# hazard_scoreboard_unit_flat

Figure 1. Drive-strength map (hazard_scoreboard_unit_flat).
Bar = 20 µm.
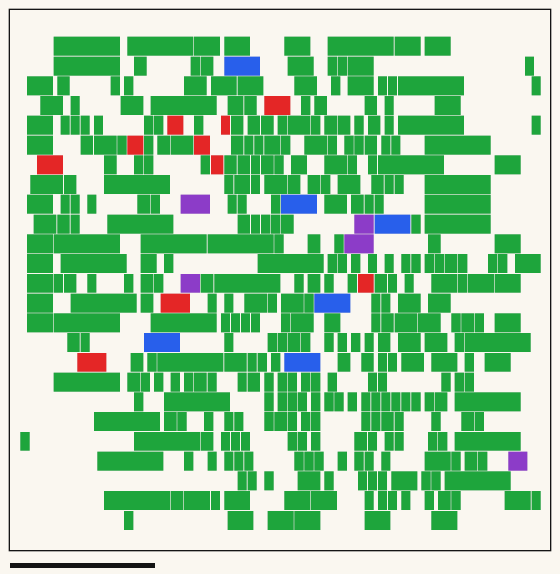

### config.mk
export PLATFORM = sky130hd
export DESIGN_NAME = hazard_scoreboard_unit_flat
export DESIGN_NICKNAME = d
export VERILOG_FILES = /design/src/rtl/hazard_scoreboard_unit_if.sv /design/src/rtl/hazard_scoreboard_unit.sv /design/src/flat_wrapper.sv
export SDC_FILE = /design/constraint.sdc
export NUM_CORES = 1
export LEC_CHECK = 0
export ABC_AREA = 1
export CORE_UTILIZATION = 45
export DETAILED_ROUTE_END_ITERATION = 8
export PLACE_DENSITY = 0.72
export SKIP_LAST_GASP = 1
export SLEW_MARGIN = 20
export SYNTH_ARGS = -nofsm -noshare
export SYNTH_HDL_FRONTEND = slang
export SYNTH_SLANG_ARGS = --single-unit
### constraint.sdc
create_clock -name clk -period 3.3 [get_ports clk]
set_input_delay 0.33 -clock clk [delete_from_list [all_inputs] [get_ports clk]]
set_output_delay 0.33 -clock clk [all_outputs]
set_load 0.05 [all_outputs]
### src/rtl/hazard_scoreboard_unit_if.sv
// Decode-side bundle for the hazard scoreboard: decode operands, pipeline
// control in; stall, forward selects and stall counter out.
interface hazard_scoreboard_unit_if #(
    parameter int REG_ADDR_W = 4,
    parameter int NUM_SRC    = 3,
    parameter int SEL_W      = 2
);
    logic                          id_valid;
    logic [NUM_SRC*REG_ADDR_W-1:0] id_src;
    logic [NUM_SRC-1:0]            id_src_used;
    logic [REG_ADDR_W-1:0]         id_dest;
    logic                          id_wb_en;
    logic                          id_mem_read;
    logic                          pipe_adv;
    logic                          flush;
    logic                          stall;
    logic [NUM_SRC*SEL_W-1:0]      fwd_sel;
    logic [15:0]                   stall_cnt;

    modport master (
        output id_valid, id_src, id_src_used, id_dest,
        output id_wb_en, id_mem_read, pipe_adv, flush,
        input  stall, fwd_sel, stall_cnt
    );

    modport slave (
        input  id_valid, id_src, id_src_used, id_dest,
        input  id_wb_en, id_mem_read, pipe_adv, flush,
        output stall, fwd_sel, stall_cnt
    );
endinterface

### src/rtl/hazard_scoreboard_unit.sv
// In-flight scoreboard hazard unit: youngest-match forwarding/stall per source.
// Ports: clk, rst (async active-low), bus (slave: decode in, stall/fwd_sel/stall_cnt out).
// Macro FORWARDING_EN: when defined, forward from records; otherwise stall on any match.
module hazard_scoreboard_unit #(
    parameter int REG_ADDR_W = 4,
    parameter int NUM_SRC    = 3,
    parameter int PIPE_DEPTH = 3,
    parameter int LOAD_LAT   = 1,
    parameter int SEL_W      = 2
) (
    input  logic clk,
    input  logic rst,
    hazard_scoreboard_unit_if.slave bus
);

    logic [PIPE_DEPTH-1:0]                 vld_q;
    logic [PIPE_DEPTH-1:0]                 wb_q;
    logic [PIPE_DEPTH-1:0]                 ld_q;
    logic [PIPE_DEPTH-1:0][REG_ADDR_W-1:0] dst_q;
    logic [15:0]                           cnt_q;
    logic [15:0]                           cnt_d;

    logic                     stall_c;
    logic [NUM_SRC*SEL_W-1:0] fwd_c;
    logic [NUM_SRC-1:0]       hit_c;

    // Stages are scanned youngest first; hit_c locks out older matches.
    always_comb begin
        stall_c = 1'b0;
        fwd_c   = '0;
        hit_c   = '0;
        for (int i = 0; i < NUM_SRC; i++) begin
            for (int s = 0; s < PIPE_DEPTH; s++) begin
                if (!hit_c[i] && bus.id_valid && bus.id_src_used[i] &&
                    vld_q[s] && wb_q[s] &&
                    bus.id_src[i*REG_ADDR_W +: REG_ADDR_W] == dst_q[s]) begin
                    hit_c[i] = 1'b1;
`ifdef FORWARDING_EN
                    if (ld_q[s] && s < LOAD_LAT)
                        stall_c = 1'b1;
                    else
                        fwd_c[i*SEL_W +: SEL_W] = SEL_W'(s + 1);
`else
                    stall_c = 1'b1;
`endif
                end
            end
        end
    end

`ifndef FORWARDING_EN
    // Load flag and latency only matter when forwarding.
    localparam int unused_lat = LOAD_LAT;
    logic unused_ld;
    assign unused_ld = ^ld_q;
`endif

    always_comb begin
        cnt_d = cnt_q;
        if (stall_c && cnt_q != 16'hFFFF)
            cnt_d = cnt_q + 16'd1;
    end

    always_ff @(posedge clk or negedge rst) begin
        if (!rst) begin
            vld_q <= '0;
            wb_q  <= '0;
            ld_q  <= '0;
            dst_q <= '0;
            cnt_q <= '0;
        end else if (bus.pipe_adv) begin
            for (int s = 1; s < PIPE_DEPTH; s++) begin
                // A flush kills the record leaving stage 0.
                vld_q[s] <= (s == 1) ? (vld_q[0] & ~bus.flush)
                                     : vld_q[s-1];
                wb_q[s]  <= wb_q[s-1];
                ld_q[s]  <= ld_q[s-1];
                dst_q[s] <= dst_q[s-1];
            end
            vld_q[0] <= bus.id_valid & ~stall_c & ~bus.flush;
            wb_q[0]  <= bus.id_wb_en;
            ld_q[0]  <= bus.id_mem_read;
            dst_q[0] <= bus.id_dest;
            cnt_q    <= cnt_d;
        end
    end

    assign bus.stall     = stall_c;
    assign bus.fwd_sel   = fwd_c;
    assign bus.stall_cnt = cnt_q;

endmodule

### src/flat_wrapper.sv
// flat-port wrapper written by rule: the top's interface ports become plain ports
module hazard_scoreboard_unit_flat 
#(
    parameter int REG_ADDR_W = 4,
    parameter int NUM_SRC    = 3,
    parameter int PIPE_DEPTH = 3,
    parameter int LOAD_LAT   = 1,
    parameter int SEL_W      = 2
)
  (clk, rst, bus_id_valid, bus_id_src, bus_id_src_used, bus_id_dest, bus_id_wb_en, bus_id_mem_read, bus_pipe_adv, bus_flush, bus_stall, bus_fwd_sel, bus_stall_cnt);
  hazard_scoreboard_unit_if #(.REG_ADDR_W(REG_ADDR_W), .NUM_SRC(NUM_SRC), .SEL_W(SEL_W)) bus_i ();
  input  logic clk;
  input  logic rst;
  input wire logic [$bits(bus_i.id_valid)-1:0] bus_id_valid;
  input wire logic [$bits(bus_i.id_src)-1:0] bus_id_src;
  input wire logic [$bits(bus_i.id_src_used)-1:0] bus_id_src_used;
  input wire logic [$bits(bus_i.id_dest)-1:0] bus_id_dest;
  input wire logic [$bits(bus_i.id_wb_en)-1:0] bus_id_wb_en;
  input wire logic [$bits(bus_i.id_mem_read)-1:0] bus_id_mem_read;
  input wire logic [$bits(bus_i.pipe_adv)-1:0] bus_pipe_adv;
  input wire logic [$bits(bus_i.flush)-1:0] bus_flush;
  output wire logic [$bits(bus_i.stall)-1:0] bus_stall;
  output wire logic [$bits(bus_i.fwd_sel)-1:0] bus_fwd_sel;
  output wire logic [$bits(bus_i.stall_cnt)-1:0] bus_stall_cnt;
  assign bus_i.id_valid = bus_id_valid;
  assign bus_i.id_src = bus_id_src;
  assign bus_i.id_src_used = bus_id_src_used;
  assign bus_i.id_dest = bus_id_dest;
  assign bus_i.id_wb_en = bus_id_wb_en;
  assign bus_i.id_mem_read = bus_id_mem_read;
  assign bus_i.pipe_adv = bus_pipe_adv;
  assign bus_i.flush = bus_flush;
  assign bus_stall = bus_i.stall;
  assign bus_fwd_sel = bus_i.fwd_sel;
  assign bus_stall_cnt = bus_i.stall_cnt;
  hazard_scoreboard_unit #(.REG_ADDR_W(REG_ADDR_W), .NUM_SRC(NUM_SRC), .PIPE_DEPTH(PIPE_DEPTH), .LOAD_LAT(LOAD_LAT), .SEL_W(SEL_W)) u_core (.clk(clk), .rst(rst), .bus(bus_i));
endmodule
# rv32i_mem_stage

===== src/rtl/rv32i_mem_stage.sv =====
// RV32I memory stage: issues the data-memory handshake for loads and stores, steers byte lanes and registers the result for writeback.
// Optional MISALIGN_TRAP_EN: misaligned LH/LHU/SH/LW/SW are trapped with a bubble instead of being issued.
module rv32i_mem_stage #(
  parameter int          TIMEOUT = 16,
  parameter logic [31:0] NOP_IW  = 32'h0000_0013
) (
  input  logic        clk,
  input  logic        reset,
  input  logic [31:0] alu_in,
  input  logic [31:0] iw_in,
  input  logic [31:0] pc_in,
  input  logic [4:0]  wb_reg_in,
  input  logic        wb_en_in,
  input  logic        w_en_in,
  input  logic [31:0] rs2_data_in,
  output logic        dm_req,
  output logic        dm_we,
  output logic [31:0] dm_addr,
  output logic [3:0]  dm_be,
  output logic [31:0] dm_wdata,
  input  logic [31:0] dm_rdata,
  input  logic        dm_ack,
  output logic        stall,
  output logic [31:0] alu_out,
  output logic [31:0] iw_out,
  output logic [31:0] pc_out,
  output logic [31:0] wb_data_out,
  output logic [4:0]  wb_reg_out,
  output logic        wb_en_out,
  output logic        bus_err,
  output logic        df_mem_enable,
  output logic [4:0]  df_mem_reg,
  output logic [31:0] df_mem_data
`ifdef MISALIGN_TRAP_EN
  ,
  output logic        misalign
`endif
);

  localparam int CW = $clog2(TIMEOUT + 1);

  typedef enum logic {S_IDLE, S_ACCESS} state_e;

  state_e        state_q, state_d;
  logic [CW-1:0] cnt_q, cnt_d;
  logic          dm_req_q, dm_req_d, dm_we_q, dm_we_d;
  logic [31:0]   dm_addr_q, dm_addr_d, dm_wdata_q, dm_wdata_d;
  logic [3:0]    dm_be_q, dm_be_d;
  logic [31:0]   alu_out_q, alu_out_d, iw_out_q, iw_out_d, pc_out_q, pc_out_d;
  logic [31:0]   wb_data_q, wb_data_d;
  logic [4:0]    wb_reg_q, wb_reg_d;
  logic          wb_en_q, wb_en_d, bus_err_q, bus_err_d;
  logic          misalign_q, misalign_d;

  logic        is_load, is_store, is_mem, misaligned;
  logic [2:0]  f3;
  logic [1:0]  off;
  logic [7:0]  ld_byte;
  logic [15:0] ld_half;
  logic [31:0] ld_data, req_wdata;
  logic [3:0]  req_be;
  logic        cap_inst, cap_bubble;

  assign is_load  = (iw_in[6:0] == 7'b0000011);
  assign is_store = (iw_in[6:0] == 7'b0100011);
  assign is_mem   = is_load | is_store;
  assign f3       = iw_in[14:12];
  assign off      = alu_in[1:0];

`ifdef MISALIGN_TRAP_EN
  assign misaligned = is_mem && (((f3 == 3'b001 || f3 == 3'b101) && off[0]) ||
                                 (f3 == 3'b010 && off != 2'b00));
  assign misalign   = misalign_q;
`else
  assign misaligned = 1'b0;
`endif

  always_comb begin
    ld_byte = 8'h00;
    case (off)
      2'd0:    ld_byte = dm_rdata[7:0];
      2'd1:    ld_byte = dm_rdata[15:8];
      2'd2:    ld_byte = dm_rdata[23:16];
      default: ld_byte = dm_rdata[31:24];
    endcase
    ld_half = off[1] ? dm_rdata[31:16] : dm_rdata[15:0];
    case (f3)
      3'b000:  ld_data = {{24{ld_byte[7]}}, ld_byte};
      3'b001:  ld_data = {{16{ld_half[15]}}, ld_half};
      3'b010:  ld_data = dm_rdata;
      3'b100:  ld_data = {24'h0, ld_byte};
      3'b101:  ld_data = {16'h0, ld_half};
      default: ld_data = 32'h0;
    endcase
  end

  // Loads read the whole word; stores replicate the data across every lane the size could hit.
  always_comb begin
    req_be    = 4'b1111;
    req_wdata = 32'h0;
    if (is_store) begin
      req_wdata = rs2_data_in;
      case (f3)
        3'b000: begin
          req_be    = 4'b0001 << off;
          req_wdata = {4{rs2_data_in[7:0]}};
        end
        3'b001: begin
          req_be    = off[1] ? 4'b1100 : 4'b0011;
          req_wdata = {2{rs2_data_in[15:0]}};
        end
        3'b010:  req_be = 4'b1111;
        default: req_be = 4'b0000;
      endcase
    end
  end

  always_comb begin
    state_d    = state_q;
    cnt_d      = cnt_q;
    dm_req_d   = dm_req_q;
    dm_we_d    = dm_we_q;
    dm_addr_d  = dm_addr_q;
    dm_be_d    = dm_be_q;
    dm_wdata_d = dm_wdata_q;
    bus_err_d  = bus_err_q;
    alu_out_d  = alu_out_q;
    iw_out_d   = iw_out_q;
    pc_out_d   = pc_out_q;
    wb_data_d  = wb_data_q;
    wb_reg_d   = wb_reg_q;
    wb_en_d    = wb_en_q;
    misalign_d = 1'b0;
    stall      = 1'b0;
    cap_inst   = 1'b0;
    cap_bubble = 1'b0;

    case (state_q)
      S_IDLE: begin
        if (!is_mem) begin
          cap_inst = 1'b1;
        end else if (misaligned) begin
          misalign_d = 1'b1;
          cap_bubble = 1'b1;
        end else begin
          stall      = 1'b1;
          cap_bubble = 1'b1;
          state_d    = S_ACCESS;
          cnt_d      = '0;
          dm_req_d   = 1'b1;
          dm_we_d    = is_store & w_en_in | is_store;
          dm_addr_d  = {alu_in[31:2], 2'b00};
          dm_be_d    = req_be;
          dm_wdata_d = req_wdata;
        end
      end
      default: begin
        // An ack arriving on the final count still completes the access.
        if (dm_ack || cnt_q == CW'(TIMEOUT - 1)) begin
          cap_inst   = dm_ack;
          cap_bubble = ~dm_ack;
          bus_err_d  = bus_err_q | ~dm_ack;
          state_d    = S_IDLE;
          cnt_d      = '0;
          dm_req_d   = 1'b0;
          dm_we_d    = 1'b0;
          dm_addr_d  = 32'h0;
          dm_be_d    = 4'b0000;
          dm_wdata_d = 32'h0;
        end else begin
          stall = 1'b1;
          cnt_d = cnt_q + CW'(1);
        end
      end
    endcase

    if (cap_inst) begin
      alu_out_d = alu_in;
      iw_out_d  = iw_in;
      pc_out_d  = pc_in;
      wb_data_d = is_load ? ld_data : alu_in;
      wb_reg_d  = wb_reg_in;
      wb_en_d   = wb_en_in;
    end else if (cap_bubble) begin
      alu_out_d = 32'h0;
      iw_out_d  = NOP_IW;
      pc_out_d  = 32'h0;
      wb_data_d = 32'h0;
      wb_reg_d  = 5'd0;
      wb_en_d   = 1'b0;
    end
  end

  always_ff @(posedge clk or negedge reset) begin
    if (!reset) begin
      state_q    <= S_IDLE;
      cnt_q      <= '0;
      dm_req_q   <= 1'b0;
      dm_we_q    <= 1'b0;
      dm_addr_q  <= 32'h0;
      dm_be_q    <= 4'b0000;
      dm_wdata_q <= 32'h0;
      bus_err_q  <= 1'b0;
      alu_out_q  <= 32'h0;
      iw_out_q   <= NOP_IW;
      pc_out_q   <= 32'h0;
      wb_data_q  <= 32'h0;
      wb_reg_q   <= 5'd0;
      wb_en_q    <= 1'b0;
      misalign_q <= 1'b0;
    end else begin
      state_q    <= state_d;
      cnt_q      <= cnt_d;
      dm_req_q   <= dm_req_d;
      dm_we_q    <= dm_we_d;
      dm_addr_q  <= dm_addr_d;
      dm_be_q    <= dm_be_d;
      dm_wdata_q <= dm_wdata_d;
      bus_err_q  <= bus_err_d;
      alu_out_q  <= alu_out_d;
      iw_out_q   <= iw_out_d;
      pc_out_q   <= pc_out_d;
      wb_data_q  <= wb_data_d;
      wb_reg_q   <= wb_reg_d;
      wb_en_q    <= wb_en_d;
      misalign_q <= misalign_d;
    end
  end

  assign dm_req        = dm_req_q;
  assign dm_we         = dm_we_q;
  assign dm_addr       = dm_addr_q;
  assign dm_be         = dm_be_q;
  assign dm_wdata      = dm_wdata_q;
  assign bus_err       = bus_err_q;
  assign alu_out       = alu_out_q;
  assign iw_out        = iw_out_q;
  assign pc_out        = pc_out_q;
  assign wb_data_out   = wb_data_q;
  assign wb_reg_out    = wb_reg_q;
  assign wb_en_out     = wb_en_q;
  assign df_mem_enable = wb_en_q;
  assign df_mem_reg    = wb_reg_q;
  assign df_mem_data   = wb_data_q;

endmodule


===== config.mk =====
export PLATFORM = sky130hd
export DESIGN_NAME = rv32i_mem_stage
export DESIGN_NICKNAME = d
export VERILOG_FILES = /design/src/rtl/rv32i_mem_stage.sv
export SDC_FILE = /design/constraint.sdc
export NUM_CORES = 1
export LEC_CHECK = 0
export CAP_MARGIN = 5
export CORE_AREA = 2 2 163 165
export CTS_CLUSTER_SIZE = 20
export DETAILED_ROUTE_END_ITERATION = 6
export DIE_AREA = 0 0 165 167
export HOLD_SLACK_MARGIN = 0.03
export PLACE_DENSITY = 0.7
export SKIP_CTS_REPAIR_TIMING = 1
export SLEW_MARGIN = 5
export SYNTH_ARGS = -nofsm -noshare
export SYNTH_HDL_FRONTEND = slang
export SYNTH_SLANG_ARGS = --single-unit

===== constraint.sdc =====
create_clock -name clk -period 5.6 [get_ports clk]
set_clock_uncertainty 0.05 [all_clocks]
set_input_delay 1.12 -clock clk [delete_from_list [all_inputs] [get_ports clk]]
set_output_delay 1.12 -clock clk [all_outputs]
set_load 0.005 [all_outputs]

# vram_access_arbiter

$ cat src/rtl/vram_access_arbiter.sv
`default_nettype none
// ============================================================================
// Module      : vram_access_arbiter
// Description : Single-port VRAM arbiter. Display reads have absolute
//               priority; physics (read/write, lockable) normally beats
//               cursor draw writes unless the draw has waited too long.
//               Read returns are routed back through a tag shift register.
// Revision    : 1.0 - initial release
// ============================================================================
module vram_access_arbiter #(
  parameter int unsigned VRAM_ADDR_WIDTH = 19,
  parameter int unsigned VRAM_DATA_WIDTH = 1,
  parameter int unsigned ACTIVE_COLUMNS  = 640,
  parameter int unsigned ACTIVE_ROWS     = 480,
  parameter int unsigned RD_LATENCY      = 1,
  parameter int unsigned DRAW_MAX_WAIT   = 16
) (
  input  logic                       clk_i,
  input  logic                       reset_ni,
  input  logic                       disp_req_i,
  input  logic [VRAM_ADDR_WIDTH-1:0] disp_addr_i,
  output logic [VRAM_DATA_WIDTH-1:0] disp_rdata_o,
  output logic                       disp_rvalid_o,
  input  logic                       phy_req_i,
  input  logic                       phy_we_i,
  input  logic                       phy_lock_i,
  input  logic [VRAM_ADDR_WIDTH-1:0] phy_addr_i,
  input  logic [VRAM_DATA_WIDTH-1:0] phy_wdata_i,
  output logic                       phy_gnt_o,
  output logic [VRAM_DATA_WIDTH-1:0] phy_rdata_o,
  output logic                       phy_rvalid_o,
  input  logic                       drw_req_i,
  input  logic [VRAM_ADDR_WIDTH-1:0] drw_addr_i,
  input  logic [VRAM_DATA_WIDTH-1:0] drw_wdata_i,
  output logic                       drw_gnt_o,
  output logic                       vram_en_o,
  output logic                       vram_we_o,
  output logic [VRAM_ADDR_WIDTH-1:0] vram_addr_o,
  output logic [VRAM_DATA_WIDTH-1:0] vram_wdata_o,
  input  logic [VRAM_DATA_WIDTH-1:0] vram_rdata_i,
  output logic                       oor_err_o
);

  localparam int unsigned C_ADDR_LIMIT_INT = ACTIVE_COLUMNS * ACTIVE_ROWS;
  localparam logic [VRAM_ADDR_WIDTH-1:0] C_ADDR_LIMIT = C_ADDR_LIMIT_INT[VRAM_ADDR_WIDTH-1:0];
  localparam logic [7:0] C_WAIT_MAX = DRAW_MAX_WAIT[7:0];

  typedef enum logic [0:0] {
    ST_OPEN   = 1'b0,
    ST_LOCKED = 1'b1
  } state_t;

  state_t state_q, state_d;
  logic [7:0] drw_wait_q;
  logic       oor_err_q;
  logic       phy_oor, drw_oor, draw_urgent;
  logic       disp_issue, phy_issue, zero_issue;
  logic [RD_LATENCY-1:0] disp_pipe, phy_pipe, zero_pipe;

  assign phy_oor = (phy_addr_i >= C_ADDR_LIMIT);
  assign drw_oor = (drw_addr_i >= C_ADDR_LIMIT);
  // A starved draw only outranks physics while no read-modify-write lock is held
  assign draw_urgent = (drw_wait_q == C_WAIT_MAX) && (state_q == ST_OPEN);

  // Lock state register; reset drops any held lock
  always_ff @(posedge clk_i or negedge reset_ni) begin
    if (!reset_ni) state_q <= ST_OPEN;
    else           state_q <= state_d;
  end

  // Grant decision, next lock state and VRAM command mux
  always_comb begin
    state_d      = state_q;
    phy_gnt_o    = 1'b0;
    drw_gnt_o    = 1'b0;
    vram_en_o    = 1'b0;
    vram_we_o    = 1'b0;
    vram_addr_o  = '0;
    vram_wdata_o = '0;
    disp_issue   = 1'b0;
    phy_issue    = 1'b0;
    zero_issue   = 1'b0;
    if (reset_ni) begin
      if (disp_req_i) begin
        vram_en_o   = 1'b1;
        vram_addr_o = disp_addr_i;
        disp_issue  = 1'b1;
      end else if (phy_req_i && !(drw_req_i && draw_urgent)) begin
        phy_gnt_o    = 1'b1;
        vram_en_o    = !phy_oor;
        vram_we_o    = phy_we_i && !phy_oor;
        vram_addr_o  = phy_addr_i;
        vram_wdata_o = phy_we_i ? phy_wdata_i : '0;
        phy_issue    = !phy_we_i;
        zero_issue   = !phy_we_i && phy_oor;
        state_d      = phy_lock_i ? ST_LOCKED : ST_OPEN;
      end else if (drw_req_i && (state_q == ST_OPEN)) begin
        drw_gnt_o    = 1'b1;
        vram_en_o    = !drw_oor;
        vram_we_o    = !drw_oor;
        vram_addr_o  = drw_addr_i;
        vram_wdata_o = drw_wdata_i;
      end
    end
  end

  // Draw starvation counter and sticky out-of-range flag
  always_ff @(posedge clk_i or negedge reset_ni) begin
    if (!reset_ni) begin
      drw_wait_q <= '0;
      oor_err_q  <= 1'b0;
    end else begin
      if (drw_gnt_o)                              drw_wait_q <= '0;
      else if (drw_req_i && drw_wait_q < C_WAIT_MAX) drw_wait_q <= drw_wait_q + 8'd1;
      if ((phy_gnt_o && phy_oor) || (drw_gnt_o && drw_oor)) oor_err_q <= 1'b1;
    end
  end

  generate
    if (RD_LATENCY == 1) begin : g_pipe_single
      // Single-stage read tag register
      always_ff @(posedge clk_i or negedge reset_ni) begin
        if (!reset_ni) begin
          disp_pipe <= '0;
          phy_pipe  <= '0;
          zero_pipe <= '0;
        end else begin
          disp_pipe <= disp_issue;
          phy_pipe  <= phy_issue;
          zero_pipe <= zero_issue;
        end
      end
    end else begin : g_pipe_multi
      // Multi-stage read tag shift register
      always_ff @(posedge clk_i or negedge reset_ni) begin
        if (!reset_ni) begin
          disp_pipe <= '0;
          phy_pipe  <= '0;
          zero_pipe <= '0;
        end else begin
          disp_pipe <= {disp_pipe[RD_LATENCY-2:0], disp_issue};
          phy_pipe  <= {phy_pipe[RD_LATENCY-2:0], phy_issue};
          zero_pipe <= {zero_pipe[RD_LATENCY-2:0], zero_issue};
        end
      end
    end
  endgenerate

  // Out-of-range physics reads return zero instead of whatever the VRAM bus holds
  assign disp_rvalid_o = disp_pipe[RD_LATENCY-1];
  assign phy_rvalid_o  = phy_pipe[RD_LATENCY-1];
  assign disp_rdata_o  = disp_rvalid_o ? vram_rdata_i : '0;
  assign phy_rdata_o   = (phy_rvalid_o && !zero_pipe[RD_LATENCY-1]) ? vram_rdata_i : '0;
  assign oor_err_o     = oor_err_q;

endmodule
`default_nettype wire

$ cat config.mk
export PLATFORM = sky130hd
export DESIGN_NAME = vram_access_arbiter
export DESIGN_NICKNAME = d
export VERILOG_FILES = /design/src/rtl/vram_access_arbiter.sv
export SDC_FILE = /design/constraint.sdc
export NUM_CORES = 1
export LEC_CHECK = 0
export ABC_AREA = 1
export CORE_MARGIN = 4
export CORE_UTILIZATION = 35
export CTS_BUF_LIST = sky130_fd_sc_hd__clkbuf_4 sky130_fd_sc_hd__clkbuf_8 sky130_fd_sc_hd__clkbuf_16
export DETAILED_ROUTE_END_ITERATION = 10
export GPL_ROUTABILITY_DRIVEN = 0
export PLACE_DENSITY = 0.91
export REMOVE_ABC_BUFFERS = 1
export SYNTH_ARGS = -nofsm -noshare
export SYNTH_HDL_FRONTEND = slang
export SYNTH_SLANG_ARGS = --single-unit
$ cat constraint.sdc
create_clock -name clk_i -period 2.1 [get_ports clk_i]
set_clock_uncertainty 0.15 [all_clocks]
set_input_delay 0.21 -clock clk_i [delete_from_list [all_inputs] [get_ports clk_i]]
set_output_delay 0.21 -clock clk_i [all_outputs]
set_load 0.02 [all_outputs]
Figure 2. Drive-strength map (rv32i_mem_stage).
Bar = 50 µm.
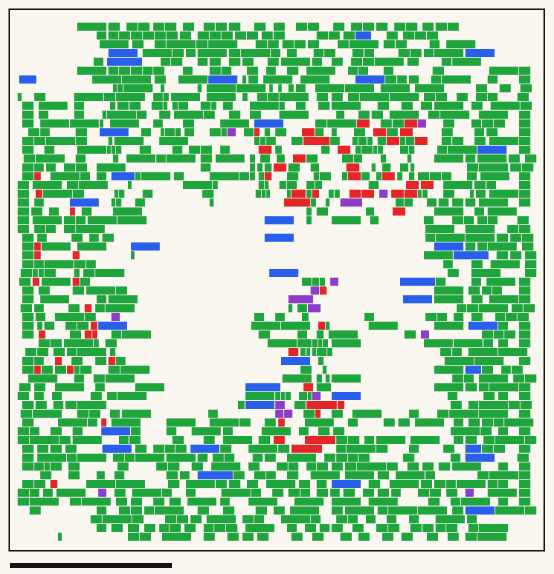
legend:
  blue:
    size: _6 and larger
    cells: 35
    most_used: clkbuf_16
  purple:
    size: _3 and _4 cells
    cells: 16
    most_used: buf_4
  green:
    size: _0 and _1 cells
    cells: 979
    most_used: clkdlybuf4s50_1
  red:
    size: _2 cells
    cells: 57

==> impl_metrics.yaml, rv32i_mem_stage <==
# physical design summary
run_status:
  status: "complete, no violations"
die:
  die.size.y_um: 167
  fp_util: 0.351
  num_rows: 59
logic_synthesis:
  ys_top_cells_by_area: "dfrtp_1, a22o_1, buf_4, mux2_2, mux2i_1"
  syn_avg_cell_area_um2: 12.5
  mux_share: 0.0497
  top_cell: "dfrtp_1"
  synth_compound_gate_area_share: 0.240
  synth.logic.top_family: "AND-OR/OR-AND gates"
critical_path:
  critPathBufInv: 3
  r2r_end: "dm_wdata[0]"
  cp-start-kind: "input port"
  critical_path_class: "in2out"
  r2r_slack_ps: 2330
  reg2reg_depth: 9
routing:
  route.met3.wl_um: 2290
  final_antenna_net_count: 0
  routed_wl_um: 31200
final_layout:
  design_area_um2: 14000
  comb_area_um2: 3240
  layout.nonclk_buf_frac: 0.301
  inverters: 3
  diodes: 1
global_routing:
  gr-total-overflow: 0
  grtUsageMet3: 0.0496
  use_met2: 0.357
placement:
  place_worst_setup_slack_ps: 1310
min_path:
  hold_path_depth: 1
  hold_path_class: "reg2reg"
[rv32i_mem_stage: worst register-to-register path: cells and delay by family (launching register included)]
kind / cells / cell delay (ps)
buffers and inverters: 2 / 960
flip-flops: 1 / 400
adder cells (fa/ha/maj): 2 / 430
AND/OR/NAND/NOR: 4 / 1160
AND-OR/OR-AND: 1 / 200
[rv32i_mem_stage: report_power, final]
group	switching [mW]	internal, mW
logic	0.245	0.454
clock network	0.642	1.08
registers	0.0824	1.64
total	0.969	3.17
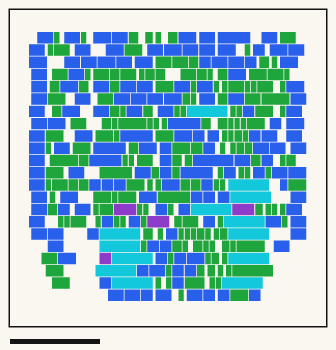
Figure 3: vram_access_arbiter, cell classes on the final placement.
Bar = 20 µm.
legend:
  cyan:
    class: flops
    cells: 13
    share_of_their_area: 11%
  purple:
    class: clock drivers and dummy loads
    cells: 4
    share_of_their_area: 1.6%
  blue:
    class: other buffers and delay cells
    cells: 148
    share_of_their_area: 49%
  green:
    class: combinational and other logic
    cells: 184
    share_of_their_area: 39%
sequential cell area share: 0.105
Final Instance Area: 3090 µm²
Row Count: 22
total core area: 3690 µm²

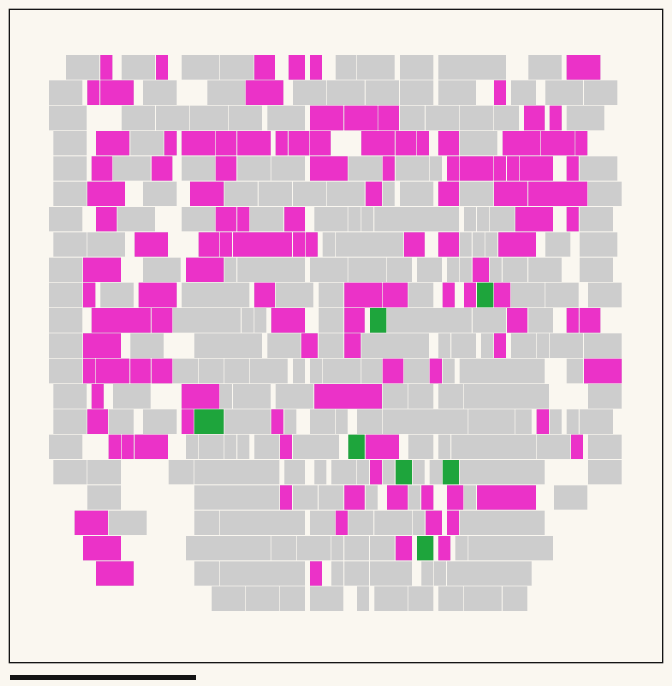
Figure 4: vram_access_arbiter, selected gate families.
Bar = 20 µm.
legend:
  green:
    family: inverting AOI/OAI gates
    cells: 7
  magenta:
    family: NAND gates
    cells: 120
Final Non-Filler Cells: 397
most frequent logic cell in the layout: clkdlybuf4s50_1
Comb/total area: 0.343

==> impl_metrics.yaml, vram_access_arbiter <==
# physical design summary
die:
  io_pins: 96
routing:
  vias: 2162
  vias_per_cell: 5.45
  drt_iter0_markers: 200
critical_path:
  r2r_end: "drw_wait_q[0]"
logic_synthesis:
  syn_avg_cell_area_um2: 6.52
  top_area_cell: "dfrtp_1"
  synth.logic.top_family: "simple AND/OR/NAND/NOR gates"
final_timing:
  rsz0062_at_grt: "true"
  setup_slack_ps: -203
  setup_violations: 23
job:
  max_cap_violations: 0
run_status:
  violations: "setup timing"
  status: "finished with violations"
power:
  peakVddDrop_mv: 0.398
vram_access_arbiter: layer usage:
| layer | global-route usage | wire length, µm | share of wire |
|---|---|---|---|
| met4 | 0.0957 | 520 | 0.069 |
| met1 | 0.247 | 2530 | 0.33 |
| met3 | 0.0576 | 717 | 0.095 |
| met2 | 0.440 | 3810 | 0.50 |
| met5 | 0 | 0 | 0 |
vram_access_arbiter: flip-flops by register name, indices dropped and copies added, names as in the netlist:
signal,flops
disp_rvalid_o,1
drw_wait_q,8
oor_err_o,1
phy_rvalid_o,1
state_q,1
zero_pipe,1
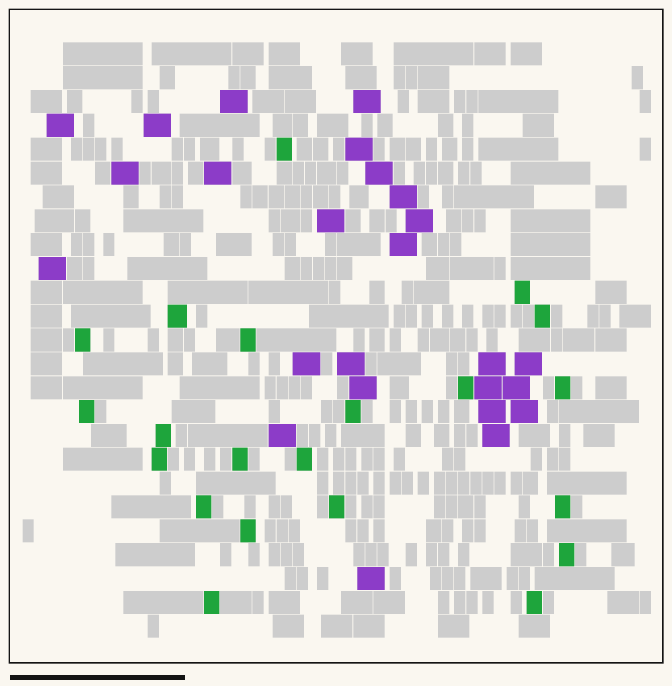
Figure 5: hazard_scoreboard_unit_flat, selected gate families.
Bar = 20 µm.
legend:
  purple:
    family: XOR/XNOR gates
    cells: 25
  green:
    family: inverting AOI/OAI gates
    cells: 21

About Figure 1:
legend:
  green:
    size: _0 and _1 cells
    cells: 373
    most_used: nand2_1
  red:
    size: _2 cells
    cells: 10
    most_used: nor2_2
  blue:
    size: _6 and larger
    cells: 6
    most_used: clkbuf_8
  purple:
    size: _3 and _4 cells
    cells: 5
    most_used: buf_4
P&R area growth vs syn: 22.7%
Final Instance Area: 2890 µm²

==> impl_metrics.yaml, hazard_scoreboard_unit_flat <==
# physical design summary
run_status:
  status: "complete, no violations"
power:
  switching_share: 0.339
  powerComb_mw: 0.276
placement:
  port_buffers: 41
  place_area_um2: 2800
global_routing:
  grt.total_usage: 0.211
logic_synthesis:
  synth_warnings: 0
  synth_cells: 351
critical_path:
  cp.depth: 10
final_layout:
  nets: 420
final_timing:
  setup_slack_ps: 591
  hold_viol: 0
  post-route-period-util: 0.821
clock_tree:
  numCtsBuffers: 5
  clockBufferDepth: 2
[hazard_scoreboard_unit_flat: cells in the mapped netlist]
cell,instances
nor2_2,3
o22ai_1,1
buf_4,7
nand2_1,129
clkbuf_1,4
clkbuf_2,1
nand4_1,4
nand2_4,2
xor2_1,16
nor4_1,1
nand3_2,1
conb_1,1
ha_1,1
a21oi_1,4
nor3_1,3
inv_1,43
buf_2,1
dfrtp_1,34
inv_2,1
o21ai_0,15
buf_8,1
nand2_2,1
nor3_2,1
nand3_1,36
o21ai_1,1
nor2_1,28
mux2_2,2
xnor2_1,9

==> layout pictures side by side <==
Routing congestion map.
Plate I
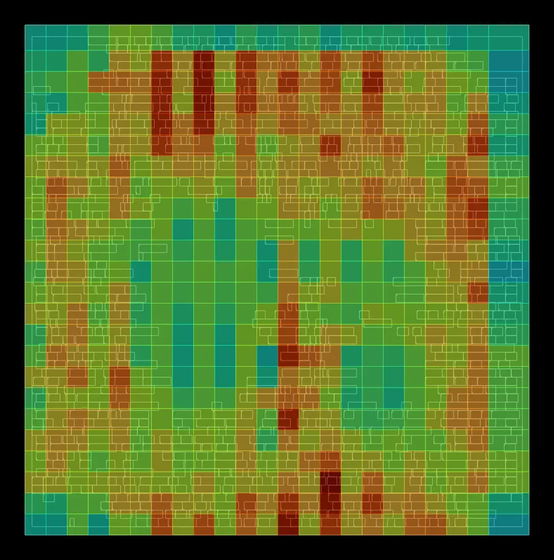
Plate II
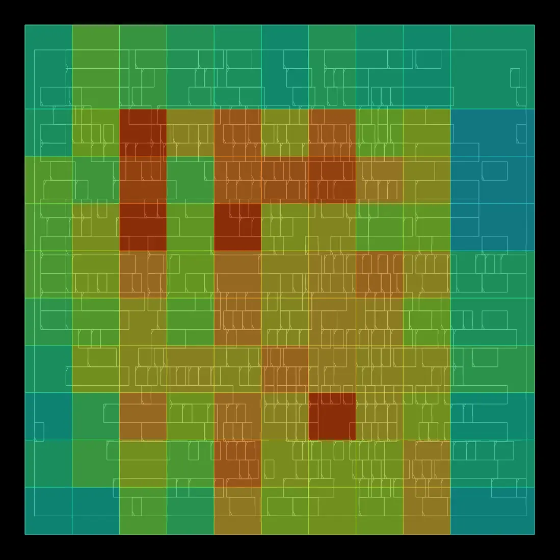
Plate III
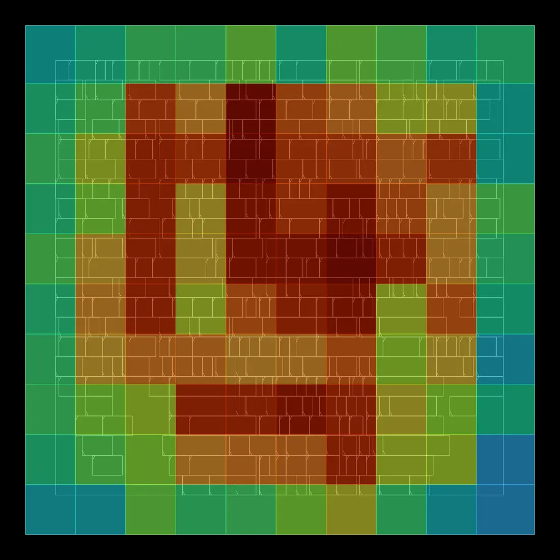
The one with the highest utilization is Plate III.
- rv32i_mem_stage = Plate I
- vram_access_arbiter = Plate III
- hazard_scoreboard_unit_flat = Plate II


# trdb_stream_deframe8_flat

Figure 6. Drive-strength map (trdb_stream_deframe8_flat).
Bar = 50 µm.
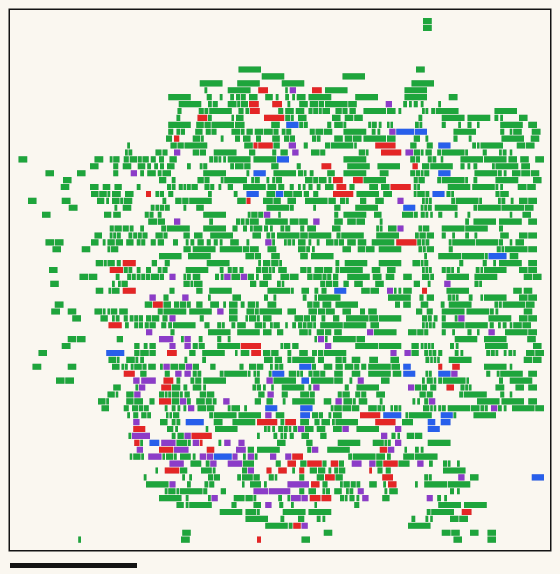

[src/rtl/trdb_pkg.sv]
// Shared constants, state type and sizing helper for the trace stream packer/deframer pair.
package trdb_pkg;

  localparam int unsigned PACKET_HEADER_LEN = 7;
  localparam int unsigned PACKET_LEN        = 64;
  localparam int unsigned DEFRAME_CAP_BYTES = (PACKET_LEN + PACKET_HEADER_LEN + 7) / 8 + 4;

  typedef enum logic [1:0] {HDR, BODY, OUT} trdb_deframe_state_e;

  // Bytes occupied by a packet of len payload bits plus its length header.
  function automatic int unsigned trdb_pkt_bytes(input int unsigned len,
                                                 input int unsigned hdr_len = PACKET_HEADER_LEN);
    return (len + hdr_len + 7) / 8;
  endfunction

endpackage

[src/rtl/trdb_stream_deframe8_if.sv]
// Word-stream input and packet output bundle of the trace deframer.
interface trdb_stream_deframe8_if #(
  parameter int unsigned HDR_LEN = trdb_pkg::PACKET_HEADER_LEN,
  parameter int unsigned PLD_LEN = trdb_pkg::PACKET_LEN
);
  logic [31:0]        data_i;
  logic               valid_i;
  logic               ready_o;
  logic               clear_i;
  logic [PLD_LEN-1:0] packet_bits_o;
  logic [HDR_LEN-1:0] packet_len_o;
  logic               valid_o;
  logic               grant_i;
  logic               error_o;

  modport slave (
    input  data_i, valid_i, clear_i, grant_i,
    output ready_o, packet_bits_o, packet_len_o, valid_o, error_o
  );

  modport master (
    output data_i, valid_i, clear_i, grant_i,
    input  ready_o, packet_bits_o, packet_len_o, valid_o, error_o
  );
endinterface

[src/rtl/trdb_byte_fifo_shift.sv]
// Byte-granular shift buffer: 4-byte push at the tail, 0..CAP byte pop from the head, flat view out.
module trdb_byte_fifo_shift #(
  parameter int unsigned CAP  = trdb_pkg::DEFRAME_CAP_BYTES,
  parameter int unsigned CNTW = $clog2(CAP + 1)
) (
  input  logic             clk_i,
  input  logic             rst_ni,
  input  logic             clear_i,
  input  logic             push_i,
  input  logic [31:0]      data_i,
  input  logic [CNTW-1:0]  pop_i,
  output logic [CNTW-1:0]  cnt_o,
  output logic [8*CAP-1:0] flat_o
);

  logic [8*CAP-1:0] flat_q, flat_d, kept, word_ext;
  logic [CNTW-1:0]  cnt_q, cnt_d, kept_cnt;

  assign word_ext = {{(8*CAP-32){1'b0}}, data_i};

  // Pop first, then append behind what remains; bytes above cnt_q are always zero.
  always_comb begin
    kept     = flat_q >> {pop_i, 3'b000};
    kept_cnt = cnt_q - pop_i;
    flat_d   = kept;
    cnt_d    = kept_cnt;
    if (push_i) begin
      flat_d = kept | (word_ext << {kept_cnt, 3'b000});
      cnt_d  = kept_cnt + CNTW'(4);
    end
    if (clear_i) begin
      flat_d = '0;
      cnt_d  = '0;
    end
  end

  always_ff @(posedge clk_i or negedge rst_ni) begin
    if (!rst_ni) begin
      flat_q <= '0;
      cnt_q  <= '0;
    end else begin
      flat_q <= flat_d;
      cnt_q  <= cnt_d;
    end
  end

  assign cnt_o  = cnt_q;
  assign flat_o = flat_q;

endmodule

[src/rtl/trdb_stream_deframe8.sv]
// Rebuilds {payload, length} trace packets from a byte-packed 32-bit word stream.
// Define TRDB_DEFRAME_ERR_EN to enable the sticky over-length error check.
module trdb_stream_deframe8
  import trdb_pkg::*;
#(
  parameter int unsigned HDR_LEN = PACKET_HEADER_LEN,
  parameter int unsigned PLD_LEN = PACKET_LEN,
  parameter int unsigned ID      = 1
) (
  input logic                   clk_i,
  input logic                   rst_ni,
  trdb_stream_deframe8_if.slave bus
);

  localparam int unsigned     CAP      = trdb_pkt_bytes(PLD_LEN, HDR_LEN) + 4;
  localparam int unsigned     CNTW     = $clog2(CAP + 1);
  localparam logic [CNTW-1:0] HdrBytes = CNTW'((HDR_LEN + 7) / 8);
  localparam logic [CNTW-1:0] MaxBytes = CNTW'(CAP - 4);

  trdb_deframe_state_e state_q, state_d;
  logic [1:0]          align_q, align_d;
  logic                valid_q, valid_d;
  logic [PLD_LEN-1:0]  bits_q, bits_d;
  logic [HDR_LEN-1:0]  len_q, len_d;
  logic [CNTW-1:0]     cnt, pop, nbytes;
  logic [8*CAP-1:0]    flat;
  logic [HDR_LEN-1:0]  head_len;
  logic [31:0]         nb_raw;
  logic [PLD_LEN-1:0]  mask;
  logic                ready, push, flush;
`ifdef TRDB_DEFRAME_ERR_EN
  logic                err_q, err_d;
`endif

  trdb_byte_fifo_shift #(.CAP(CAP), .CNTW(CNTW)) u_fifo (
    .clk_i   (clk_i),
    .rst_ni  (rst_ni),
    .clear_i (flush),
    .push_i  (push),
    .data_i  (bus.data_i),
    .pop_i   (pop),
    .cnt_o   (cnt),
    .flat_o  (flat)
  );

  assign head_len = flat[HDR_LEN-1:0];
  assign nb_raw   = trdb_pkt_bytes(32'(head_len), HDR_LEN);
  assign nbytes   = (nb_raw > CAP - 4) ? MaxBytes : CNTW'(nb_raw);
  assign mask     = ~({PLD_LEN{1'b1}} << head_len);
  assign ready    = (cnt <= MaxBytes);
  assign push     = bus.valid_i & ready & ~flush;

  always_comb begin
    state_d = state_q;
    valid_d = valid_q;
    bits_d  = bits_q;
    len_d   = len_q;
    pop     = '0;
    flush   = bus.clear_i;
`ifdef TRDB_DEFRAME_ERR_EN
    err_d   = err_q;
`endif
    unique case (state_q)
      HDR: if (cnt >= HdrBytes) begin
        // A zero header is flush padding running to the end of its source word.
        if (head_len == '0) begin
          pop = CNTW'(3'd4 - {1'b0, align_q});
`ifdef TRDB_DEFRAME_ERR_EN
        end else if (32'(head_len) > PLD_LEN) begin
          err_d = 1'b1;
          flush = 1'b1;
`endif
        end else begin
          state_d = BODY;
        end
      end
      BODY: if (cnt >= nbytes) begin
        bits_d  = flat[HDR_LEN +: PLD_LEN] & mask;
        len_d   = head_len;
        valid_d = 1'b1;
        state_d = OUT;
      end
      OUT: if (bus.grant_i) begin
        pop     = nbytes;
        valid_d = 1'b0;
        state_d = HDR;
      end
      default: state_d = HDR;
    endcase
    align_d = align_q + pop[1:0];
    if (flush) begin
      state_d = HDR;
      valid_d = 1'b0;
      pop     = '0;
      align_d = '0;
    end
`ifdef TRDB_DEFRAME_ERR_EN
    if (bus.clear_i) err_d = 1'b0;
`endif
  end

  always_ff @(posedge clk_i or negedge rst_ni) begin
    if (!rst_ni) begin
      state_q <= HDR;
      align_q <= '0;
      valid_q <= 1'b0;
      bits_q  <= '0;
      len_q   <= '0;
    end else begin
      state_q <= state_d;
      align_q <= align_d;
      valid_q <= valid_d;
      bits_q  <= bits_d;
      len_q   <= len_d;
    end
  end

`ifdef TRDB_DEFRAME_ERR_EN
  always_ff @(posedge clk_i or negedge rst_ni) begin
    if (!rst_ni) err_q <= 1'b0;
    else         err_q <= err_d;
  end
  assign bus.error_o = err_q;
`else
  assign bus.error_o = 1'b0;
`endif

  assign bus.ready_o       = ready;
  assign bus.valid_o       = valid_q;
  assign bus.packet_bits_o = bits_q;
  assign bus.packet_len_o  = len_q;

  logic unused_ok;
  assign unused_ok = ^{flat[8*CAP-1:HDR_LEN+PLD_LEN], ID != 0};

endmodule

[src/flat_wrapper.sv]
// flat-port wrapper written by rule: the top's interface ports become plain ports
module trdb_stream_deframe8_flat import trdb_pkg::*;
#(
  parameter int unsigned HDR_LEN = PACKET_HEADER_LEN,
  parameter int unsigned PLD_LEN = PACKET_LEN,
  parameter int unsigned ID      = 1
)
  (clk_i, rst_ni, bus_data_i, bus_valid_i, bus_clear_i, bus_grant_i, bus_ready_o, bus_packet_bits_o, bus_packet_len_o, bus_valid_o, bus_error_o);
  trdb_stream_deframe8_if #(.HDR_LEN(HDR_LEN), .PLD_LEN(PLD_LEN)) bus_i ();
  input logic clk_i;
  input logic rst_ni;
  input wire logic [$bits(bus_i.data_i)-1:0] bus_data_i;
  input wire logic [$bits(bus_i.valid_i)-1:0] bus_valid_i;
  input wire logic [$bits(bus_i.clear_i)-1:0] bus_clear_i;
  input wire logic [$bits(bus_i.grant_i)-1:0] bus_grant_i;
  output wire logic [$bits(bus_i.ready_o)-1:0] bus_ready_o;
  output wire logic [$bits(bus_i.packet_bits_o)-1:0] bus_packet_bits_o;
  output wire logic [$bits(bus_i.packet_len_o)-1:0] bus_packet_len_o;
  output wire logic [$bits(bus_i.valid_o)-1:0] bus_valid_o;
  output wire logic [$bits(bus_i.error_o)-1:0] bus_error_o;
  assign bus_i.data_i = bus_data_i;
  assign bus_i.valid_i = bus_valid_i;
  assign bus_i.clear_i = bus_clear_i;
  assign bus_i.grant_i = bus_grant_i;
  assign bus_ready_o = bus_i.ready_o;
  assign bus_packet_bits_o = bus_i.packet_bits_o;
  assign bus_packet_len_o = bus_i.packet_len_o;
  assign bus_valid_o = bus_i.valid_o;
  assign bus_error_o = bus_i.error_o;
  trdb_stream_deframe8 #(.HDR_LEN(HDR_LEN), .PLD_LEN(PLD_LEN), .ID(ID)) u_core (.clk_i(clk_i), .rst_ni(rst_ni), .bus(bus_i));
endmodule
[config.mk]
export PLATFORM = sky130hd
export DESIGN_NAME = trdb_stream_deframe8_flat
export DESIGN_NICKNAME = d
export VERILOG_FILES = /design/src/rtl/trdb_pkg.sv /design/src/rtl/trdb_stream_deframe8_if.sv /design/src/rtl/trdb_byte_fifo_shift.sv /design/src/rtl/trdb_stream_deframe8.sv /design/src/flat_wrapper.sv
export SDC_FILE = /design/constraint.sdc
export NUM_CORES = 1
export LEC_CHECK = 0
export CAP_MARGIN = 10
export CORE_MARGIN = 2
export CORE_UTILIZATION = 30
export CTS_BUF_LIST = sky130_fd_sc_hd__clkbuf_2 sky130_fd_sc_hd__clkbuf_4 sky130_fd_sc_hd__clkbuf_8
export DETAILED_ROUTE_END_ITERATION = 16
export GPL_ROUTABILITY_DRIVEN = 0
export MAX_ROUTING_LAYER = met4
export PLACE_DENSITY = 0.56
export SYNTH_ARGS = -nofsm -noshare
export SYNTH_HDL_FRONTEND = slang
export SYNTH_SLANG_ARGS = --single-unit
[constraint.sdc]
create_clock -name clk_i -period 4.9 [get_ports clk_i]
set_clock_uncertainty 0.15 [all_clocks]
set_input_delay 0.735 -clock clk_i [delete_from_list [all_inputs] [get_ports clk_i]]
set_output_delay 0.735 -clock clk_i [all_outputs]
set_load 0.005 [all_outputs]
# fault_sweep_engine

File: config.mk
export PLATFORM = sky130hd
export DESIGN_NAME = fault_sweep_engine
export DESIGN_NICKNAME = d
export VERILOG_FILES = /design/src/rtl/fault_sweep_pkg.sv /design/src/rtl/fault_sweep_golden_ram.sv /design/src/rtl/fault_sweep_engine.sv
export SDC_FILE = /design/constraint.sdc
export NUM_CORES = 1
export LEC_CHECK = 0
export CORE_ASPECT_RATIO = 0.7
export CORE_UTILIZATION = 50
export DETAILED_ROUTE_END_ITERATION = 16
export PLACE_DENSITY_LB_ADDON = 0.15
export SLEW_MARGIN = 20
export SYNTH_ARGS = -nofsm -noshare
export SYNTH_HDL_FRONTEND = slang
export SYNTH_SLANG_ARGS = --single-unit
File: constraint.sdc
create_clock -name clk -period 3.8 [get_ports clk]
set_input_delay 0.38 -clock clk [delete_from_list [all_inputs] [get_ports clk]]
set_output_delay 0.38 -clock clk [all_outputs]
set_load 0.05 [all_outputs]
File: src/rtl/fault_sweep_pkg.sv
// Shared types for the fault sweep engine: FSM states, the fault-free opcode
// and the mismatch report record (sized for the default engine configuration).
package fault_sweep_pkg;

    typedef enum logic [2:0] {
        S_IDLE,
        S_APPLY,
        S_SAMPLE,
        S_REPORT,
        S_SUMMARY,
        S_DONE
    } state_t;

    localparam int OPC_W_DEF = 6;
    localparam int REC_IDX_W = 5;
    localparam int REC_VEC_W = 5;
    localparam int REC_OUT_W = 2;

    localparam logic [OPC_W_DEF-1:0] OPC_NOFAULT = '0;

    typedef struct packed {
        logic [REC_IDX_W-1:0] fault_idx;
        logic [REC_VEC_W-1:0] vector;
        logic [REC_OUT_W-1:0] out;
    } rpt_rec_t;

endpackage

File: src/rtl/fault_sweep_golden_ram.sv
// Fault-free response store: one synchronous write port, one combinational read port.
module fault_sweep_golden_ram #(
    parameter int AW = 5,
    parameter int DW = 2
) (
    input  logic          clk,
    input  logic          we,
    input  logic [AW-1:0] waddr,
    input  logic [DW-1:0] wdata,
    input  logic [AW-1:0] raddr,
    output logic [DW-1:0] rdata
);

    logic [DW-1:0] mem [2**AW];

    always_ff @(posedge clk) begin
        if (we) mem[waddr] <= wdata;
    end

    assign rdata = mem[raddr];

endmodule

File: src/rtl/fault_sweep_engine.sv
// Fault-simulation sequencer: golden sweep, then one sweep per fault table entry,
// streaming mismatches on a valid/ready channel and pulsing a per-fault summary.
module fault_sweep_engine
    import fault_sweep_pkg::*;
#(
    parameter int N_IN       = REC_VEC_W,
    parameter int N_OUT      = REC_OUT_W,
    parameter int OPC_W      = OPC_W_DEF,
    parameter int MAX_FAULTS = 32,
    parameter int SETTLE     = 1
) (
    input  logic                            clk,
    input  logic                            rst,
    input  logic                            start,
    input  logic [$clog2(MAX_FAULTS+1)-1:0] num_faults,
    input  logic                            fault_drop,
    input  logic                            flt_wr_en,
    input  logic [$clog2(MAX_FAULTS)-1:0]   flt_wr_addr,
    input  logic [OPC_W-1:0]                flt_wr_opcode,
    output logic [N_IN-1:0]                 dut_in,
    output logic [OPC_W-1:0]                dut_opcode,
    input  logic [N_OUT-1:0]                dut_out,
    output logic                            rpt_valid,
    input  logic                            rpt_ready,
    output logic [$clog2(MAX_FAULTS)-1:0]   rpt_fault_idx,
    output logic [N_IN-1:0]                 rpt_vector,
    output logic [N_OUT-1:0]                rpt_out,
    output logic                            sum_valid,
    output logic [$clog2(MAX_FAULTS)-1:0]   sum_fault_idx,
    output logic [N_IN:0]                   sum_detect_cnt,
    output logic                            busy,
    output logic                            done
);

    localparam int IDX_W      = $clog2(MAX_FAULTS);
    localparam int NF_W       = $clog2(MAX_FAULTS + 1);
    localparam int SETTLE_CYC = (SETTLE > 0) ? SETTLE : 1;
    localparam int ST_W       = (SETTLE_CYC > 1) ? $clog2(SETTLE_CYC) : 1;

    localparam logic [ST_W-1:0] SETTLE_LOAD = ST_W'(SETTLE_CYC - 1);
    localparam logic [N_IN-1:0] VEC_LAST    = '1;
    localparam logic [NF_W-1:0] NF_MAX      = NF_W'(MAX_FAULTS);

    state_t            state;
    logic              golden_phase;
    logic              drop;
    logic [N_IN-1:0]   vec;
    logic [NF_W-1:0]   nf;
    logic [IDX_W-1:0]  fidx;
    logic [N_IN:0]     cnt;
    logic [ST_W-1:0]   settle_cnt;
    rpt_rec_t          rec;
    logic [OPC_W-1:0]  fault_tbl [MAX_FAULTS];
    logic [N_OUT-1:0]  golden_rd;
    logic              golden_we;
    logic              mismatch;
    logic              more_faults;
    logic [IDX_W-1:0]  fidx_next;
    logic [NF_W-1:0]   nf_clamped;

    assign nf_clamped  = (num_faults > NF_MAX) ? NF_MAX : num_faults;
    assign fidx_next   = fidx + 1'b1;
    assign more_faults = (NF_W'(fidx) + NF_W'(1)) < nf;
    assign golden_we   = (state == S_SAMPLE) && golden_phase;
    assign mismatch    = !golden_phase && (golden_rd != dut_out);

    assign dut_in        = vec;
    assign rpt_fault_idx = rec.fault_idx;
    assign rpt_vector    = rec.vector;
    assign rpt_out       = rec.out;

    fault_sweep_golden_ram #(
        .AW (N_IN),
        .DW (N_OUT)
    ) u_golden (
        .clk   (clk),
        .we    (golden_we),
        .waddr (vec),
        .wdata (dut_out),
        .raddr (vec),
        .rdata (golden_rd)
    );

    always_ff @(posedge clk) begin
        if (flt_wr_en && (state == S_IDLE)) fault_tbl[flt_wr_addr] <= flt_wr_opcode;
    end

    always_ff @(posedge clk) begin
        if (rst) begin
            state          <= S_IDLE;
            golden_phase   <= 1'b0;
            drop           <= 1'b0;
            vec            <= '0;
            nf             <= '0;
            fidx           <= '0;
            cnt            <= '0;
            settle_cnt     <= SETTLE_LOAD;
            rec            <= '0;
            dut_opcode     <= OPC_NOFAULT;
            rpt_valid      <= 1'b0;
            sum_valid      <= 1'b0;
            sum_fault_idx  <= '0;
            sum_detect_cnt <= '0;
            busy           <= 1'b0;
            done           <= 1'b0;
        end else begin
            sum_valid  <= 1'b0;
            done       <= 1'b0;
            settle_cnt <= SETTLE_LOAD;
            case (state)
                S_IDLE: begin
                    if (start) begin
                        nf           <= nf_clamped;
                        drop         <= fault_drop;
                        golden_phase <= 1'b1;
                        vec          <= '0;
                        dut_opcode   <= OPC_NOFAULT;
                        busy         <= 1'b1;
                        state        <= S_APPLY;
                    end
                end
                S_APPLY: begin
                    if (settle_cnt == '0) state <= S_SAMPLE;
                    else settle_cnt <= settle_cnt - 1'b1;
                end
                S_SAMPLE: begin
                    if (mismatch) begin
                        cnt       <= cnt + 1'b1;
                        rec       <= '{fault_idx: fidx, vector: vec, out: dut_out};
                        rpt_valid <= 1'b1;
                        state     <= S_REPORT;
                    end else if (vec != VEC_LAST) begin
                        vec   <= vec + 1'b1;
                        state <= S_APPLY;
                    end else if (golden_phase) begin
                        if (nf != '0) begin
                            golden_phase <= 1'b0;
                            fidx         <= '0;
                            cnt          <= '0;
                            vec          <= '0;
                            dut_opcode   <= fault_tbl[0];
                            state        <= S_APPLY;
                        end else begin
                            done  <= 1'b1;
                            state <= S_DONE;
                        end
                    end else begin
                        sum_valid      <= 1'b1;
                        sum_fault_idx  <= fidx;
                        sum_detect_cnt <= cnt;
                        state          <= S_SUMMARY;
                    end
                end
                S_REPORT: begin
                    // record stays frozen until the consumer takes it
                    if (rpt_ready) begin
                        rpt_valid <= 1'b0;
                        if (drop || (vec == VEC_LAST)) begin
                            sum_valid      <= 1'b1;
                            sum_fault_idx  <= fidx;
                            sum_detect_cnt <= cnt;
                            state          <= S_SUMMARY;
                        end else begin
                            vec   <= vec + 1'b1;
                            state <= S_APPLY;
                        end
                    end
                end
                S_SUMMARY: begin
                    if (more_faults) begin
                        fidx       <= fidx_next;
                        cnt        <= '0;
                        vec        <= '0;
                        dut_opcode <= fault_tbl[fidx_next];
                        state      <= S_APPLY;
                    end else begin
                        dut_opcode <= OPC_NOFAULT;
                        done       <= 1'b1;
                        state      <= S_DONE;
                    end
                end
                S_DONE: begin
                    busy  <= 1'b0;
                    vec   <= '0;
                    state <= S_IDLE;
                end
                default: state <= S_IDLE;
            endcase
        end
    end

endmodule
# tone_gen

File: src/rtl/tone_gen_pkg.sv
// tone_gen_pkg: shared constants, sine table and FSM state type for the tone generator
package tone_gen_pkg;
    localparam int MIN_PERIOD = 16;
    localparam int STEPS      = 16;
    localparam int ACC_W      = 11;
    localparam int PERIOD_W   = 10;

    typedef enum logic [1:0] {IDLE, RUN, FINISH} state_t;

    localparam logic signed [3:0] SINE [STEPS] = '{
        4'sd0, 4'sd3, 4'sd5, 4'sd6, 4'sd7, 4'sd6, 4'sd5, 4'sd3,
        4'sd0, -4'sd3, -4'sd5, -4'sd6, -4'sd7, -4'sd6, -4'sd5, -4'sd3
    };
endpackage

File: src/rtl/tone_gen_stepper.sv
// tone_gen_stepper: phase accumulator advancing the sine index 16 times per period clocks
module tone_gen_stepper
    import tone_gen_pkg::*;
(
    input  logic                clk,
    input  logic                RESETn,
    input  logic                en,
    input  logic                clr,
    input  logic [PERIOD_W-1:0] period,
    output logic [3:0]          idx,
    output logic                step,
    output logic                wrap_step
);
    logic [ACC_W-1:0] acc;
    logic [ACC_W-1:0] a;

    // period >= 16 guarantees at most one step per clock
    always_comb begin
        a         = acc + ACC_W'(STEPS);
        step      = en && (a >= ACC_W'(period));
        wrap_step = step && (idx == 4'(STEPS - 1));
    end

    always_ff @(posedge clk or negedge RESETn) begin
        if (!RESETn) begin
            acc <= '0;
            idx <= '0;
        end else if (clr) begin
            acc <= '0;
            idx <= '0;
        end else if (en) begin
            acc <= step ? a - ACC_W'(period) : a;
            idx <= step ? idx + 4'd1 : idx;
        end
    end
endmodule

File: src/rtl/tone_gen.sv
// tone_gen: quantised 16-step sine source with start/stop control and wrap-aligned period reload
module tone_gen
    import tone_gen_pkg::*;
#(
    parameter int DEFAULT_PERIOD = 64
) (
    input  logic                clk,
    input  logic                RESETn,
    input  logic                start,
    input  logic                stop,
    input  logic                load,
    input  logic [PERIOD_W-1:0] period_in,
    output logic signed [3:0]   signal,
    output logic                sample_valid,
    output logic                wrap,
    output logic                load_pending
);
    state_t              state;
    state_t              state_next;
    logic [PERIOD_W-1:0] period;
    logic [PERIOD_W-1:0] pend_period;
    logic [PERIOD_W-1:0] clamped;
    logic                pend;
    logic                running;
    logic                clr;
    logic                apply;
    logic [3:0]          idx;
    logic [3:0]          idx_next;
    logic                step;
    logic                wrap_step;

    tone_gen_stepper u_stepper (
        .clk       (clk),
        .RESETn    (RESETn),
        .en        (running),
        .clr       (clr),
        .period    (period),
        .idx       (idx),
        .step      (step),
        .wrap_step (wrap_step)
    );

    // stop beats start; a pending period lands immediately in IDLE, otherwise only at wrap
    always_comb begin
        running    = state != IDLE;
        clamped    = period_in < PERIOD_W'(MIN_PERIOD) ? PERIOD_W'(MIN_PERIOD) : period_in;
        apply      = pend && (!running || wrap_step);
        clr        = (state == IDLE && start && !stop) || (wrap_step && pend);
        idx_next   = clr ? 4'd0 : idx + {3'b0, step};
        state_next = state == IDLE ? ((start && !stop) ? RUN : IDLE)
                   : state == RUN  ? (stop ? FINISH : RUN)
                   : (start && !stop) ? RUN
                   : wrap_step ? IDLE : FINISH;
    end

    always_ff @(posedge clk or negedge RESETn) begin
        if (!RESETn) begin
            state        <= IDLE;
            period       <= PERIOD_W'(DEFAULT_PERIOD);
            pend_period  <= PERIOD_W'(DEFAULT_PERIOD);
            pend         <= 1'b0;
            signal       <= '0;
            sample_valid <= 1'b0;
            wrap         <= 1'b0;
        end else begin
            state        <= state_next;
            if (apply) period <= pend_period;
            if (load) pend_period <= clamped;
            pend         <= load || (pend && !apply);
            signal       <= state_next == IDLE ? 4'sd0 : SINE[idx_next];
            sample_valid <= state_next != IDLE;
            wrap         <= wrap_step;
        end
    end

    assign load_pending = pend;
endmodule

File: config.mk
export PLATFORM = sky130hd
export DESIGN_NAME = tone_gen
export DESIGN_NICKNAME = d
export VERILOG_FILES = /design/src/rtl/tone_gen_pkg.sv /design/src/rtl/tone_gen_stepper.sv /design/src/rtl/tone_gen.sv
export SDC_FILE = /design/constraint.sdc
export NUM_CORES = 1
export LEC_CHECK = 0
export CELL_PAD_IN_SITES_DETAIL_PLACEMENT = 0
export CELL_PAD_IN_SITES_GLOBAL_PLACEMENT = 1
export CORE_UTILIZATION = 35
export DETAILED_ROUTE_END_ITERATION = 6
export PLACE_DENSITY = 0.68
export SLEW_MARGIN = 20
export SYNTH_ARGS = -nofsm -noshare
export SYNTH_HDL_FRONTEND = slang
export SYNTH_SLANG_ARGS = --single-unit
File: constraint.sdc
create_clock -name clk -period 3.8 [get_ports clk]
set_input_delay 0.76 -clock clk [delete_from_list [all_inputs] [get_ports clk]]
set_output_delay 0.76 -clock clk [all_outputs]
set_load 0.01 [all_outputs]

==> screenshots <==
Register map, names as in the netlist.
picture 1
Bar = 50 µm. Other sequential cells in the stronger grey, the rest of the logic in the fainter grey.
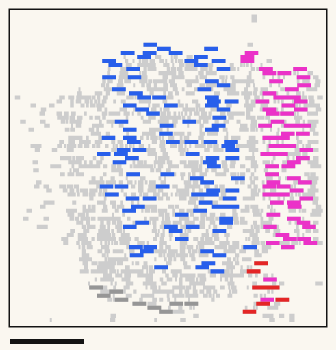
picture 2
Bar = 20 µm. Other sequential cells in the stronger grey, the rest of the logic in the fainter grey.
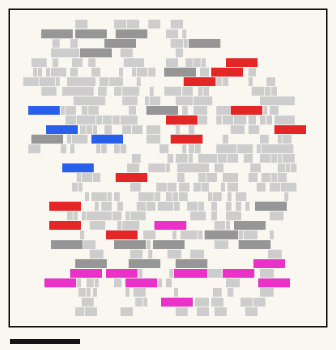
picture 3
Bar = 50 µm. Other sequential cells in the stronger grey, the rest of the logic in the fainter grey.
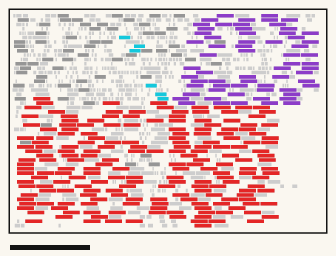
Of these, most sequential cells: picture 3
Of these, most cells: picture 1
Picture 1 is trdb_stream_deframe8_flat.
Picture 2 is tone_gen.
Picture 3 is fault_sweep_engine.

Figure 7. Cell classes on the final placement (tone_gen).
Bar = 20 µm.
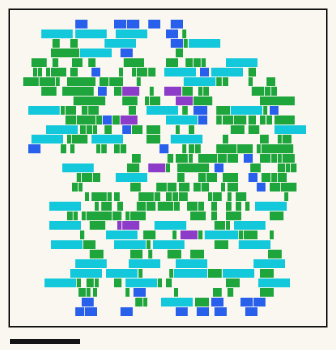
legend:
  cyan:
    class: flops
    cells: 44
    share_of_their_area: 35%
  purple:
    class: clock drivers and dummy loads
    cells: 8
    share_of_their_area: 3.1%
  blue:
    class: other buffers and delay cells
    cells: 34
    share_of_their_area: 9.7%
  green:
    class: combinational and other logic
    cells: 220
    share_of_their_area: 53%
Final Instance Area: 3320 µm²
Row Count: 31
final core occ: 0.452
sequential cell area share: 0.333

==> impl_metrics.yaml, tone_gen <==
# physical design summary
placement:
  globalplace.congestion: 0.833
  hpwl_um: 4170
logic_synthesis:
  top_cells_by_count: "dfrtp_1, a21oi_1, inv_1"
  syn_avg_cell_area_um2: 10.0
  synth_warnings: 0
  synth_compound_gate_area_share: 0.172
  synthArstFlopShare: 1.00
die:
  dieWidth_um: 89.7
  io_pins: 22
  n_tap_cell: 99
run_status:
  status: "complete, no violations"
final_layout:
  comb_share: 0.480
  clock_area_frac: 0.0302
  diodes: 0
power:
  leakagePower_nw: 1.47
  peakVddDrop_mv: 0.312
clock_tree:
  clockRootBuffer: "clkbuf_8"
routing:
  first_pass_iters: 4
  route.met3.wl_um: 126
critical_path:
  max_stage_delay_ps: 440
  r2r_end: "signal[2]"
  cpMaxStageDelayCell: "dfrtp_1"
tone_gen: metrics by stage:
step,area (µm²),util
after floorplan,2730,-
after global placement,3120,0.425
after detailed placement,3120,0.425
after CTS,3230,0.440
after global routing,3320,0.452
final,3320,0.452
tone_gen: power breakdown:
part           switching [mW]  total (mW)  internal, mW  leakage [nW]
Clock                   0.156       0.322         0.166        0.0515
Combinational           0.964        1.88         0.917         0.884
Sequential              0.117       0.735         0.618         0.537
Total                    1.24        2.94          1.70          1.47
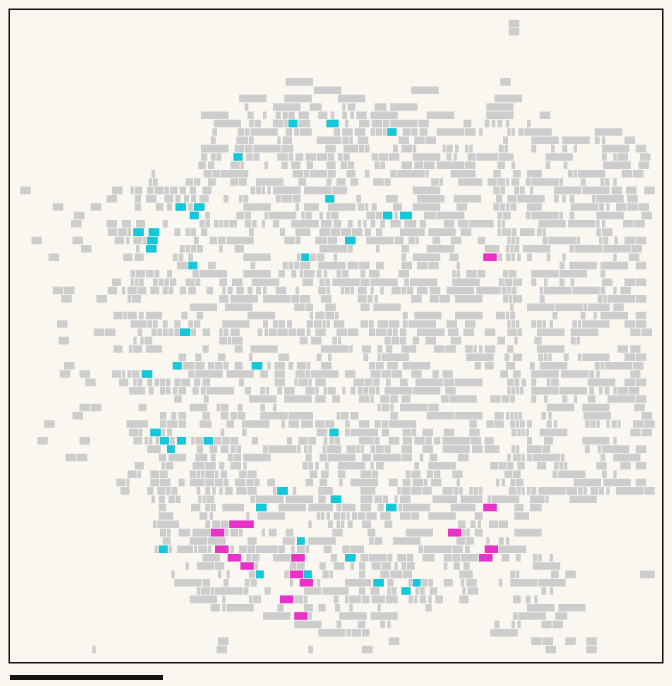
Figure 8: trdb_stream_deframe8_flat, selected gate families.
Bar = 50 µm.
legend:
  cyan:
    family: AND-OR and OR-AND gates
    cells: 39
  magenta:
    family: adder and majority cells
    cells: 15
Comb/total area: 0.508
Final Non-Filler Cells: 2188
most frequent logic cell in the layout: nand2_1

Notes on Figure 6 above:
legend:
  red:
    size: _2 cells
    cells: 68
    most_used: mux2_2
  blue:
    size: _6 and larger
    cells: 32
    most_used: clkbuf_8
  purple:
    size: _3 and _4 cells
    cells: 100
    most_used: buf_4
  green:
    size: _0 and _1 cells
    cells: 1403
    most_used: nand2_1

==> impl_metrics.yaml, trdb_stream_deframe8_flat <==
# physical design summary
run_status:
  status: "complete, no violations"
final_timing:
  period_needed_ps: 4710
  holdWs_ps: 294
  slew_viol_final: 0
final_layout:
  seq_cells: 184
  nClkBuffers: 18
  lay_top_cells: "nand2_1, dfrtp_1, mux2i_1"
  fill_cells: 4417
  logic_gates: 1164
  fin_util: 0.360
  area_growth_pct: 18.8
clock_tree:
  htree_levels: 4
  clock-sinks: 184
  clockRootBuffer: "clkbuf_8"
  postCtsSetupBuffers: 0
global_routing:
  grtUsageMet1: 0.349
  antenna_found_initial: 0
  grtUsageMet3: 0.0557
  grt.total_usage: 0.239
critical_path:
  worstPathRequired_ps: 5060
  crit_start: "u_core.u_fifo.flat_o[0]"
  r2r-start: "u_core.u_fifo.flat_o[0]"
routing:
  wl_met2_um: 21600
  drc_errors: 0
logic_synthesis:
  ys.flops: 184
  synthArstFlopShare: 1.00
power:
  peakVddDrop_mv: 0.321
  p_per_area_nw_per_um2: 549
trdb_stream_deframe8_flat: state kept, by name, summed over array words and instances, names as in the netlist:
register	cells
u_core.state_q	2
u_core.bus.packet_len_o	7
u_core.u_fifo.flat_o	104
u_core.align_q	2
u_core.bus.packet_bits_o	64
u_core.u_fifo.cnt_o	4
u_core.bus.valid_o	1
trdb_stream_deframe8_flat: stage by stage:
stage | setup WS (ps) | setup TNS (ps)
global route | -12.6 | -25.0
detailed placement | 127 | 0
global placement | 214 | 0
CTS | 112 | 0
floorplan | -26.1 | -71.5
finish | 191 | 0
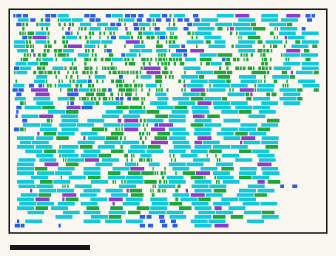
Figure 9: fault_sweep_engine, cell classes on the final placement.
Bar = 50 µm.
legend:
  purple:
    class: clock drivers and dummy loads
    cells: 56
    share_of_their_area: 6.7%
  blue:
    class: other buffers and delay cells
    cells: 82
    share_of_their_area: 5.3%
  green:
    class: combinational and other logic
    cells: 526
    share_of_their_area: 27%
  cyan:
    class: flops
    cells: 322
    share_of_their_area: 61%

==> impl_metrics.yaml, fault_sweep_engine <==
# physical design summary
critical_path:
  max_stage_delay_ps: 470
  cp-end-kind: "flip-flop"
  cpMaxStageDelayCell: "or3_1"
power:
  p_seq_mw: 3.86
  p_total_mw: 7.21
  p_int_mw: 5.65
  peakVddDrop_mv: 0.345
routing:
  drt_iter0_markers: 810
  route.met3.wl_um: 2310
  highest-signal-layer: "met4"
final_layout:
  final_cells: 1343
  nets: 999
  largest_register_ff_count: 192
  signal_buffers: 82
  reg.largest.list: "fault_tbl x192, u_golden.mem x64"
logic_synthesis:
  yosys.area_share.simple: 0.0937
  xor_share: 0.00331
final_timing:
  fin_setup_tns_ps: 0
  slew_viol_final: 0
  setup_violations: 0
  period_needed_ps: 3400
  setup_slack_ps: 404
clock_tree:
  numCtsBuffers: 30
run_status:
  status: "complete, no violations"
placement:
  hpwl_um: 18700
  place_worst_setup_slack_ps: 521
global_routing:
  grt_pass1_vias: 7276
## fault_sweep_engine: cells in the mapped netlist (3+ instances only)
library cell / instances
dfxtp_1: 66
a22oi_1: 4
and3_1: 6
xor2_1: 4
nor2_1: 106
clkbuf_1: 28
nor3b_1: 7
nor2b_1: 6
nor3_1: 4
ha_1: 12
nand3b_1: 4
mux2i_1: 25
a211oi_1: 9
edfxtp_1: 256
buf_2: 9
buf_4: 3
nand4_1: 4
a21oi_1: 74
nand2b_1: 12
or3_1: 4
inv_1: 13
and2_1: 3
buf_1: 6
nand2_1: 79
o21ai_0: 23
nand3_1: 26
or2_2: 3
mux4_2: 64

# uart_rx_os_flat

Figure 10. Selected gate families (uart_rx_os_flat).
Bar = 20 µm.
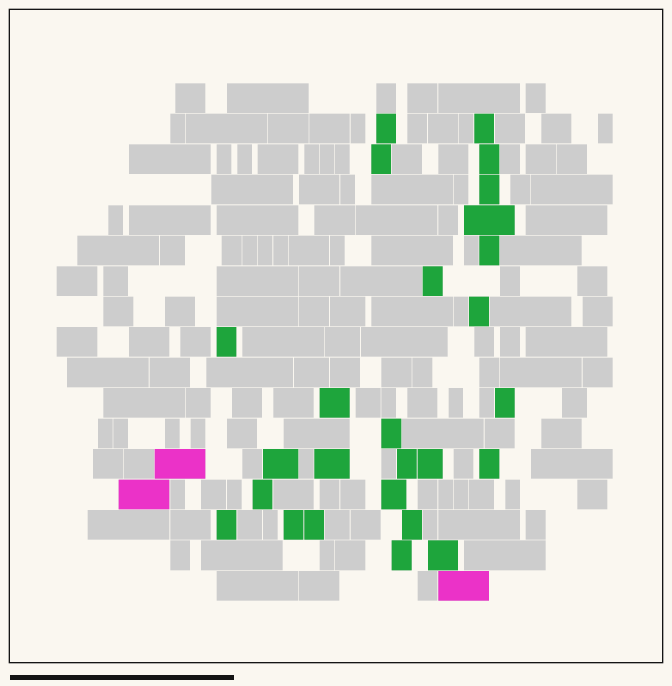

<file path="config.mk">
export PLATFORM = sky130hd
export DESIGN_NAME = uart_rx_os_flat
export DESIGN_NICKNAME = d
export VERILOG_FILES = /design/src/rtl/uart_rx_os_if.sv /design/src/rtl/uart_rx_os.sv /design/src/flat_wrapper.sv
export SDC_FILE = /design/constraint.sdc
export NUM_CORES = 1
export LEC_CHECK = 0
export CORE_MARGIN = 4
export CORE_UTILIZATION = 53
export CTS_CLUSTER_DIAMETER = 200
export DETAILED_ROUTE_END_ITERATION = 10
export GPL_ROUTABILITY_DRIVEN = 1
export PLACE_DENSITY = 0.87
export SYNTH_ARGS = -nofsm -noshare
export SYNTH_HDL_FRONTEND = slang
export SYNTH_SLANG_ARGS = --single-unit
</file>
<file path="constraint.sdc">
create_clock -name clk -period 1.7 [get_ports clk]
set_input_delay 0.34 -clock clk [delete_from_list [all_inputs] [get_ports clk]]
set_output_delay 0.34 -clock clk [all_outputs]
set_load 0.05 [all_outputs]
</file>
<file path="src/rtl/uart_rx_os_if.sv">
// Receive-word handshake between the UART receiver (master) and its consumer (slave).
interface uart_rx_os_if #(
  parameter int DATA_BITS = 8
);
  logic [DATA_BITS-1:0] dout;
  logic                 dout_valid;
  logic                 dout_ready;
  logic                 frame_err;
  logic                 parity_err;

  modport master (
    output dout, dout_valid, frame_err, parity_err,
    input  dout_ready
  );

  modport slave (
    input  dout, dout_valid, frame_err, parity_err,
    output dout_ready
  );
endinterface

</file>
<file path="src/rtl/uart_rx_os.sv">
// Oversampling UART receiver with a valid/ready output word and frame/parity/overrun status.
// Define UART_RX_PARITY_EN to add a parity bit between the data bits and the stop bit.
module uart_rx_os #(
  parameter int DATA_BITS  = 8,
  parameter int OVERSAMPLE = 16,
  parameter bit PARITY_ODD = 1'b0
) (
  input  logic               clk,
  input  logic               rst,
  input  logic               sample_tick,
  input  logic               rx,
  uart_rx_os_if.master       dbus,
  output logic               overrun,
  output logic               rx_busy
);

  localparam int CW = $clog2(OVERSAMPLE);
  localparam int BW = $clog2(DATA_BITS);
  localparam logic [CW-1:0] TICK_HALF = CW'(OVERSAMPLE / 2 - 1);
  localparam logic [CW-1:0] TICK_LAST = CW'(OVERSAMPLE - 1);
  localparam logic [BW-1:0] BIT_LAST  = BW'(DATA_BITS - 1);

  typedef enum logic [2:0] {
    IDLE,
    START,
    DATA,
`ifdef UART_RX_PARITY_EN
    PARITY,
`endif
    STOP
  } state_e;

  state_e               state_q;
  logic                 rx_meta_q;
  logic                 rx_sync_q;
  logic [CW-1:0]        tick_cnt_q;
  logic [BW-1:0]        bit_cnt_q;
  logic [DATA_BITS-1:0] shift_q;
  logic [DATA_BITS-1:0] dout_q;
  logic                 dout_valid_q;
  logic                 frame_err_q;
  logic                 overrun_q;
`ifdef UART_RX_PARITY_EN
  logic                 par_mis_q;
  logic                 parity_err_q;
`endif

  logic bit_end;
  logic can_load;

  // A bit period ends on the tick where the counter wraps.
  assign bit_end  = (tick_cnt_q == TICK_LAST);
  assign can_load = !dout_valid_q || dbus.dout_ready;

  always_ff @(posedge clk) begin
    if (!rst) begin
      state_q      <= IDLE;
      rx_meta_q    <= 1'b1;
      rx_sync_q    <= 1'b1;
      tick_cnt_q   <= '0;
      bit_cnt_q    <= '0;
      shift_q      <= '0;
      dout_q       <= '0;
      dout_valid_q <= 1'b0;
      frame_err_q  <= 1'b0;
      overrun_q    <= 1'b0;
`ifdef UART_RX_PARITY_EN
      par_mis_q    <= 1'b0;
      parity_err_q <= 1'b0;
`endif
    end else begin
      rx_meta_q <= rx;
      rx_sync_q <= rx_meta_q;
      overrun_q <= 1'b0;

      // NOTE: all state uses <=; the later reload of dout_valid_q in STOP overrides this clear.
      if (dout_valid_q && dbus.dout_ready) begin
        dout_valid_q <= 1'b0;
      end

      if (sample_tick) begin
        case (state_q)
          IDLE: begin
            if (!rx_sync_q) begin
              state_q    <= START;
              tick_cnt_q <= '0;
            end
          end
          START: begin
            if (tick_cnt_q == TICK_HALF) begin
              if (rx_sync_q) begin
                state_q <= IDLE;
              end else begin
                state_q    <= DATA;
                tick_cnt_q <= '0;
                bit_cnt_q  <= '0;
              end
            end else begin
              tick_cnt_q <= tick_cnt_q + 1'b1;
            end
          end
          DATA: begin
            if (bit_end) begin
              tick_cnt_q <= '0;
              shift_q    <= {rx_sync_q, shift_q[DATA_BITS-1:1]};
              if (bit_cnt_q == BIT_LAST) begin
`ifdef UART_RX_PARITY_EN
                state_q <= PARITY;
`else
                state_q <= STOP;
`endif
              end else begin
                bit_cnt_q <= bit_cnt_q + 1'b1;
              end
            end else begin
              tick_cnt_q <= tick_cnt_q + 1'b1;
            end
          end
`ifdef UART_RX_PARITY_EN
          PARITY: begin
            if (bit_end) begin
              tick_cnt_q <= '0;
              par_mis_q  <= rx_sync_q ^ (^shift_q) ^ PARITY_ODD;
              state_q    <= STOP;
            end else begin
              tick_cnt_q <= tick_cnt_q + 1'b1;
            end
          end
`endif
          STOP: begin
            if (bit_end) begin
              tick_cnt_q <= '0;
              state_q    <= IDLE;
              if (can_load) begin
                dout_q       <= shift_q;
                frame_err_q  <= !rx_sync_q;
                dout_valid_q <= 1'b1;
`ifdef UART_RX_PARITY_EN
                parity_err_q <= par_mis_q;
`endif
              end else begin
                overrun_q <= 1'b1;
              end
            end else begin
              tick_cnt_q <= tick_cnt_q + 1'b1;
            end
          end
          default: state_q <= IDLE;
        endcase
      end
    end
  end

  assign dbus.dout       = dout_q;
  assign dbus.dout_valid = dout_valid_q;
  assign dbus.frame_err  = frame_err_q;
`ifdef UART_RX_PARITY_EN
  assign dbus.parity_err = parity_err_q;
`else
  assign dbus.parity_err = 1'b0;
`endif
  assign overrun = overrun_q;
  assign rx_busy = (state_q != IDLE);

endmodule

</file>
<file path="src/flat_wrapper.sv">
// flat-port wrapper written by rule: the top's interface ports become plain ports
module uart_rx_os_flat 
#(
  parameter int DATA_BITS  = 8,
  parameter int OVERSAMPLE = 16,
  parameter bit PARITY_ODD = 1'b0
)
  (clk, rst, sample_tick, rx, overrun, rx_busy, dbus_dout, dbus_dout_valid, dbus_frame_err, dbus_parity_err, dbus_dout_ready);
  uart_rx_os_if #(.DATA_BITS(DATA_BITS)) dbus_i ();
  input  logic clk;
  input  logic rst;
  input  logic sample_tick;
  input  logic rx;
  output logic overrun;
  output logic rx_busy;
  output wire logic [$bits(dbus_i.dout)-1:0] dbus_dout;
  output wire logic [$bits(dbus_i.dout_valid)-1:0] dbus_dout_valid;
  output wire logic [$bits(dbus_i.frame_err)-1:0] dbus_frame_err;
  output wire logic [$bits(dbus_i.parity_err)-1:0] dbus_parity_err;
  input wire logic [$bits(dbus_i.dout_ready)-1:0] dbus_dout_ready;
  assign dbus_dout = dbus_i.dout;
  assign dbus_dout_valid = dbus_i.dout_valid;
  assign dbus_frame_err = dbus_i.frame_err;
  assign dbus_parity_err = dbus_i.parity_err;
  assign dbus_i.dout_ready = dbus_dout_ready;
  uart_rx_os #(.DATA_BITS(DATA_BITS), .OVERSAMPLE(OVERSAMPLE), .PARITY_ODD(PARITY_ODD)) u_core (.clk(clk), .rst(rst), .sample_tick(sample_tick), .rx(rx), .dbus(dbus_i), .overrun(overrun), .rx_busy(rx_busy));
endmodule
</file>
# decimal_to_bcd_key_encoder

<file path="src/rtl/decimal_to_bcd_key_encoder_pkg.sv">
// Shared definitions for the decimal key encoder and the matching BCD display decoders.
// Holds the FSM state encoding, BCD width and the one-hot to BCD helper.
package decimal_to_bcd_key_encoder_pkg;

    localparam int unsigned BCD_W = 4;
    localparam int unsigned KEYS  = 10;

    typedef enum logic [1:0] {
        ST_IDLE     = 2'd0,
        ST_DEBOUNCE = 2'd1,
        ST_EMIT     = 2'd2,
        ST_RELEASE  = 2'd3
    } state_t;

    // Index of the highest set key line; callers only pass one-hot vectors, so the result is 0..9
    function automatic logic [BCD_W-1:0] onehot10_to_bcd(input logic [KEYS-1:0] k);
        logic [BCD_W-1:0] r;
        r = '0;
        for (int i = 0; i < int'(KEYS); i++) begin
            if (k[i]) begin
                r = BCD_W'(i);
            end
        end
        return r;
    endfunction

endpackage

</file>
<file path="src/rtl/decimal_to_bcd_key_encoder_key_sync.sv">
// Two-flop synchroniser for a vector of asynchronous key lines.
// Each bit is synchronised independently; no cross-bit coherency is implied.
module key_sync #(
    parameter int unsigned W = 1
) (
    input  logic         clk,
    input  logic         rst,
    input  logic [W-1:0] d,
    output logic [W-1:0] q
);

    logic [W-1:0] meta;

    always_ff @(posedge clk or posedge rst) begin
        if (rst) begin
            meta <= '0;
            q    <= '0;
        end else begin
            meta <= d;
            q    <= meta;
        end
    end

endmodule

</file>
<file path="src/rtl/decimal_to_bcd_key_encoder.sv">
// Ten-key decimal encoder: synchronise, debounce, encode one press to BCD,
// hand it off on valid/ready and shift accepted digits into the display register.
module decimal_to_bcd_key_encoder
    import decimal_to_bcd_key_encoder_pkg::*;
#(
    parameter int unsigned DEBOUNCE_CYCLES = 4,
    parameter int unsigned NUM_DIGITS      = 4
) (
    input  logic                          clk,
    input  logic                          rst,
    input  logic [KEYS-1:0]               key_in,
    input  logic                          clr,
    input  logic                          bcd_ready,
    output logic [BCD_W-1:0]              bcd_out,
    output logic                          bcd_valid,
    output logic [BCD_W*NUM_DIGITS-1:0]   digits,
    output logic                          multi_err
);

    localparam int unsigned DW = BCD_W * NUM_DIGITS;
    localparam int unsigned CW = (DEBOUNCE_CYCLES > 1) ? $clog2(DEBOUNCE_CYCLES + 1) : 1;
    localparam logic [CW-1:0] CNT_LAST = CW'(DEBOUNCE_CYCLES - 1);

    logic [KEYS-1:0]  ks;
    state_t           state;
    state_t           state_nxt;
    logic [CW-1:0]    cnt;
    logic [CW-1:0]    cnt_nxt;
    logic [KEYS-1:0]  cap;
    logic [KEYS-1:0]  cap_nxt;
    logic             bcd_valid_d;
    logic [BCD_W-1:0] bcd_out_d;
    logic             multi_err_d;
    logic             accept_c;

    key_sync #(
        .W (KEYS)
    ) u_key_sync (
        .clk (clk),
        .rst (rst),
        .d   (key_in),
        .q   (ks)
    );

    assign accept_c = bcd_valid & bcd_ready;

    // State, counter, capture and registered outputs
    always_ff @(posedge clk or posedge rst) begin
        if (rst) begin
            state     <= ST_IDLE;
            cnt       <= '0;
            cap       <= '0;
            bcd_valid <= 1'b0;
            bcd_out   <= '0;
            multi_err <= 1'b0;
        end else begin
            state     <= state_nxt;
            cnt       <= cnt_nxt;
            cap       <= cap_nxt;
            bcd_valid <= bcd_valid_d;
            bcd_out   <= bcd_out_d;
            multi_err <= multi_err_d;
        end
    end

    // Digit register: clr takes priority over a simultaneous transfer
    always_ff @(posedge clk or posedge rst) begin
        if (rst) begin
            digits <= '0;
        end else if (clr) begin
            digits <= '0;
        end else if (accept_c) begin
            digits <= (digits << BCD_W) | DW'(bcd_out);
        end
    end

    // Next-state and counter logic
    always_comb begin
        state_nxt = state;
        cnt_nxt   = cnt;
        cap_nxt   = cap;
        case (state)
            ST_IDLE: begin
                if ($onehot(ks)) begin
                    cap_nxt   = ks;
                    cnt_nxt   = '0;
                    state_nxt = ST_DEBOUNCE;
                end else if (ks != '0) begin
                    cnt_nxt   = '0;
                    state_nxt = ST_RELEASE;
                end
            end
            ST_DEBOUNCE: begin
                if (ks != cap) begin
                    cnt_nxt   = '0;
                    state_nxt = ST_IDLE;
                end else if (cnt == CNT_LAST) begin
                    cnt_nxt   = '0;
                    state_nxt = ST_EMIT;
                end else begin
                    cnt_nxt = cnt + CW'(1);
                end
            end
            ST_EMIT: begin
                if (accept_c) begin
                    cnt_nxt   = '0;
                    state_nxt = ST_RELEASE;
                end
            end
            ST_RELEASE: begin
                // Only an unbroken run of all-released cycles returns to IDLE
                if (ks != '0) begin
                    cnt_nxt = '0;
                end else if (cnt == CNT_LAST) begin
                    cnt_nxt   = '0;
                    state_nxt = ST_IDLE;
                end else begin
                    cnt_nxt = cnt + CW'(1);
                end
            end
            default: begin
                cnt_nxt   = '0;
                state_nxt = ST_IDLE;
            end
        endcase
    end

    // Output values loaded into the output registers at the next edge
    always_comb begin
        bcd_valid_d = 1'b0;
        bcd_out_d   = '0;
        multi_err_d = 1'b0;
        if (state_nxt == ST_EMIT) begin
            bcd_valid_d = 1'b1;
            bcd_out_d   = onehot10_to_bcd(cap_nxt);
        end
        if ((state == ST_IDLE) && (ks != '0) && !$onehot(ks)) begin
            multi_err_d = 1'b1;
        end
    end

endmodule

</file>
<file path="config.mk">
export PLATFORM = sky130hd
export DESIGN_NAME = decimal_to_bcd_key_encoder
export DESIGN_NICKNAME = d
export VERILOG_FILES = /design/src/rtl/decimal_to_bcd_key_encoder_pkg.sv /design/src/rtl/decimal_to_bcd_key_encoder_key_sync.sv /design/src/rtl/decimal_to_bcd_key_encoder.sv
export SDC_FILE = /design/constraint.sdc
export NUM_CORES = 1
export LEC_CHECK = 0
export ABC_AREA = 1
export CORE_MARGIN = 1.5
export CORE_UTILIZATION = 58
export DETAILED_ROUTE_END_ITERATION = 8
export PLACE_DENSITY = 0.9
export SETUP_SLACK_MARGIN = 0.1
export SLEW_MARGIN = 40
export SYNTH_ARGS = -nofsm -noshare
export SYNTH_HDL_FRONTEND = slang
export SYNTH_SLANG_ARGS = --single-unit
</file>
<file path="constraint.sdc">
create_clock -name clk -period 8.2 [get_ports clk]
set_input_delay 1.64 -clock clk [delete_from_list [all_inputs] [get_ports clk]]
set_output_delay 1.64 -clock clk [all_outputs]
set_load 0.02 [all_outputs]
</file>
# dcsk_tx_ctrl_flat

$ cat src/rtl/dcsk_pkg.sv
// Shared types, constants and helpers for the DCSK transmit controller.
package dcsk_pkg;

  typedef enum logic [1:0] {
    IDLE = 2'd0,
    REF  = 2'd1,
    INFO = 2'd2
  } tx_state_t;

  localparam int unsigned DCSK_DATA_W = 32;
  localparam int unsigned DCSK_MAX_SF = 16;
  localparam int unsigned DCSK_MIN_SF = 2;

  // Limit a requested spread factor to the range the chip buffer supports.
  function automatic logic [4:0] sf_clamp(input logic [4:0] sf, input logic [4:0] max_sf);
    logic [4:0] r;
    r = sf;
    if (sf < 5'(DCSK_MIN_SF)) r = 5'(DCSK_MIN_SF);
    else if (sf > max_sf)     r = max_sf;
    return r;
  endfunction

endpackage

$ cat src/rtl/dcsk_if.sv
// Word-input handshake bundle for the DCSK transmit controller.
interface dcsk_if
  import dcsk_pkg::*;
#(
  parameter int unsigned DATA_W = DCSK_DATA_W
);
  logic [DATA_W-1:0] Data_In;
  logic              Data_In_Valid;
  logic              Data_In_Ready;
  logic [4:0]        Spread_Factor;

  modport master (
    output Data_In, Data_In_Valid, Spread_Factor,
    input  Data_In_Ready
  );

  modport slave (
    input  Data_In, Data_In_Valid, Spread_Factor,
    output Data_In_Ready
  );
endinterface

$ cat src/rtl/dcsk_chip_buffer.sv
// Reference-chip store: one bit per chip of the current half-symbol.
module dcsk_chip_buffer #(
  parameter int unsigned DEPTH = 16
) (
  input  logic                     Clk,
  input  logic                     N_Rst,
  input  logic                     We,
  input  logic [$clog2(DEPTH)-1:0] Waddr,
  input  logic                     Wdata,
  input  logic [$clog2(DEPTH)-1:0] Raddr,
  output logic                     Rdata
);
  logic [DEPTH-1:0] mem;

  // Synchronous single-bit write, cleared by reset.
  always_ff @(posedge Clk or negedge N_Rst) begin
    if (!N_Rst) mem <= '0;
    else if (We) mem[Waddr] <= Wdata;
  end

  assign Rdata = mem[Raddr];
endmodule

$ cat src/rtl/dcsk_tx_ctrl.sv
// DCSK modulator controller: per data bit, sf reference chips from the chaos
// source followed by the same chips, inverted when the bit is 0.
// Optional build macro DCSK_TX_BACK2BACK_EN lets a new word be accepted on the
// last chip of a frame so consecutive frames stream without a Tx_Valid gap.
module dcsk_tx_ctrl
  import dcsk_pkg::*;
#(
  parameter int unsigned DATA_W = DCSK_DATA_W,
  parameter int unsigned MAX_SF = DCSK_MAX_SF
) (
  input  logic  Clk,
  input  logic  N_Rst,
  dcsk_if.slave Word_If,
  input  logic  Tx_Abort,
  input  logic  Chaos_Bit,
  output logic  Chaos_Req,
  output logic  Tx_Chip,
  output logic  Tx_Valid,
  output logic  Frame_Done,
  output logic  Busy
);
  localparam int unsigned AW   = $clog2(MAX_SF);
  localparam int unsigned BI_W = $clog2(DATA_W);
  localparam int unsigned SF_W = 5;

  tx_state_t         state;
  logic [SF_W-1:0]   sf_q;
  logic [DATA_W-1:0] word_q;
  logic [BI_W-1:0]   bit_idx;
  logic [AW-1:0]     chip_cnt;
  logic              tx_chip_q;
  logic              tx_valid_q;
  logic              frame_done_q;
  logic              buf_rdata;
  logic              last_chip;
  logic              last_bit;
  logic              ready_int;
  logic              accept;

  dcsk_chip_buffer #(.DEPTH(MAX_SF)) u_buf (
    .Clk   (Clk),
    .N_Rst (N_Rst),
    .We    (state == REF),
    .Waddr (chip_cnt),
    .Wdata (Chaos_Bit),
    .Raddr (chip_cnt),
    .Rdata (buf_rdata)
  );

  // Phase/frame boundary decode and input handshake.
  always_comb begin
    last_chip = (SF_W'(chip_cnt) == (sf_q - SF_W'(1)));
    last_bit  = (bit_idx == BI_W'(DATA_W - 1));
`ifdef DCSK_TX_BACK2BACK_EN
    ready_int = N_Rst && !Tx_Abort &&
                ((state == IDLE) || ((state == INFO) && last_chip && last_bit));
`else
    ready_int = N_Rst && !Tx_Abort && (state == IDLE);
`endif
    accept    = ready_int && Word_If.Data_In_Valid;
  end

  assign Word_If.Data_In_Ready = ready_int;
  assign Chaos_Req             = (state == REF);
  assign Busy                  = (state != IDLE);
  assign Tx_Chip               = tx_chip_q;
  assign Tx_Valid              = tx_valid_q;
  assign Frame_Done            = frame_done_q;

  // Frame sequencer: REF/INFO alternation per bit, word shift and output registers.
  always_ff @(posedge Clk or negedge N_Rst) begin
    if (!N_Rst) begin
      state        <= IDLE;
      sf_q         <= '0;
      word_q       <= '0;
      bit_idx      <= '0;
      chip_cnt     <= '0;
      tx_chip_q    <= 1'b0;
      tx_valid_q   <= 1'b0;
      frame_done_q <= 1'b0;
    end else begin
      frame_done_q <= 1'b0;
      case (state)
        IDLE: begin
          tx_chip_q  <= 1'b0;
          tx_valid_q <= 1'b0;
          if (accept) begin
            word_q   <= Word_If.Data_In;
            sf_q     <= sf_clamp(Word_If.Spread_Factor, SF_W'(MAX_SF));
            bit_idx  <= '0;
            chip_cnt <= '0;
            state    <= REF;
          end
        end
        REF: begin
          if (Tx_Abort) begin
            state      <= IDLE;
            tx_chip_q  <= 1'b0;
            tx_valid_q <= 1'b0;
            bit_idx    <= '0;
            chip_cnt   <= '0;
          end else begin
            tx_chip_q  <= Chaos_Bit;
            tx_valid_q <= 1'b1;
            if (last_chip) begin
              chip_cnt <= '0;
              state    <= INFO;
            end else begin
              chip_cnt <= chip_cnt + 1'b1;
            end
          end
        end
        INFO: begin
          if (Tx_Abort) begin
            state      <= IDLE;
            tx_chip_q  <= 1'b0;
            tx_valid_q <= 1'b0;
            bit_idx    <= '0;
            chip_cnt   <= '0;
          end else begin
            // word_q[0] is always the current bit: the word shifts right per bit
            tx_chip_q  <= buf_rdata ^ ~word_q[0];
            tx_valid_q <= 1'b1;
            if (last_chip) begin
              chip_cnt <= '0;
              if (last_bit) begin
                frame_done_q <= 1'b1;
                if (accept) begin
                  word_q  <= Word_If.Data_In;
                  sf_q    <= sf_clamp(Word_If.Spread_Factor, SF_W'(MAX_SF));
                  bit_idx <= '0;
                  state   <= REF;
                end else begin
                  bit_idx <= '0;
                  state   <= IDLE;
                end
              end else begin
                bit_idx <= bit_idx + 1'b1;
                word_q  <= word_q >> 1;
                state   <= REF;
              end
            end else begin
              chip_cnt <= chip_cnt + 1'b1;
            end
          end
        end
        default: state <= IDLE;
      endcase
    end
  end

endmodule
$ cat src/flat_wrapper.sv
// flat-port wrapper written by rule: the top's interface ports become plain ports
module dcsk_tx_ctrl_flat import dcsk_pkg::*;
#(
  parameter int unsigned DATA_W = DCSK_DATA_W,
  parameter int unsigned MAX_SF = DCSK_MAX_SF
)
  (Clk, N_Rst, Tx_Abort, Chaos_Bit, Chaos_Req, Tx_Chip, Tx_Valid, Frame_Done, Busy, Word_If_Data_In, Word_If_Data_In_Valid, Word_If_Spread_Factor, Word_If_Data_In_Ready);
  dcsk_if #(.DATA_W(DATA_W)) Word_If_i ();
  input  logic Clk;
  input  logic N_Rst;
  input  logic Tx_Abort;
  input  logic Chaos_Bit;
  output logic Chaos_Req;
  output logic Tx_Chip;
  output logic Tx_Valid;
  output logic Frame_Done;
  output logic Busy;
  input wire logic [$bits(Word_If_i.Data_In)-1:0] Word_If_Data_In;
  input wire logic [$bits(Word_If_i.Data_In_Valid)-1:0] Word_If_Data_In_Valid;
  input wire logic [$bits(Word_If_i.Spread_Factor)-1:0] Word_If_Spread_Factor;
  output wire logic [$bits(Word_If_i.Data_In_Ready)-1:0] Word_If_Data_In_Ready;
  assign Word_If_i.Data_In = Word_If_Data_In;
  assign Word_If_i.Data_In_Valid = Word_If_Data_In_Valid;
  assign Word_If_i.Spread_Factor = Word_If_Spread_Factor;
  assign Word_If_Data_In_Ready = Word_If_i.Data_In_Ready;
  dcsk_tx_ctrl #(.DATA_W(DATA_W), .MAX_SF(MAX_SF)) u_core (.Clk(Clk), .N_Rst(N_Rst), .Word_If(Word_If_i), .Tx_Abort(Tx_Abort), .Chaos_Bit(Chaos_Bit), .Chaos_Req(Chaos_Req), .Tx_Chip(Tx_Chip), .Tx_Valid(Tx_Valid), .Frame_Done(Frame_Done), .Busy(Busy));
endmodule
$ cat config.mk
export PLATFORM = sky130hd
export DESIGN_NAME = dcsk_tx_ctrl_flat
export DESIGN_NICKNAME = d
export VERILOG_FILES = /design/src/rtl/dcsk_pkg.sv /design/src/rtl/dcsk_if.sv /design/src/rtl/dcsk_chip_buffer.sv /design/src/rtl/dcsk_tx_ctrl.sv /design/src/flat_wrapper.sv
export SDC_FILE = /design/constraint.sdc
export NUM_CORES = 1
export LEC_CHECK = 0
export CAP_MARGIN = 20
export CELL_PAD_IN_SITES_DETAIL_PLACEMENT = 2
export CELL_PAD_IN_SITES_GLOBAL_PLACEMENT = 2
export CORE_ASPECT_RATIO = 0.6
export CORE_MARGIN = 4
export CORE_UTILIZATION = 27
export DETAILED_ROUTE_END_ITERATION = 16
export GPL_ROUTABILITY_DRIVEN = 0
export HOLD_SLACK_MARGIN = 0.15
export PLACE_DENSITY = 0.64
export SLEW_MARGIN = 15
export SYNTH_ARGS = -nofsm -noshare
export SYNTH_HDL_FRONTEND = slang
export SYNTH_SLANG_ARGS = --single-unit
$ cat constraint.sdc
create_clock -name Clk -period 6.61 [get_ports Clk]
set_clock_uncertainty 0.1 [all_clocks]
set_input_delay 0.661 -clock Clk [delete_from_list [all_inputs] [get_ports Clk]]
set_output_delay 0.661 -clock Clk [all_outputs]
set_load 0.02 [all_outputs]
# ones_pattern_gen_flat

File: config.mk
export PLATFORM = sky130hd
export DESIGN_NAME = ones_pattern_gen_flat
export DESIGN_NICKNAME = d
export VERILOG_FILES = /design/src/rtl/ones_pattern_gen_if.sv /design/src/rtl/ones_pattern_gen.sv /design/src/flat_wrapper.sv
export SDC_FILE = /design/constraint.sdc
export NUM_CORES = 1
export LEC_CHECK = 0
export ABC_AREA = 0
export ABC_CLOCK_PERIOD_IN_PS = 7800
export CAP_MARGIN = 0
export CORE_UTILIZATION = 55
export DETAILED_ROUTE_END_ITERATION = 8
export HOLD_SLACK_MARGIN = 0.1
export PLACE_DENSITY = 0.87
export SLEW_MARGIN = 30
export SYNTH_ARGS = -nofsm -noshare
export SYNTH_HDL_FRONTEND = slang
export SYNTH_SLANG_ARGS = --single-unit
File: constraint.sdc
create_clock -name clk -period 7.8 [get_ports clk]
set_input_delay 1.95 -clock clk [delete_from_list [all_inputs] [get_ports clk]]
set_output_delay 1.95 -clock clk [all_outputs]
set_load 0.05 [all_outputs]
File: src/rtl/ones_pattern_gen_if.sv
// Pattern stream from ones_pattern_gen to its consumer.
// Valid/ready handshake carrying the pattern, its sequence index and a last flag.
interface ones_pattern_gen_if #(
  parameter int W = 16
) ();
  logic          vec_valid;
  logic          vec_ready;
  logic [W-1:0]  vec;
  logic          vec_last;
  logic [15:0]   vec_idx;

  modport master (
    output vec_valid,
    output vec,
    output vec_last,
    output vec_idx,
    input  vec_ready
  );

  modport slave (
    input  vec_valid,
    input  vec,
    input  vec_last,
    input  vec_idx,
    output vec_ready
  );
endinterface

File: src/rtl/ones_pattern_gen.sv
// Enumerates every W-bit vector with exactly k bits set, in increasing numeric
// order, one vector per valid/ready transfer (Gosper's next-combination step).
module ones_pattern_gen #(
  parameter int W  = 16,
  parameter int KW = 5
) (
  input  logic              clk,
  input  logic              rst,
  input  logic              start,
  input  logic [KW-1:0]     k,
  output logic              busy,
  output logic              done,
  output logic              err,
  ones_pattern_gen_if.master vec_if
);

  localparam int            CW  = $clog2(W);
  localparam logic [KW-1:0] W_K = KW'(W);

  typedef enum logic [1:0] {
    ST_IDLE = 2'd0,
    ST_EMIT = 2'd1,
    ST_DONE = 2'd2
  } state_t;

  state_t          state_r;
  logic [KW-1:0]   k_r;
  logic [W-1:0]    vec_r;
  logic [15:0]     vec_idx_r;
  logic            vec_valid_r;
  logic            vec_last_r;
  logic            busy_r;
  logic            done_r;
  logic            err_r;

  logic [W-1:0]    lowbit_s;
  logic [W-1:0]    ripple_s;
  logic [CW-1:0]   ctz_s;
  logic [W-1:0]    next_vec_s;
  logic [W-1:0]    first_pat_s;
  logic            first_is_last_s;
  logic [W-1:0]    last_pat_s;
  logic            xfer_s;

  // Lowest kk bits set: the first pattern of the sequence.
  function automatic logic [W-1:0] low_ones(input logic [KW-1:0] kk);
    logic [W-1:0] m;
    for (int i = 0; i < W; i++) begin
      m[i] = (i < int'(kk));
    end
    return m;
  endfunction

  // Highest kk bits set: the final pattern of the sequence.
  function automatic logic [W-1:0] high_ones(input logic [KW-1:0] kk);
    logic [W-1:0] m;
    for (int i = 0; i < W; i++) begin
      m[i] = (i >= (W - int'(kk)));
    end
    return m;
  endfunction

  // Trailing-zero count of a one-hot (or zero) word; lowest set bit wins.
  function automatic logic [CW-1:0] ctz_pe(input logic [W-1:0] x);
    logic [CW-1:0] pos;
    pos = {CW{1'b0}};
    for (int i = W - 1; i >= 0; i--) begin
      if (x[i]) begin
        pos = CW'(i);
      end
    end
    return pos;
  endfunction

  // Gosper step; only consumed when the current vector is not the last one,
  // so the ripple add never overflows W bits when its result is used.
  always_comb begin
    lowbit_s        = vec_r & (~vec_r + {{(W-1){1'b0}}, 1'b1});
    ripple_s        = vec_r + lowbit_s;
    ctz_s           = ctz_pe(lowbit_s);
    next_vec_s      = (((ripple_s ^ vec_r) >> 2'd2) >> ctz_s) | ripple_s;
    first_pat_s     = low_ones(k);
    first_is_last_s = (first_pat_s == high_ones(k));
    last_pat_s      = high_ones(k_r);
    xfer_s          = vec_valid_r & vec_if.vec_ready;
  end

  // Control FSM with all outputs registered.
  always_ff @(posedge clk) begin
    if (rst) begin
      state_r     <= ST_IDLE;
      k_r         <= {KW{1'b0}};
      vec_r       <= {W{1'b0}};
      vec_idx_r   <= 16'd0;
      vec_valid_r <= 1'b0;
      vec_last_r  <= 1'b0;
      busy_r      <= 1'b0;
      done_r      <= 1'b0;
      err_r       <= 1'b0;
    end else begin
      done_r <= 1'b0;
      err_r  <= 1'b0;
      case (state_r)
        ST_IDLE: begin
          if (start) begin
            if (k > W_K) begin
              err_r <= 1'b1;
            end else begin
              state_r     <= ST_EMIT;
              k_r         <= k;
              vec_r       <= first_pat_s;
              vec_idx_r   <= 16'd0;
              vec_valid_r <= 1'b1;
              vec_last_r  <= first_is_last_s;
              busy_r      <= 1'b1;
            end
          end
        end
        ST_EMIT: begin
          if (xfer_s) begin
            if (vec_last_r) begin
              state_r     <= ST_DONE;
              vec_valid_r <= 1'b0;
              vec_last_r  <= 1'b0;
              done_r      <= 1'b1;
            end else begin
              vec_r      <= next_vec_s;
              vec_idx_r  <= vec_idx_r + 16'd1;
              vec_last_r <= (next_vec_s == last_pat_s);
            end
          end
        end
        ST_DONE: begin
          state_r <= ST_IDLE;
          busy_r  <= 1'b0;
        end
        default: begin
          state_r     <= ST_IDLE;
          vec_valid_r <= 1'b0;
          vec_last_r  <= 1'b0;
          busy_r      <= 1'b0;
        end
      endcase
    end
  end

  assign busy             = busy_r;
  assign done             = done_r;
  assign err              = err_r;
  assign vec_if.vec_valid = vec_valid_r;
  assign vec_if.vec       = vec_r;
  assign vec_if.vec_last  = vec_last_r;
  assign vec_if.vec_idx   = vec_idx_r;

endmodule

File: src/flat_wrapper.sv
// flat-port wrapper written by rule: the top's interface ports become plain ports
module ones_pattern_gen_flat 
#(
  parameter int W  = 16,
  parameter int KW = 5
)
  (clk, rst, start, k, busy, done, err, vec_if_vec_valid, vec_if_vec, vec_if_vec_last, vec_if_vec_idx, vec_if_vec_ready);
  ones_pattern_gen_if #(.W(W)) vec_if_i ();
  input  logic clk;
  input  logic rst;
  input  logic start;
  input  logic [KW-1:0] k;
  output logic busy;
  output logic done;
  output logic err;
  output wire logic [$bits(vec_if_i.vec_valid)-1:0] vec_if_vec_valid;
  output wire logic [$bits(vec_if_i.vec)-1:0] vec_if_vec;
  output wire logic [$bits(vec_if_i.vec_last)-1:0] vec_if_vec_last;
  output wire logic [$bits(vec_if_i.vec_idx)-1:0] vec_if_vec_idx;
  input wire logic [$bits(vec_if_i.vec_ready)-1:0] vec_if_vec_ready;
  assign vec_if_vec_valid = vec_if_i.vec_valid;
  assign vec_if_vec = vec_if_i.vec;
  assign vec_if_vec_last = vec_if_i.vec_last;
  assign vec_if_vec_idx = vec_if_i.vec_idx;
  assign vec_if_i.vec_ready = vec_if_vec_ready;
  ones_pattern_gen #(.W(W), .KW(KW)) u_core (.clk(clk), .rst(rst), .start(start), .k(k), .busy(busy), .done(done), .err(err), .vec_if(vec_if_i));
endmodule
Figure 11. Routing congestion map (dcsk_tx_ctrl_flat).
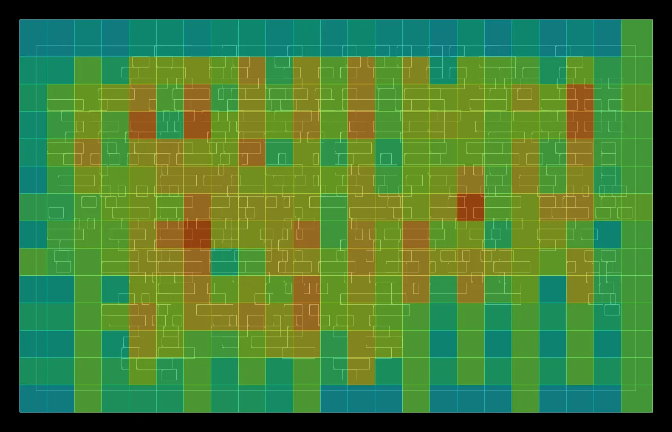
Tot GR Track Use: 0.129
met3 Track Usage GR: 0.0334
met1 usage: 0.178
final core occ: 0.358

==> impl_metrics.yaml, dcsk_tx_ctrl_flat <==
# physical design summary
run_status:
  status: "complete, no violations"
power:
  pwr-share-comb: 0.322
  p_int_mw: 1.28
final_layout:
  seq_area_um2: 1680
  layout.nonclk_buf_frac: 0.103
  largest_class: "multi-input combinational cells"
  seq_area_frac: 0.355
global_routing:
  antenna_found_initial: 0
final_timing:
  worst_pin_slew_ps: 781
  setup_violations: 0
placement:
  dp_cells: 515
logic_synthesis:
  yosysUniqueCellTypes: 43
  synth-edff-count: 0
  ys_top_cells_by_area: "dfrtp_1, mux2_2, ha_1, mux2i_1, o21ai_0"
  synthArstFlopShare: 1.00
clock_tree:
  numCtsBuffers: 9
  postCtsSetupBuffers: 0
  clockBufferDepth: 2
routing:
  vias: 2603
critical_path:
  worstPathMaxFanout: 41
  max_stage_delay_ps: 650
dcsk_tx_ctrl_flat: flip-flops by register name, summed over array words and instances, names as in the netlist:
name	cells
u_core.Tx_Valid	1
u_core.bit_idx	5
u_core.u_buf.mem	16
u_core.Frame_Done	1
u_core.Tx_Chip	1
u_core.state	2
u_core.chip_cnt	4
u_core.sf_q	5
u_core.word_q	32
dcsk_tx_ctrl_flat: metrics by stage:
stage / setup slack [ps] / util
floorplan: 4140 / -
global placement: 3070 / 0.330
detailed placement: 3010 / 0.330
CTS: 2990 / 0.358
global route: 2830 / 0.358
finish: 3140 / 0.358
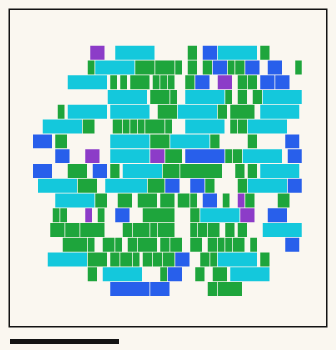
Figure 12: uart_rx_os_flat, cell classes on the final placement.
Bar = 20 µm.
legend:
  blue:
    class: other buffers and delay cells
    cells: 25
    share_of_their_area: 14%
  purple:
    class: clock drivers and dummy loads
    cells: 7
    share_of_their_area: 2.9%
  green:
    class: combinational and other logic
    cells: 111
    share_of_their_area: 44%
  cyan:
    class: flops
    cells: 30
    share_of_their_area: 39%

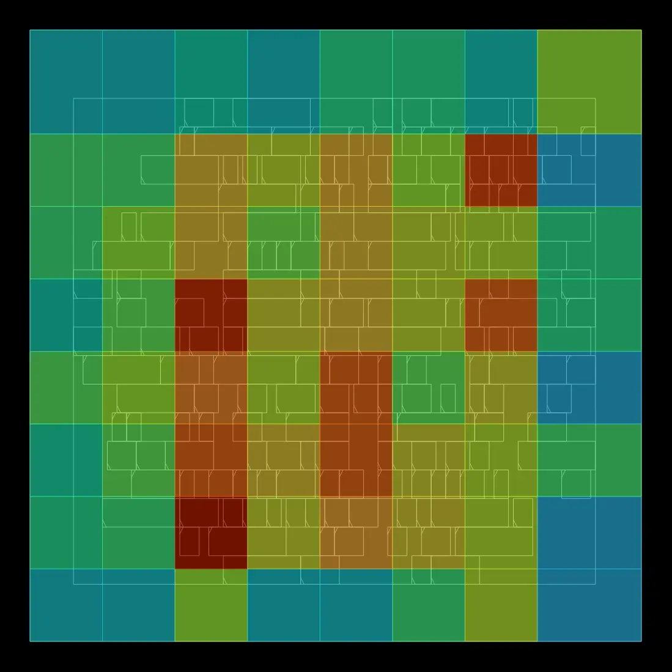
Figure 13: uart_rx_os_flat, routing congestion map.
met1 usage: 0.210
WL/cell: 13.5 µm
met3 Track Usage GR: 0.0512
M2 GR Usage: 0.268
GRT Max-Usage Layer: met2

About Figure 10:
legend:
  magenta:
    family: adder and majority cells
    cells: 3
  green:
    family: inverting AOI/OAI gates
    cells: 26

==> impl_metrics.yaml, uart_rx_os_flat <==
# physical design summary
clock_tree:
  htree_levels: 2
  cts_resized: 0
  cts_tree: "done"
  clock-sinks: 30
final_layout:
  diodes: 0
  seq_area_frac: 0.380
  comb_share: 0.421
  drive_above_1_share: 0.185
final_timing:
  rsz0062_at_grt: "false"
  setup_violations: 0
job:
  warnings: 26
routing:
  highest-signal-layer: "met4"
run_status:
  status: "complete, no violations"
logic_synthesis:
  synth_cells: 151
  yosysUniqueCellTypes: 34
power:
  power_leader: "registers"
  p_seq_mw: 0.716
  switching_power_mw: 0.264
  p_total_mw: 1.16
critical_path:
  reg2reg_depth: 5
  worstPathMaxFanout: 11
==> uart_rx_os_flat: cells in the final DEF, fill, tap and decap left out, drive strengths merged <==
cell type	count
dfxtp	30
buf	21
nand2	16
o21ai	16
nand3	13
nor2	13
mux2i	12
clkbuf	7
nor3	6
nand2b	5
a21oi	4
clkdlybuf4s50	4
ha	3
and2	2
inv	2
a31oi	2
nor3b	2
or2	1
xnor2	1
and3	1
clkinv	1
or3	1
and3b	1
a211oi	1
nor4bb	1
nor4b	1
nand4	1
o31ai	1
a21boi	1
a41oi	1
o21a	1
conb	1
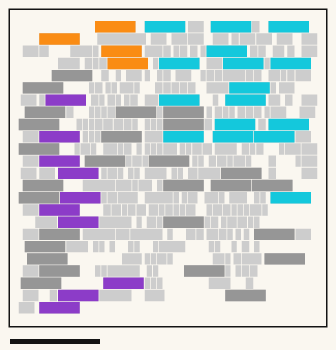
Figure 14: decimal_to_bcd_key_encoder, register map, names as in the netlist.
Bar = 20 µm. Other sequential cells in the stronger grey, the rest of the logic in the fainter grey.
legend:
  cyan:
    netlist_name: `digits`
    flops: 16
  purple:
    netlist_name: `u_key_sync.q`
    flops: 10
  orange:
    netlist_name: `bcd_out`
    flops: 4
not coloured: 27
final core occ: 0.738
Seq group: 0.339 mW
storage element area: 1430 µm²

==> impl_metrics.yaml, decimal_to_bcd_key_encoder <==
# physical design summary
run_status:
  status: "complete, no violations"
critical_path:
  arrival_ps: 4190
  cpMaxStageDelayCell: "fa_1"
power:
  peakVddDrop_mv: 0.201
  p_per_area_nw_per_um2: 251
  p_total_mw: 0.806
final_timing:
  setup_violations: 0
  relSlewSlack: 0.542
  worst_pin_slew_ps: 686
die:
  coreArea_um2: 4350
logic_synthesis:
  syn_nets: 302
  synth.logic.top_family: "simple AND/OR/NAND/NOR gates"
  synth_warnings: 0
  synthArstFlopShare: 1.00
placement:
  place_worst_setup_slack_ps: 4290
clock_tree:
  numCtsBuffers: 9
global_routing:
  grt_max_degree: 58
-- decimal_to_bcd_key_encoder: power by group through the flow --
stage / logic [mW] / registers, mW / clock network (mW)
6_report: 0.210 / 0.339 / 0.257
5_1_grt: 0.237 / 0.342 / 0.275
4_1_cts: 0.211 / 0.339 / 0.261
3_5_place_dp: 0.208 / 0.343 / 0
3_3_place_gp: 0.198 / 0.342 / 0
2_1_floorplan: 0.145 / 0.347 / 0
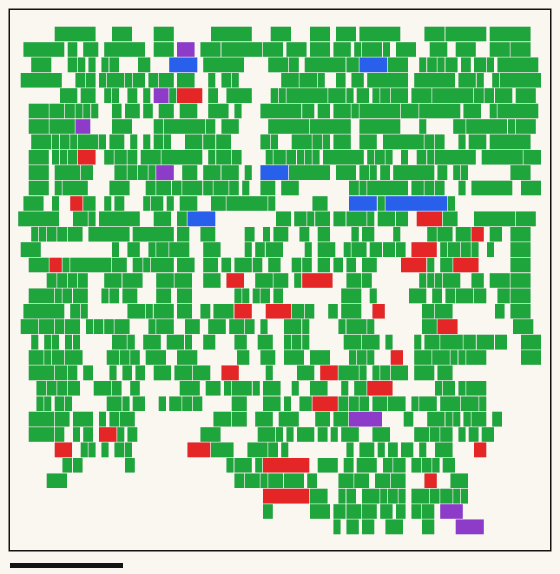
Figure 15: ones_pattern_gen_flat, drive-strength map.
Bar = 20 µm.
legend:
  purple:
    size: _3 and _4 cells
    cells: 7
  green:
    size: _0 and _1 cells
    cells: 642
    most_used: nor2_1
  red:
    size: _2 cells
    cells: 27
    most_used: or2_2
  blue:
    size: _6 and larger
    cells: 6
    most_used: clkbuf_8
P&R area growth vs syn: 10.2%
Final Instance Area: 5280 µm²
Final WS setup: 2410 ps

==> impl_metrics.yaml, ones_pattern_gen_flat <==
# physical design summary
final_layout:
  comb_area_um2: 3620
  seq_area_frac: 0.167
  drive_above_1_share: 0.0587
critical_path:
  critPathBufInv: 2
  arrival_ps: 5570
  crit_chain: "clkdlybuf4s50_1 -> inv_1 -> ha_1 -> or3b_2 -> nand2_1 -> nand2_1 -> nor2_1 -> a311oi_1 -> a211o_1 -> nor4bb_1 -> nand3_1 -> xor2_1 -> nor2_1"
placement:
  place_worst_setup_slack_ps: 2130
routing:
  drc_errors: 0
  wire_per_inst_um: 20.1
  highest-signal-layer: "met4"
  final_antenna_net_count: 0
final_timing:
  relSlewSlack: 0.381
  rsz0062_at_grt: "false"
die:
  fp_util: 0.575
  num_rows: 33
global_routing:
  grtUsageMet1: 0.497
min_path:
  hold_path_depth: 2
logic_synthesis:
  mux_share: 0.0556
  ys_cells: 684
  synth_warnings: 0
job:
  warnings: 31
  max_cap_violations: 0
run_status:
  status: "complete, no violations"
clock_tree:
  htree_levels: 2
  clockRootBuffer: "clkbuf_8"
[ones_pattern_gen_flat: cells in the mapped netlist (8+ instances only)]
master	count	area (µm²)
nand2b_1	8	50.1
and3_1	9	56.3
dfxtp_1	44	881
ha_1	8	100
inv_1	18	67.6
buf_2	9	45.0
mux2i_1	21	210
a21oi_1	46	230
nand3_1	26	130
a211o_1	9	78.8
nor3_1	24	120
nor2b_1	15	93.8
clkbuf_1	43	161
a211oi_1	15	113
o211ai_1	9	67.6
xor2_1	11	96.3
a221oi_1	8	70.1
xnor2_1	14	123
a22oi_1	12	90.1
o21ai_0	33	165
nand2_1	59	221
nor2_1	88	330

==> screenshots <==
Selected gate families.
image #1
Bar = 20 µm.
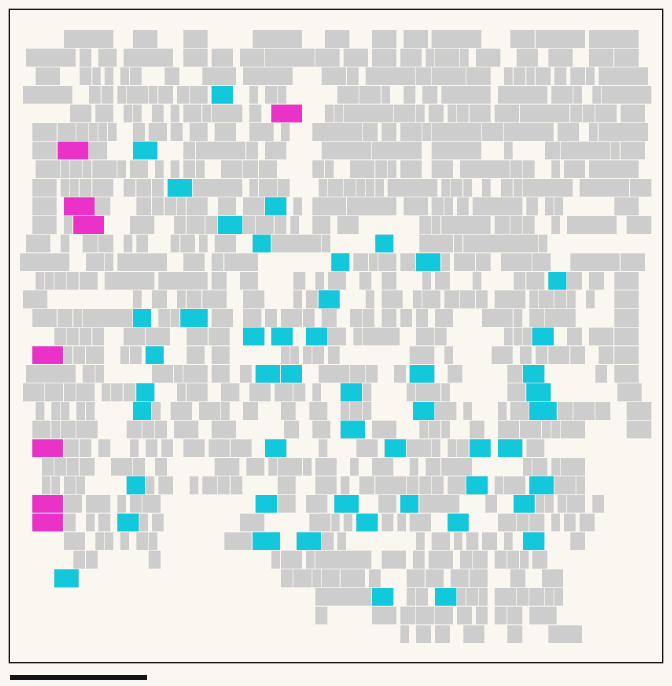
image #2
Bar = 50 µm.
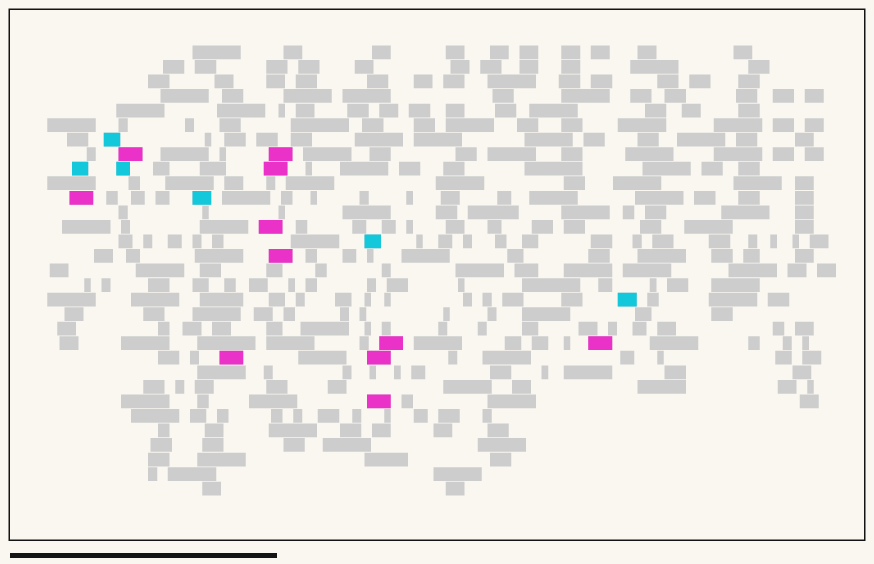
image #3
Bar = 20 µm.
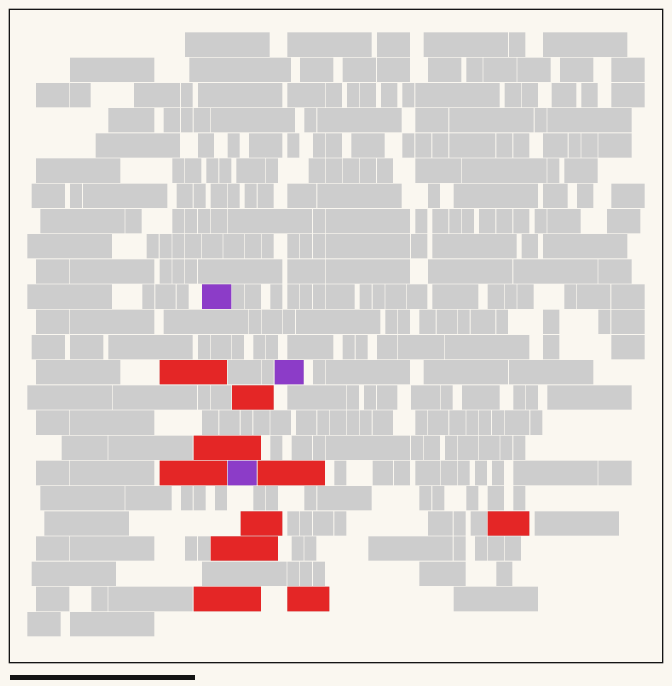
The one with the most cells is image #1.
| from | picture |
|---|---|
| dcsk_tx_ctrl_flat | image #2 |
| ones_pattern_gen_flat | image #1 |
| decimal_to_bcd_key_encoder | image #3 |

Key to image #2:
legend:
  cyan:
    family: AND-OR and OR-AND gates
    cells: 6
  magenta:
    family: adder and majority cells
    cells: 11



==> layout pictures side by side <==
Register map, names as in the netlist.
(a)
Bar = 50 µm. Other sequential cells in the stronger grey, the rest of the logic in the fainter grey.
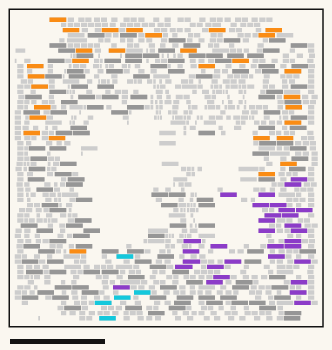
(b)
Bar = 20 µm. Other sequential cells in the stronger grey, the rest of the logic in the fainter grey.
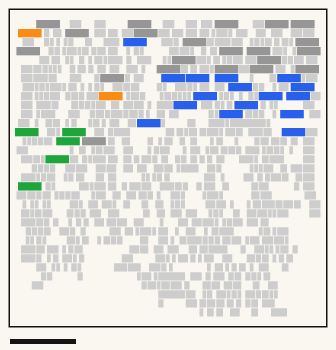
(c)
Bar = 20 µm. Other sequential cells in the stronger grey, the rest of the logic in the fainter grey.
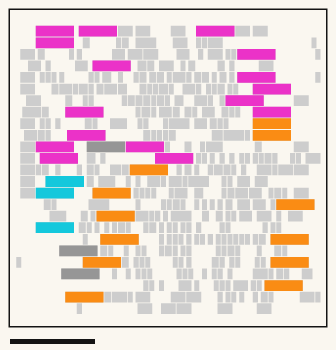
(d)
Bar = 50 µm. Other sequential cells in the stronger grey, the rest of the logic in the fainter grey.
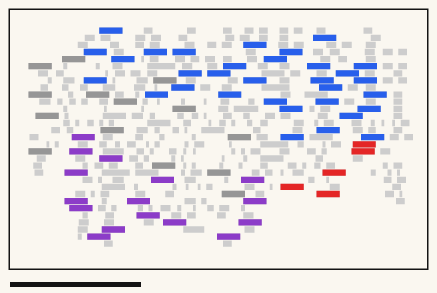
(e)
Bar = 20 µm. Other sequential cells in the stronger grey, the rest of the logic in the fainter grey.
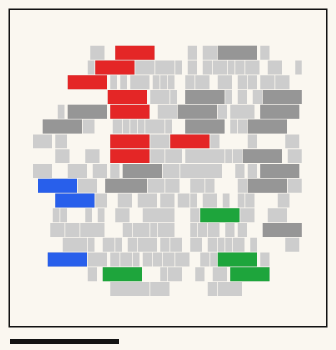
- fewest cells: (e)
- largest die: (a)
| picture | from |
|---|---|
| (a) | rv32i_mem_stage |
| (d) | dcsk_tx_ctrl_flat |
| (c) | hazard_scoreboard_unit_flat |
| (e) | uart_rx_os_flat |
| (b) | ones_pattern_gen_flat |

Key to (a):
legend:
  cyan:
    netlist_name: `df_mem_reg`
    flops: 5
  orange:
    netlist_name: `dm_addr`
    flops: 30
  purple:
    netlist_name: `iw_out`
    flops: 32
    where: bottom right
not coloured: 142


==> notes/layouts.md <==
Pictures saved along the way, in no particular order.

Cell classes on the final placement.
panel A
Bar = 50 µm.
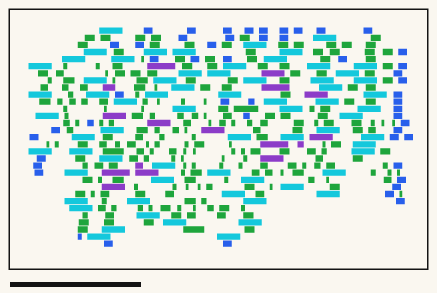
panel B
Bar = 20 µm.
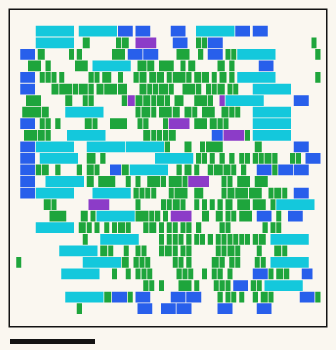
panel C
Bar = 20 µm.
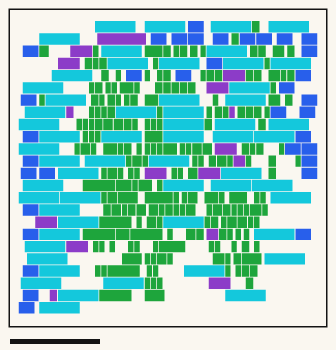
panel D
Bar = 20 µm.
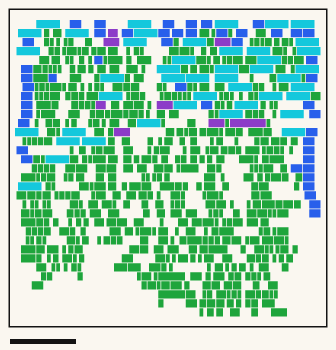
panel E
Bar = 50 µm.
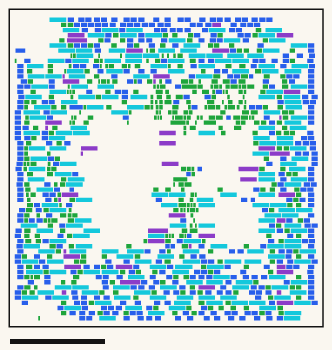
panel F
Bar = 50 µm.
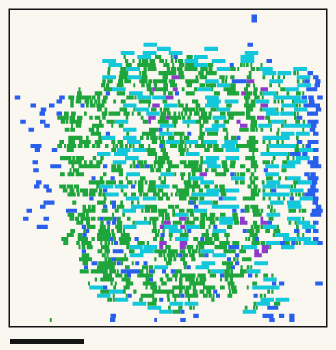
panel A: dcsk_tx_ctrl_flat
panel D: ones_pattern_gen_flat
panel C: decimal_to_bcd_key_encoder
panel E: rv32i_mem_stage
panel B: hazard_scoreboard_unit_flat
panel F: trdb_stream_deframe8_flat

Power and IR drop assume default switching activity.
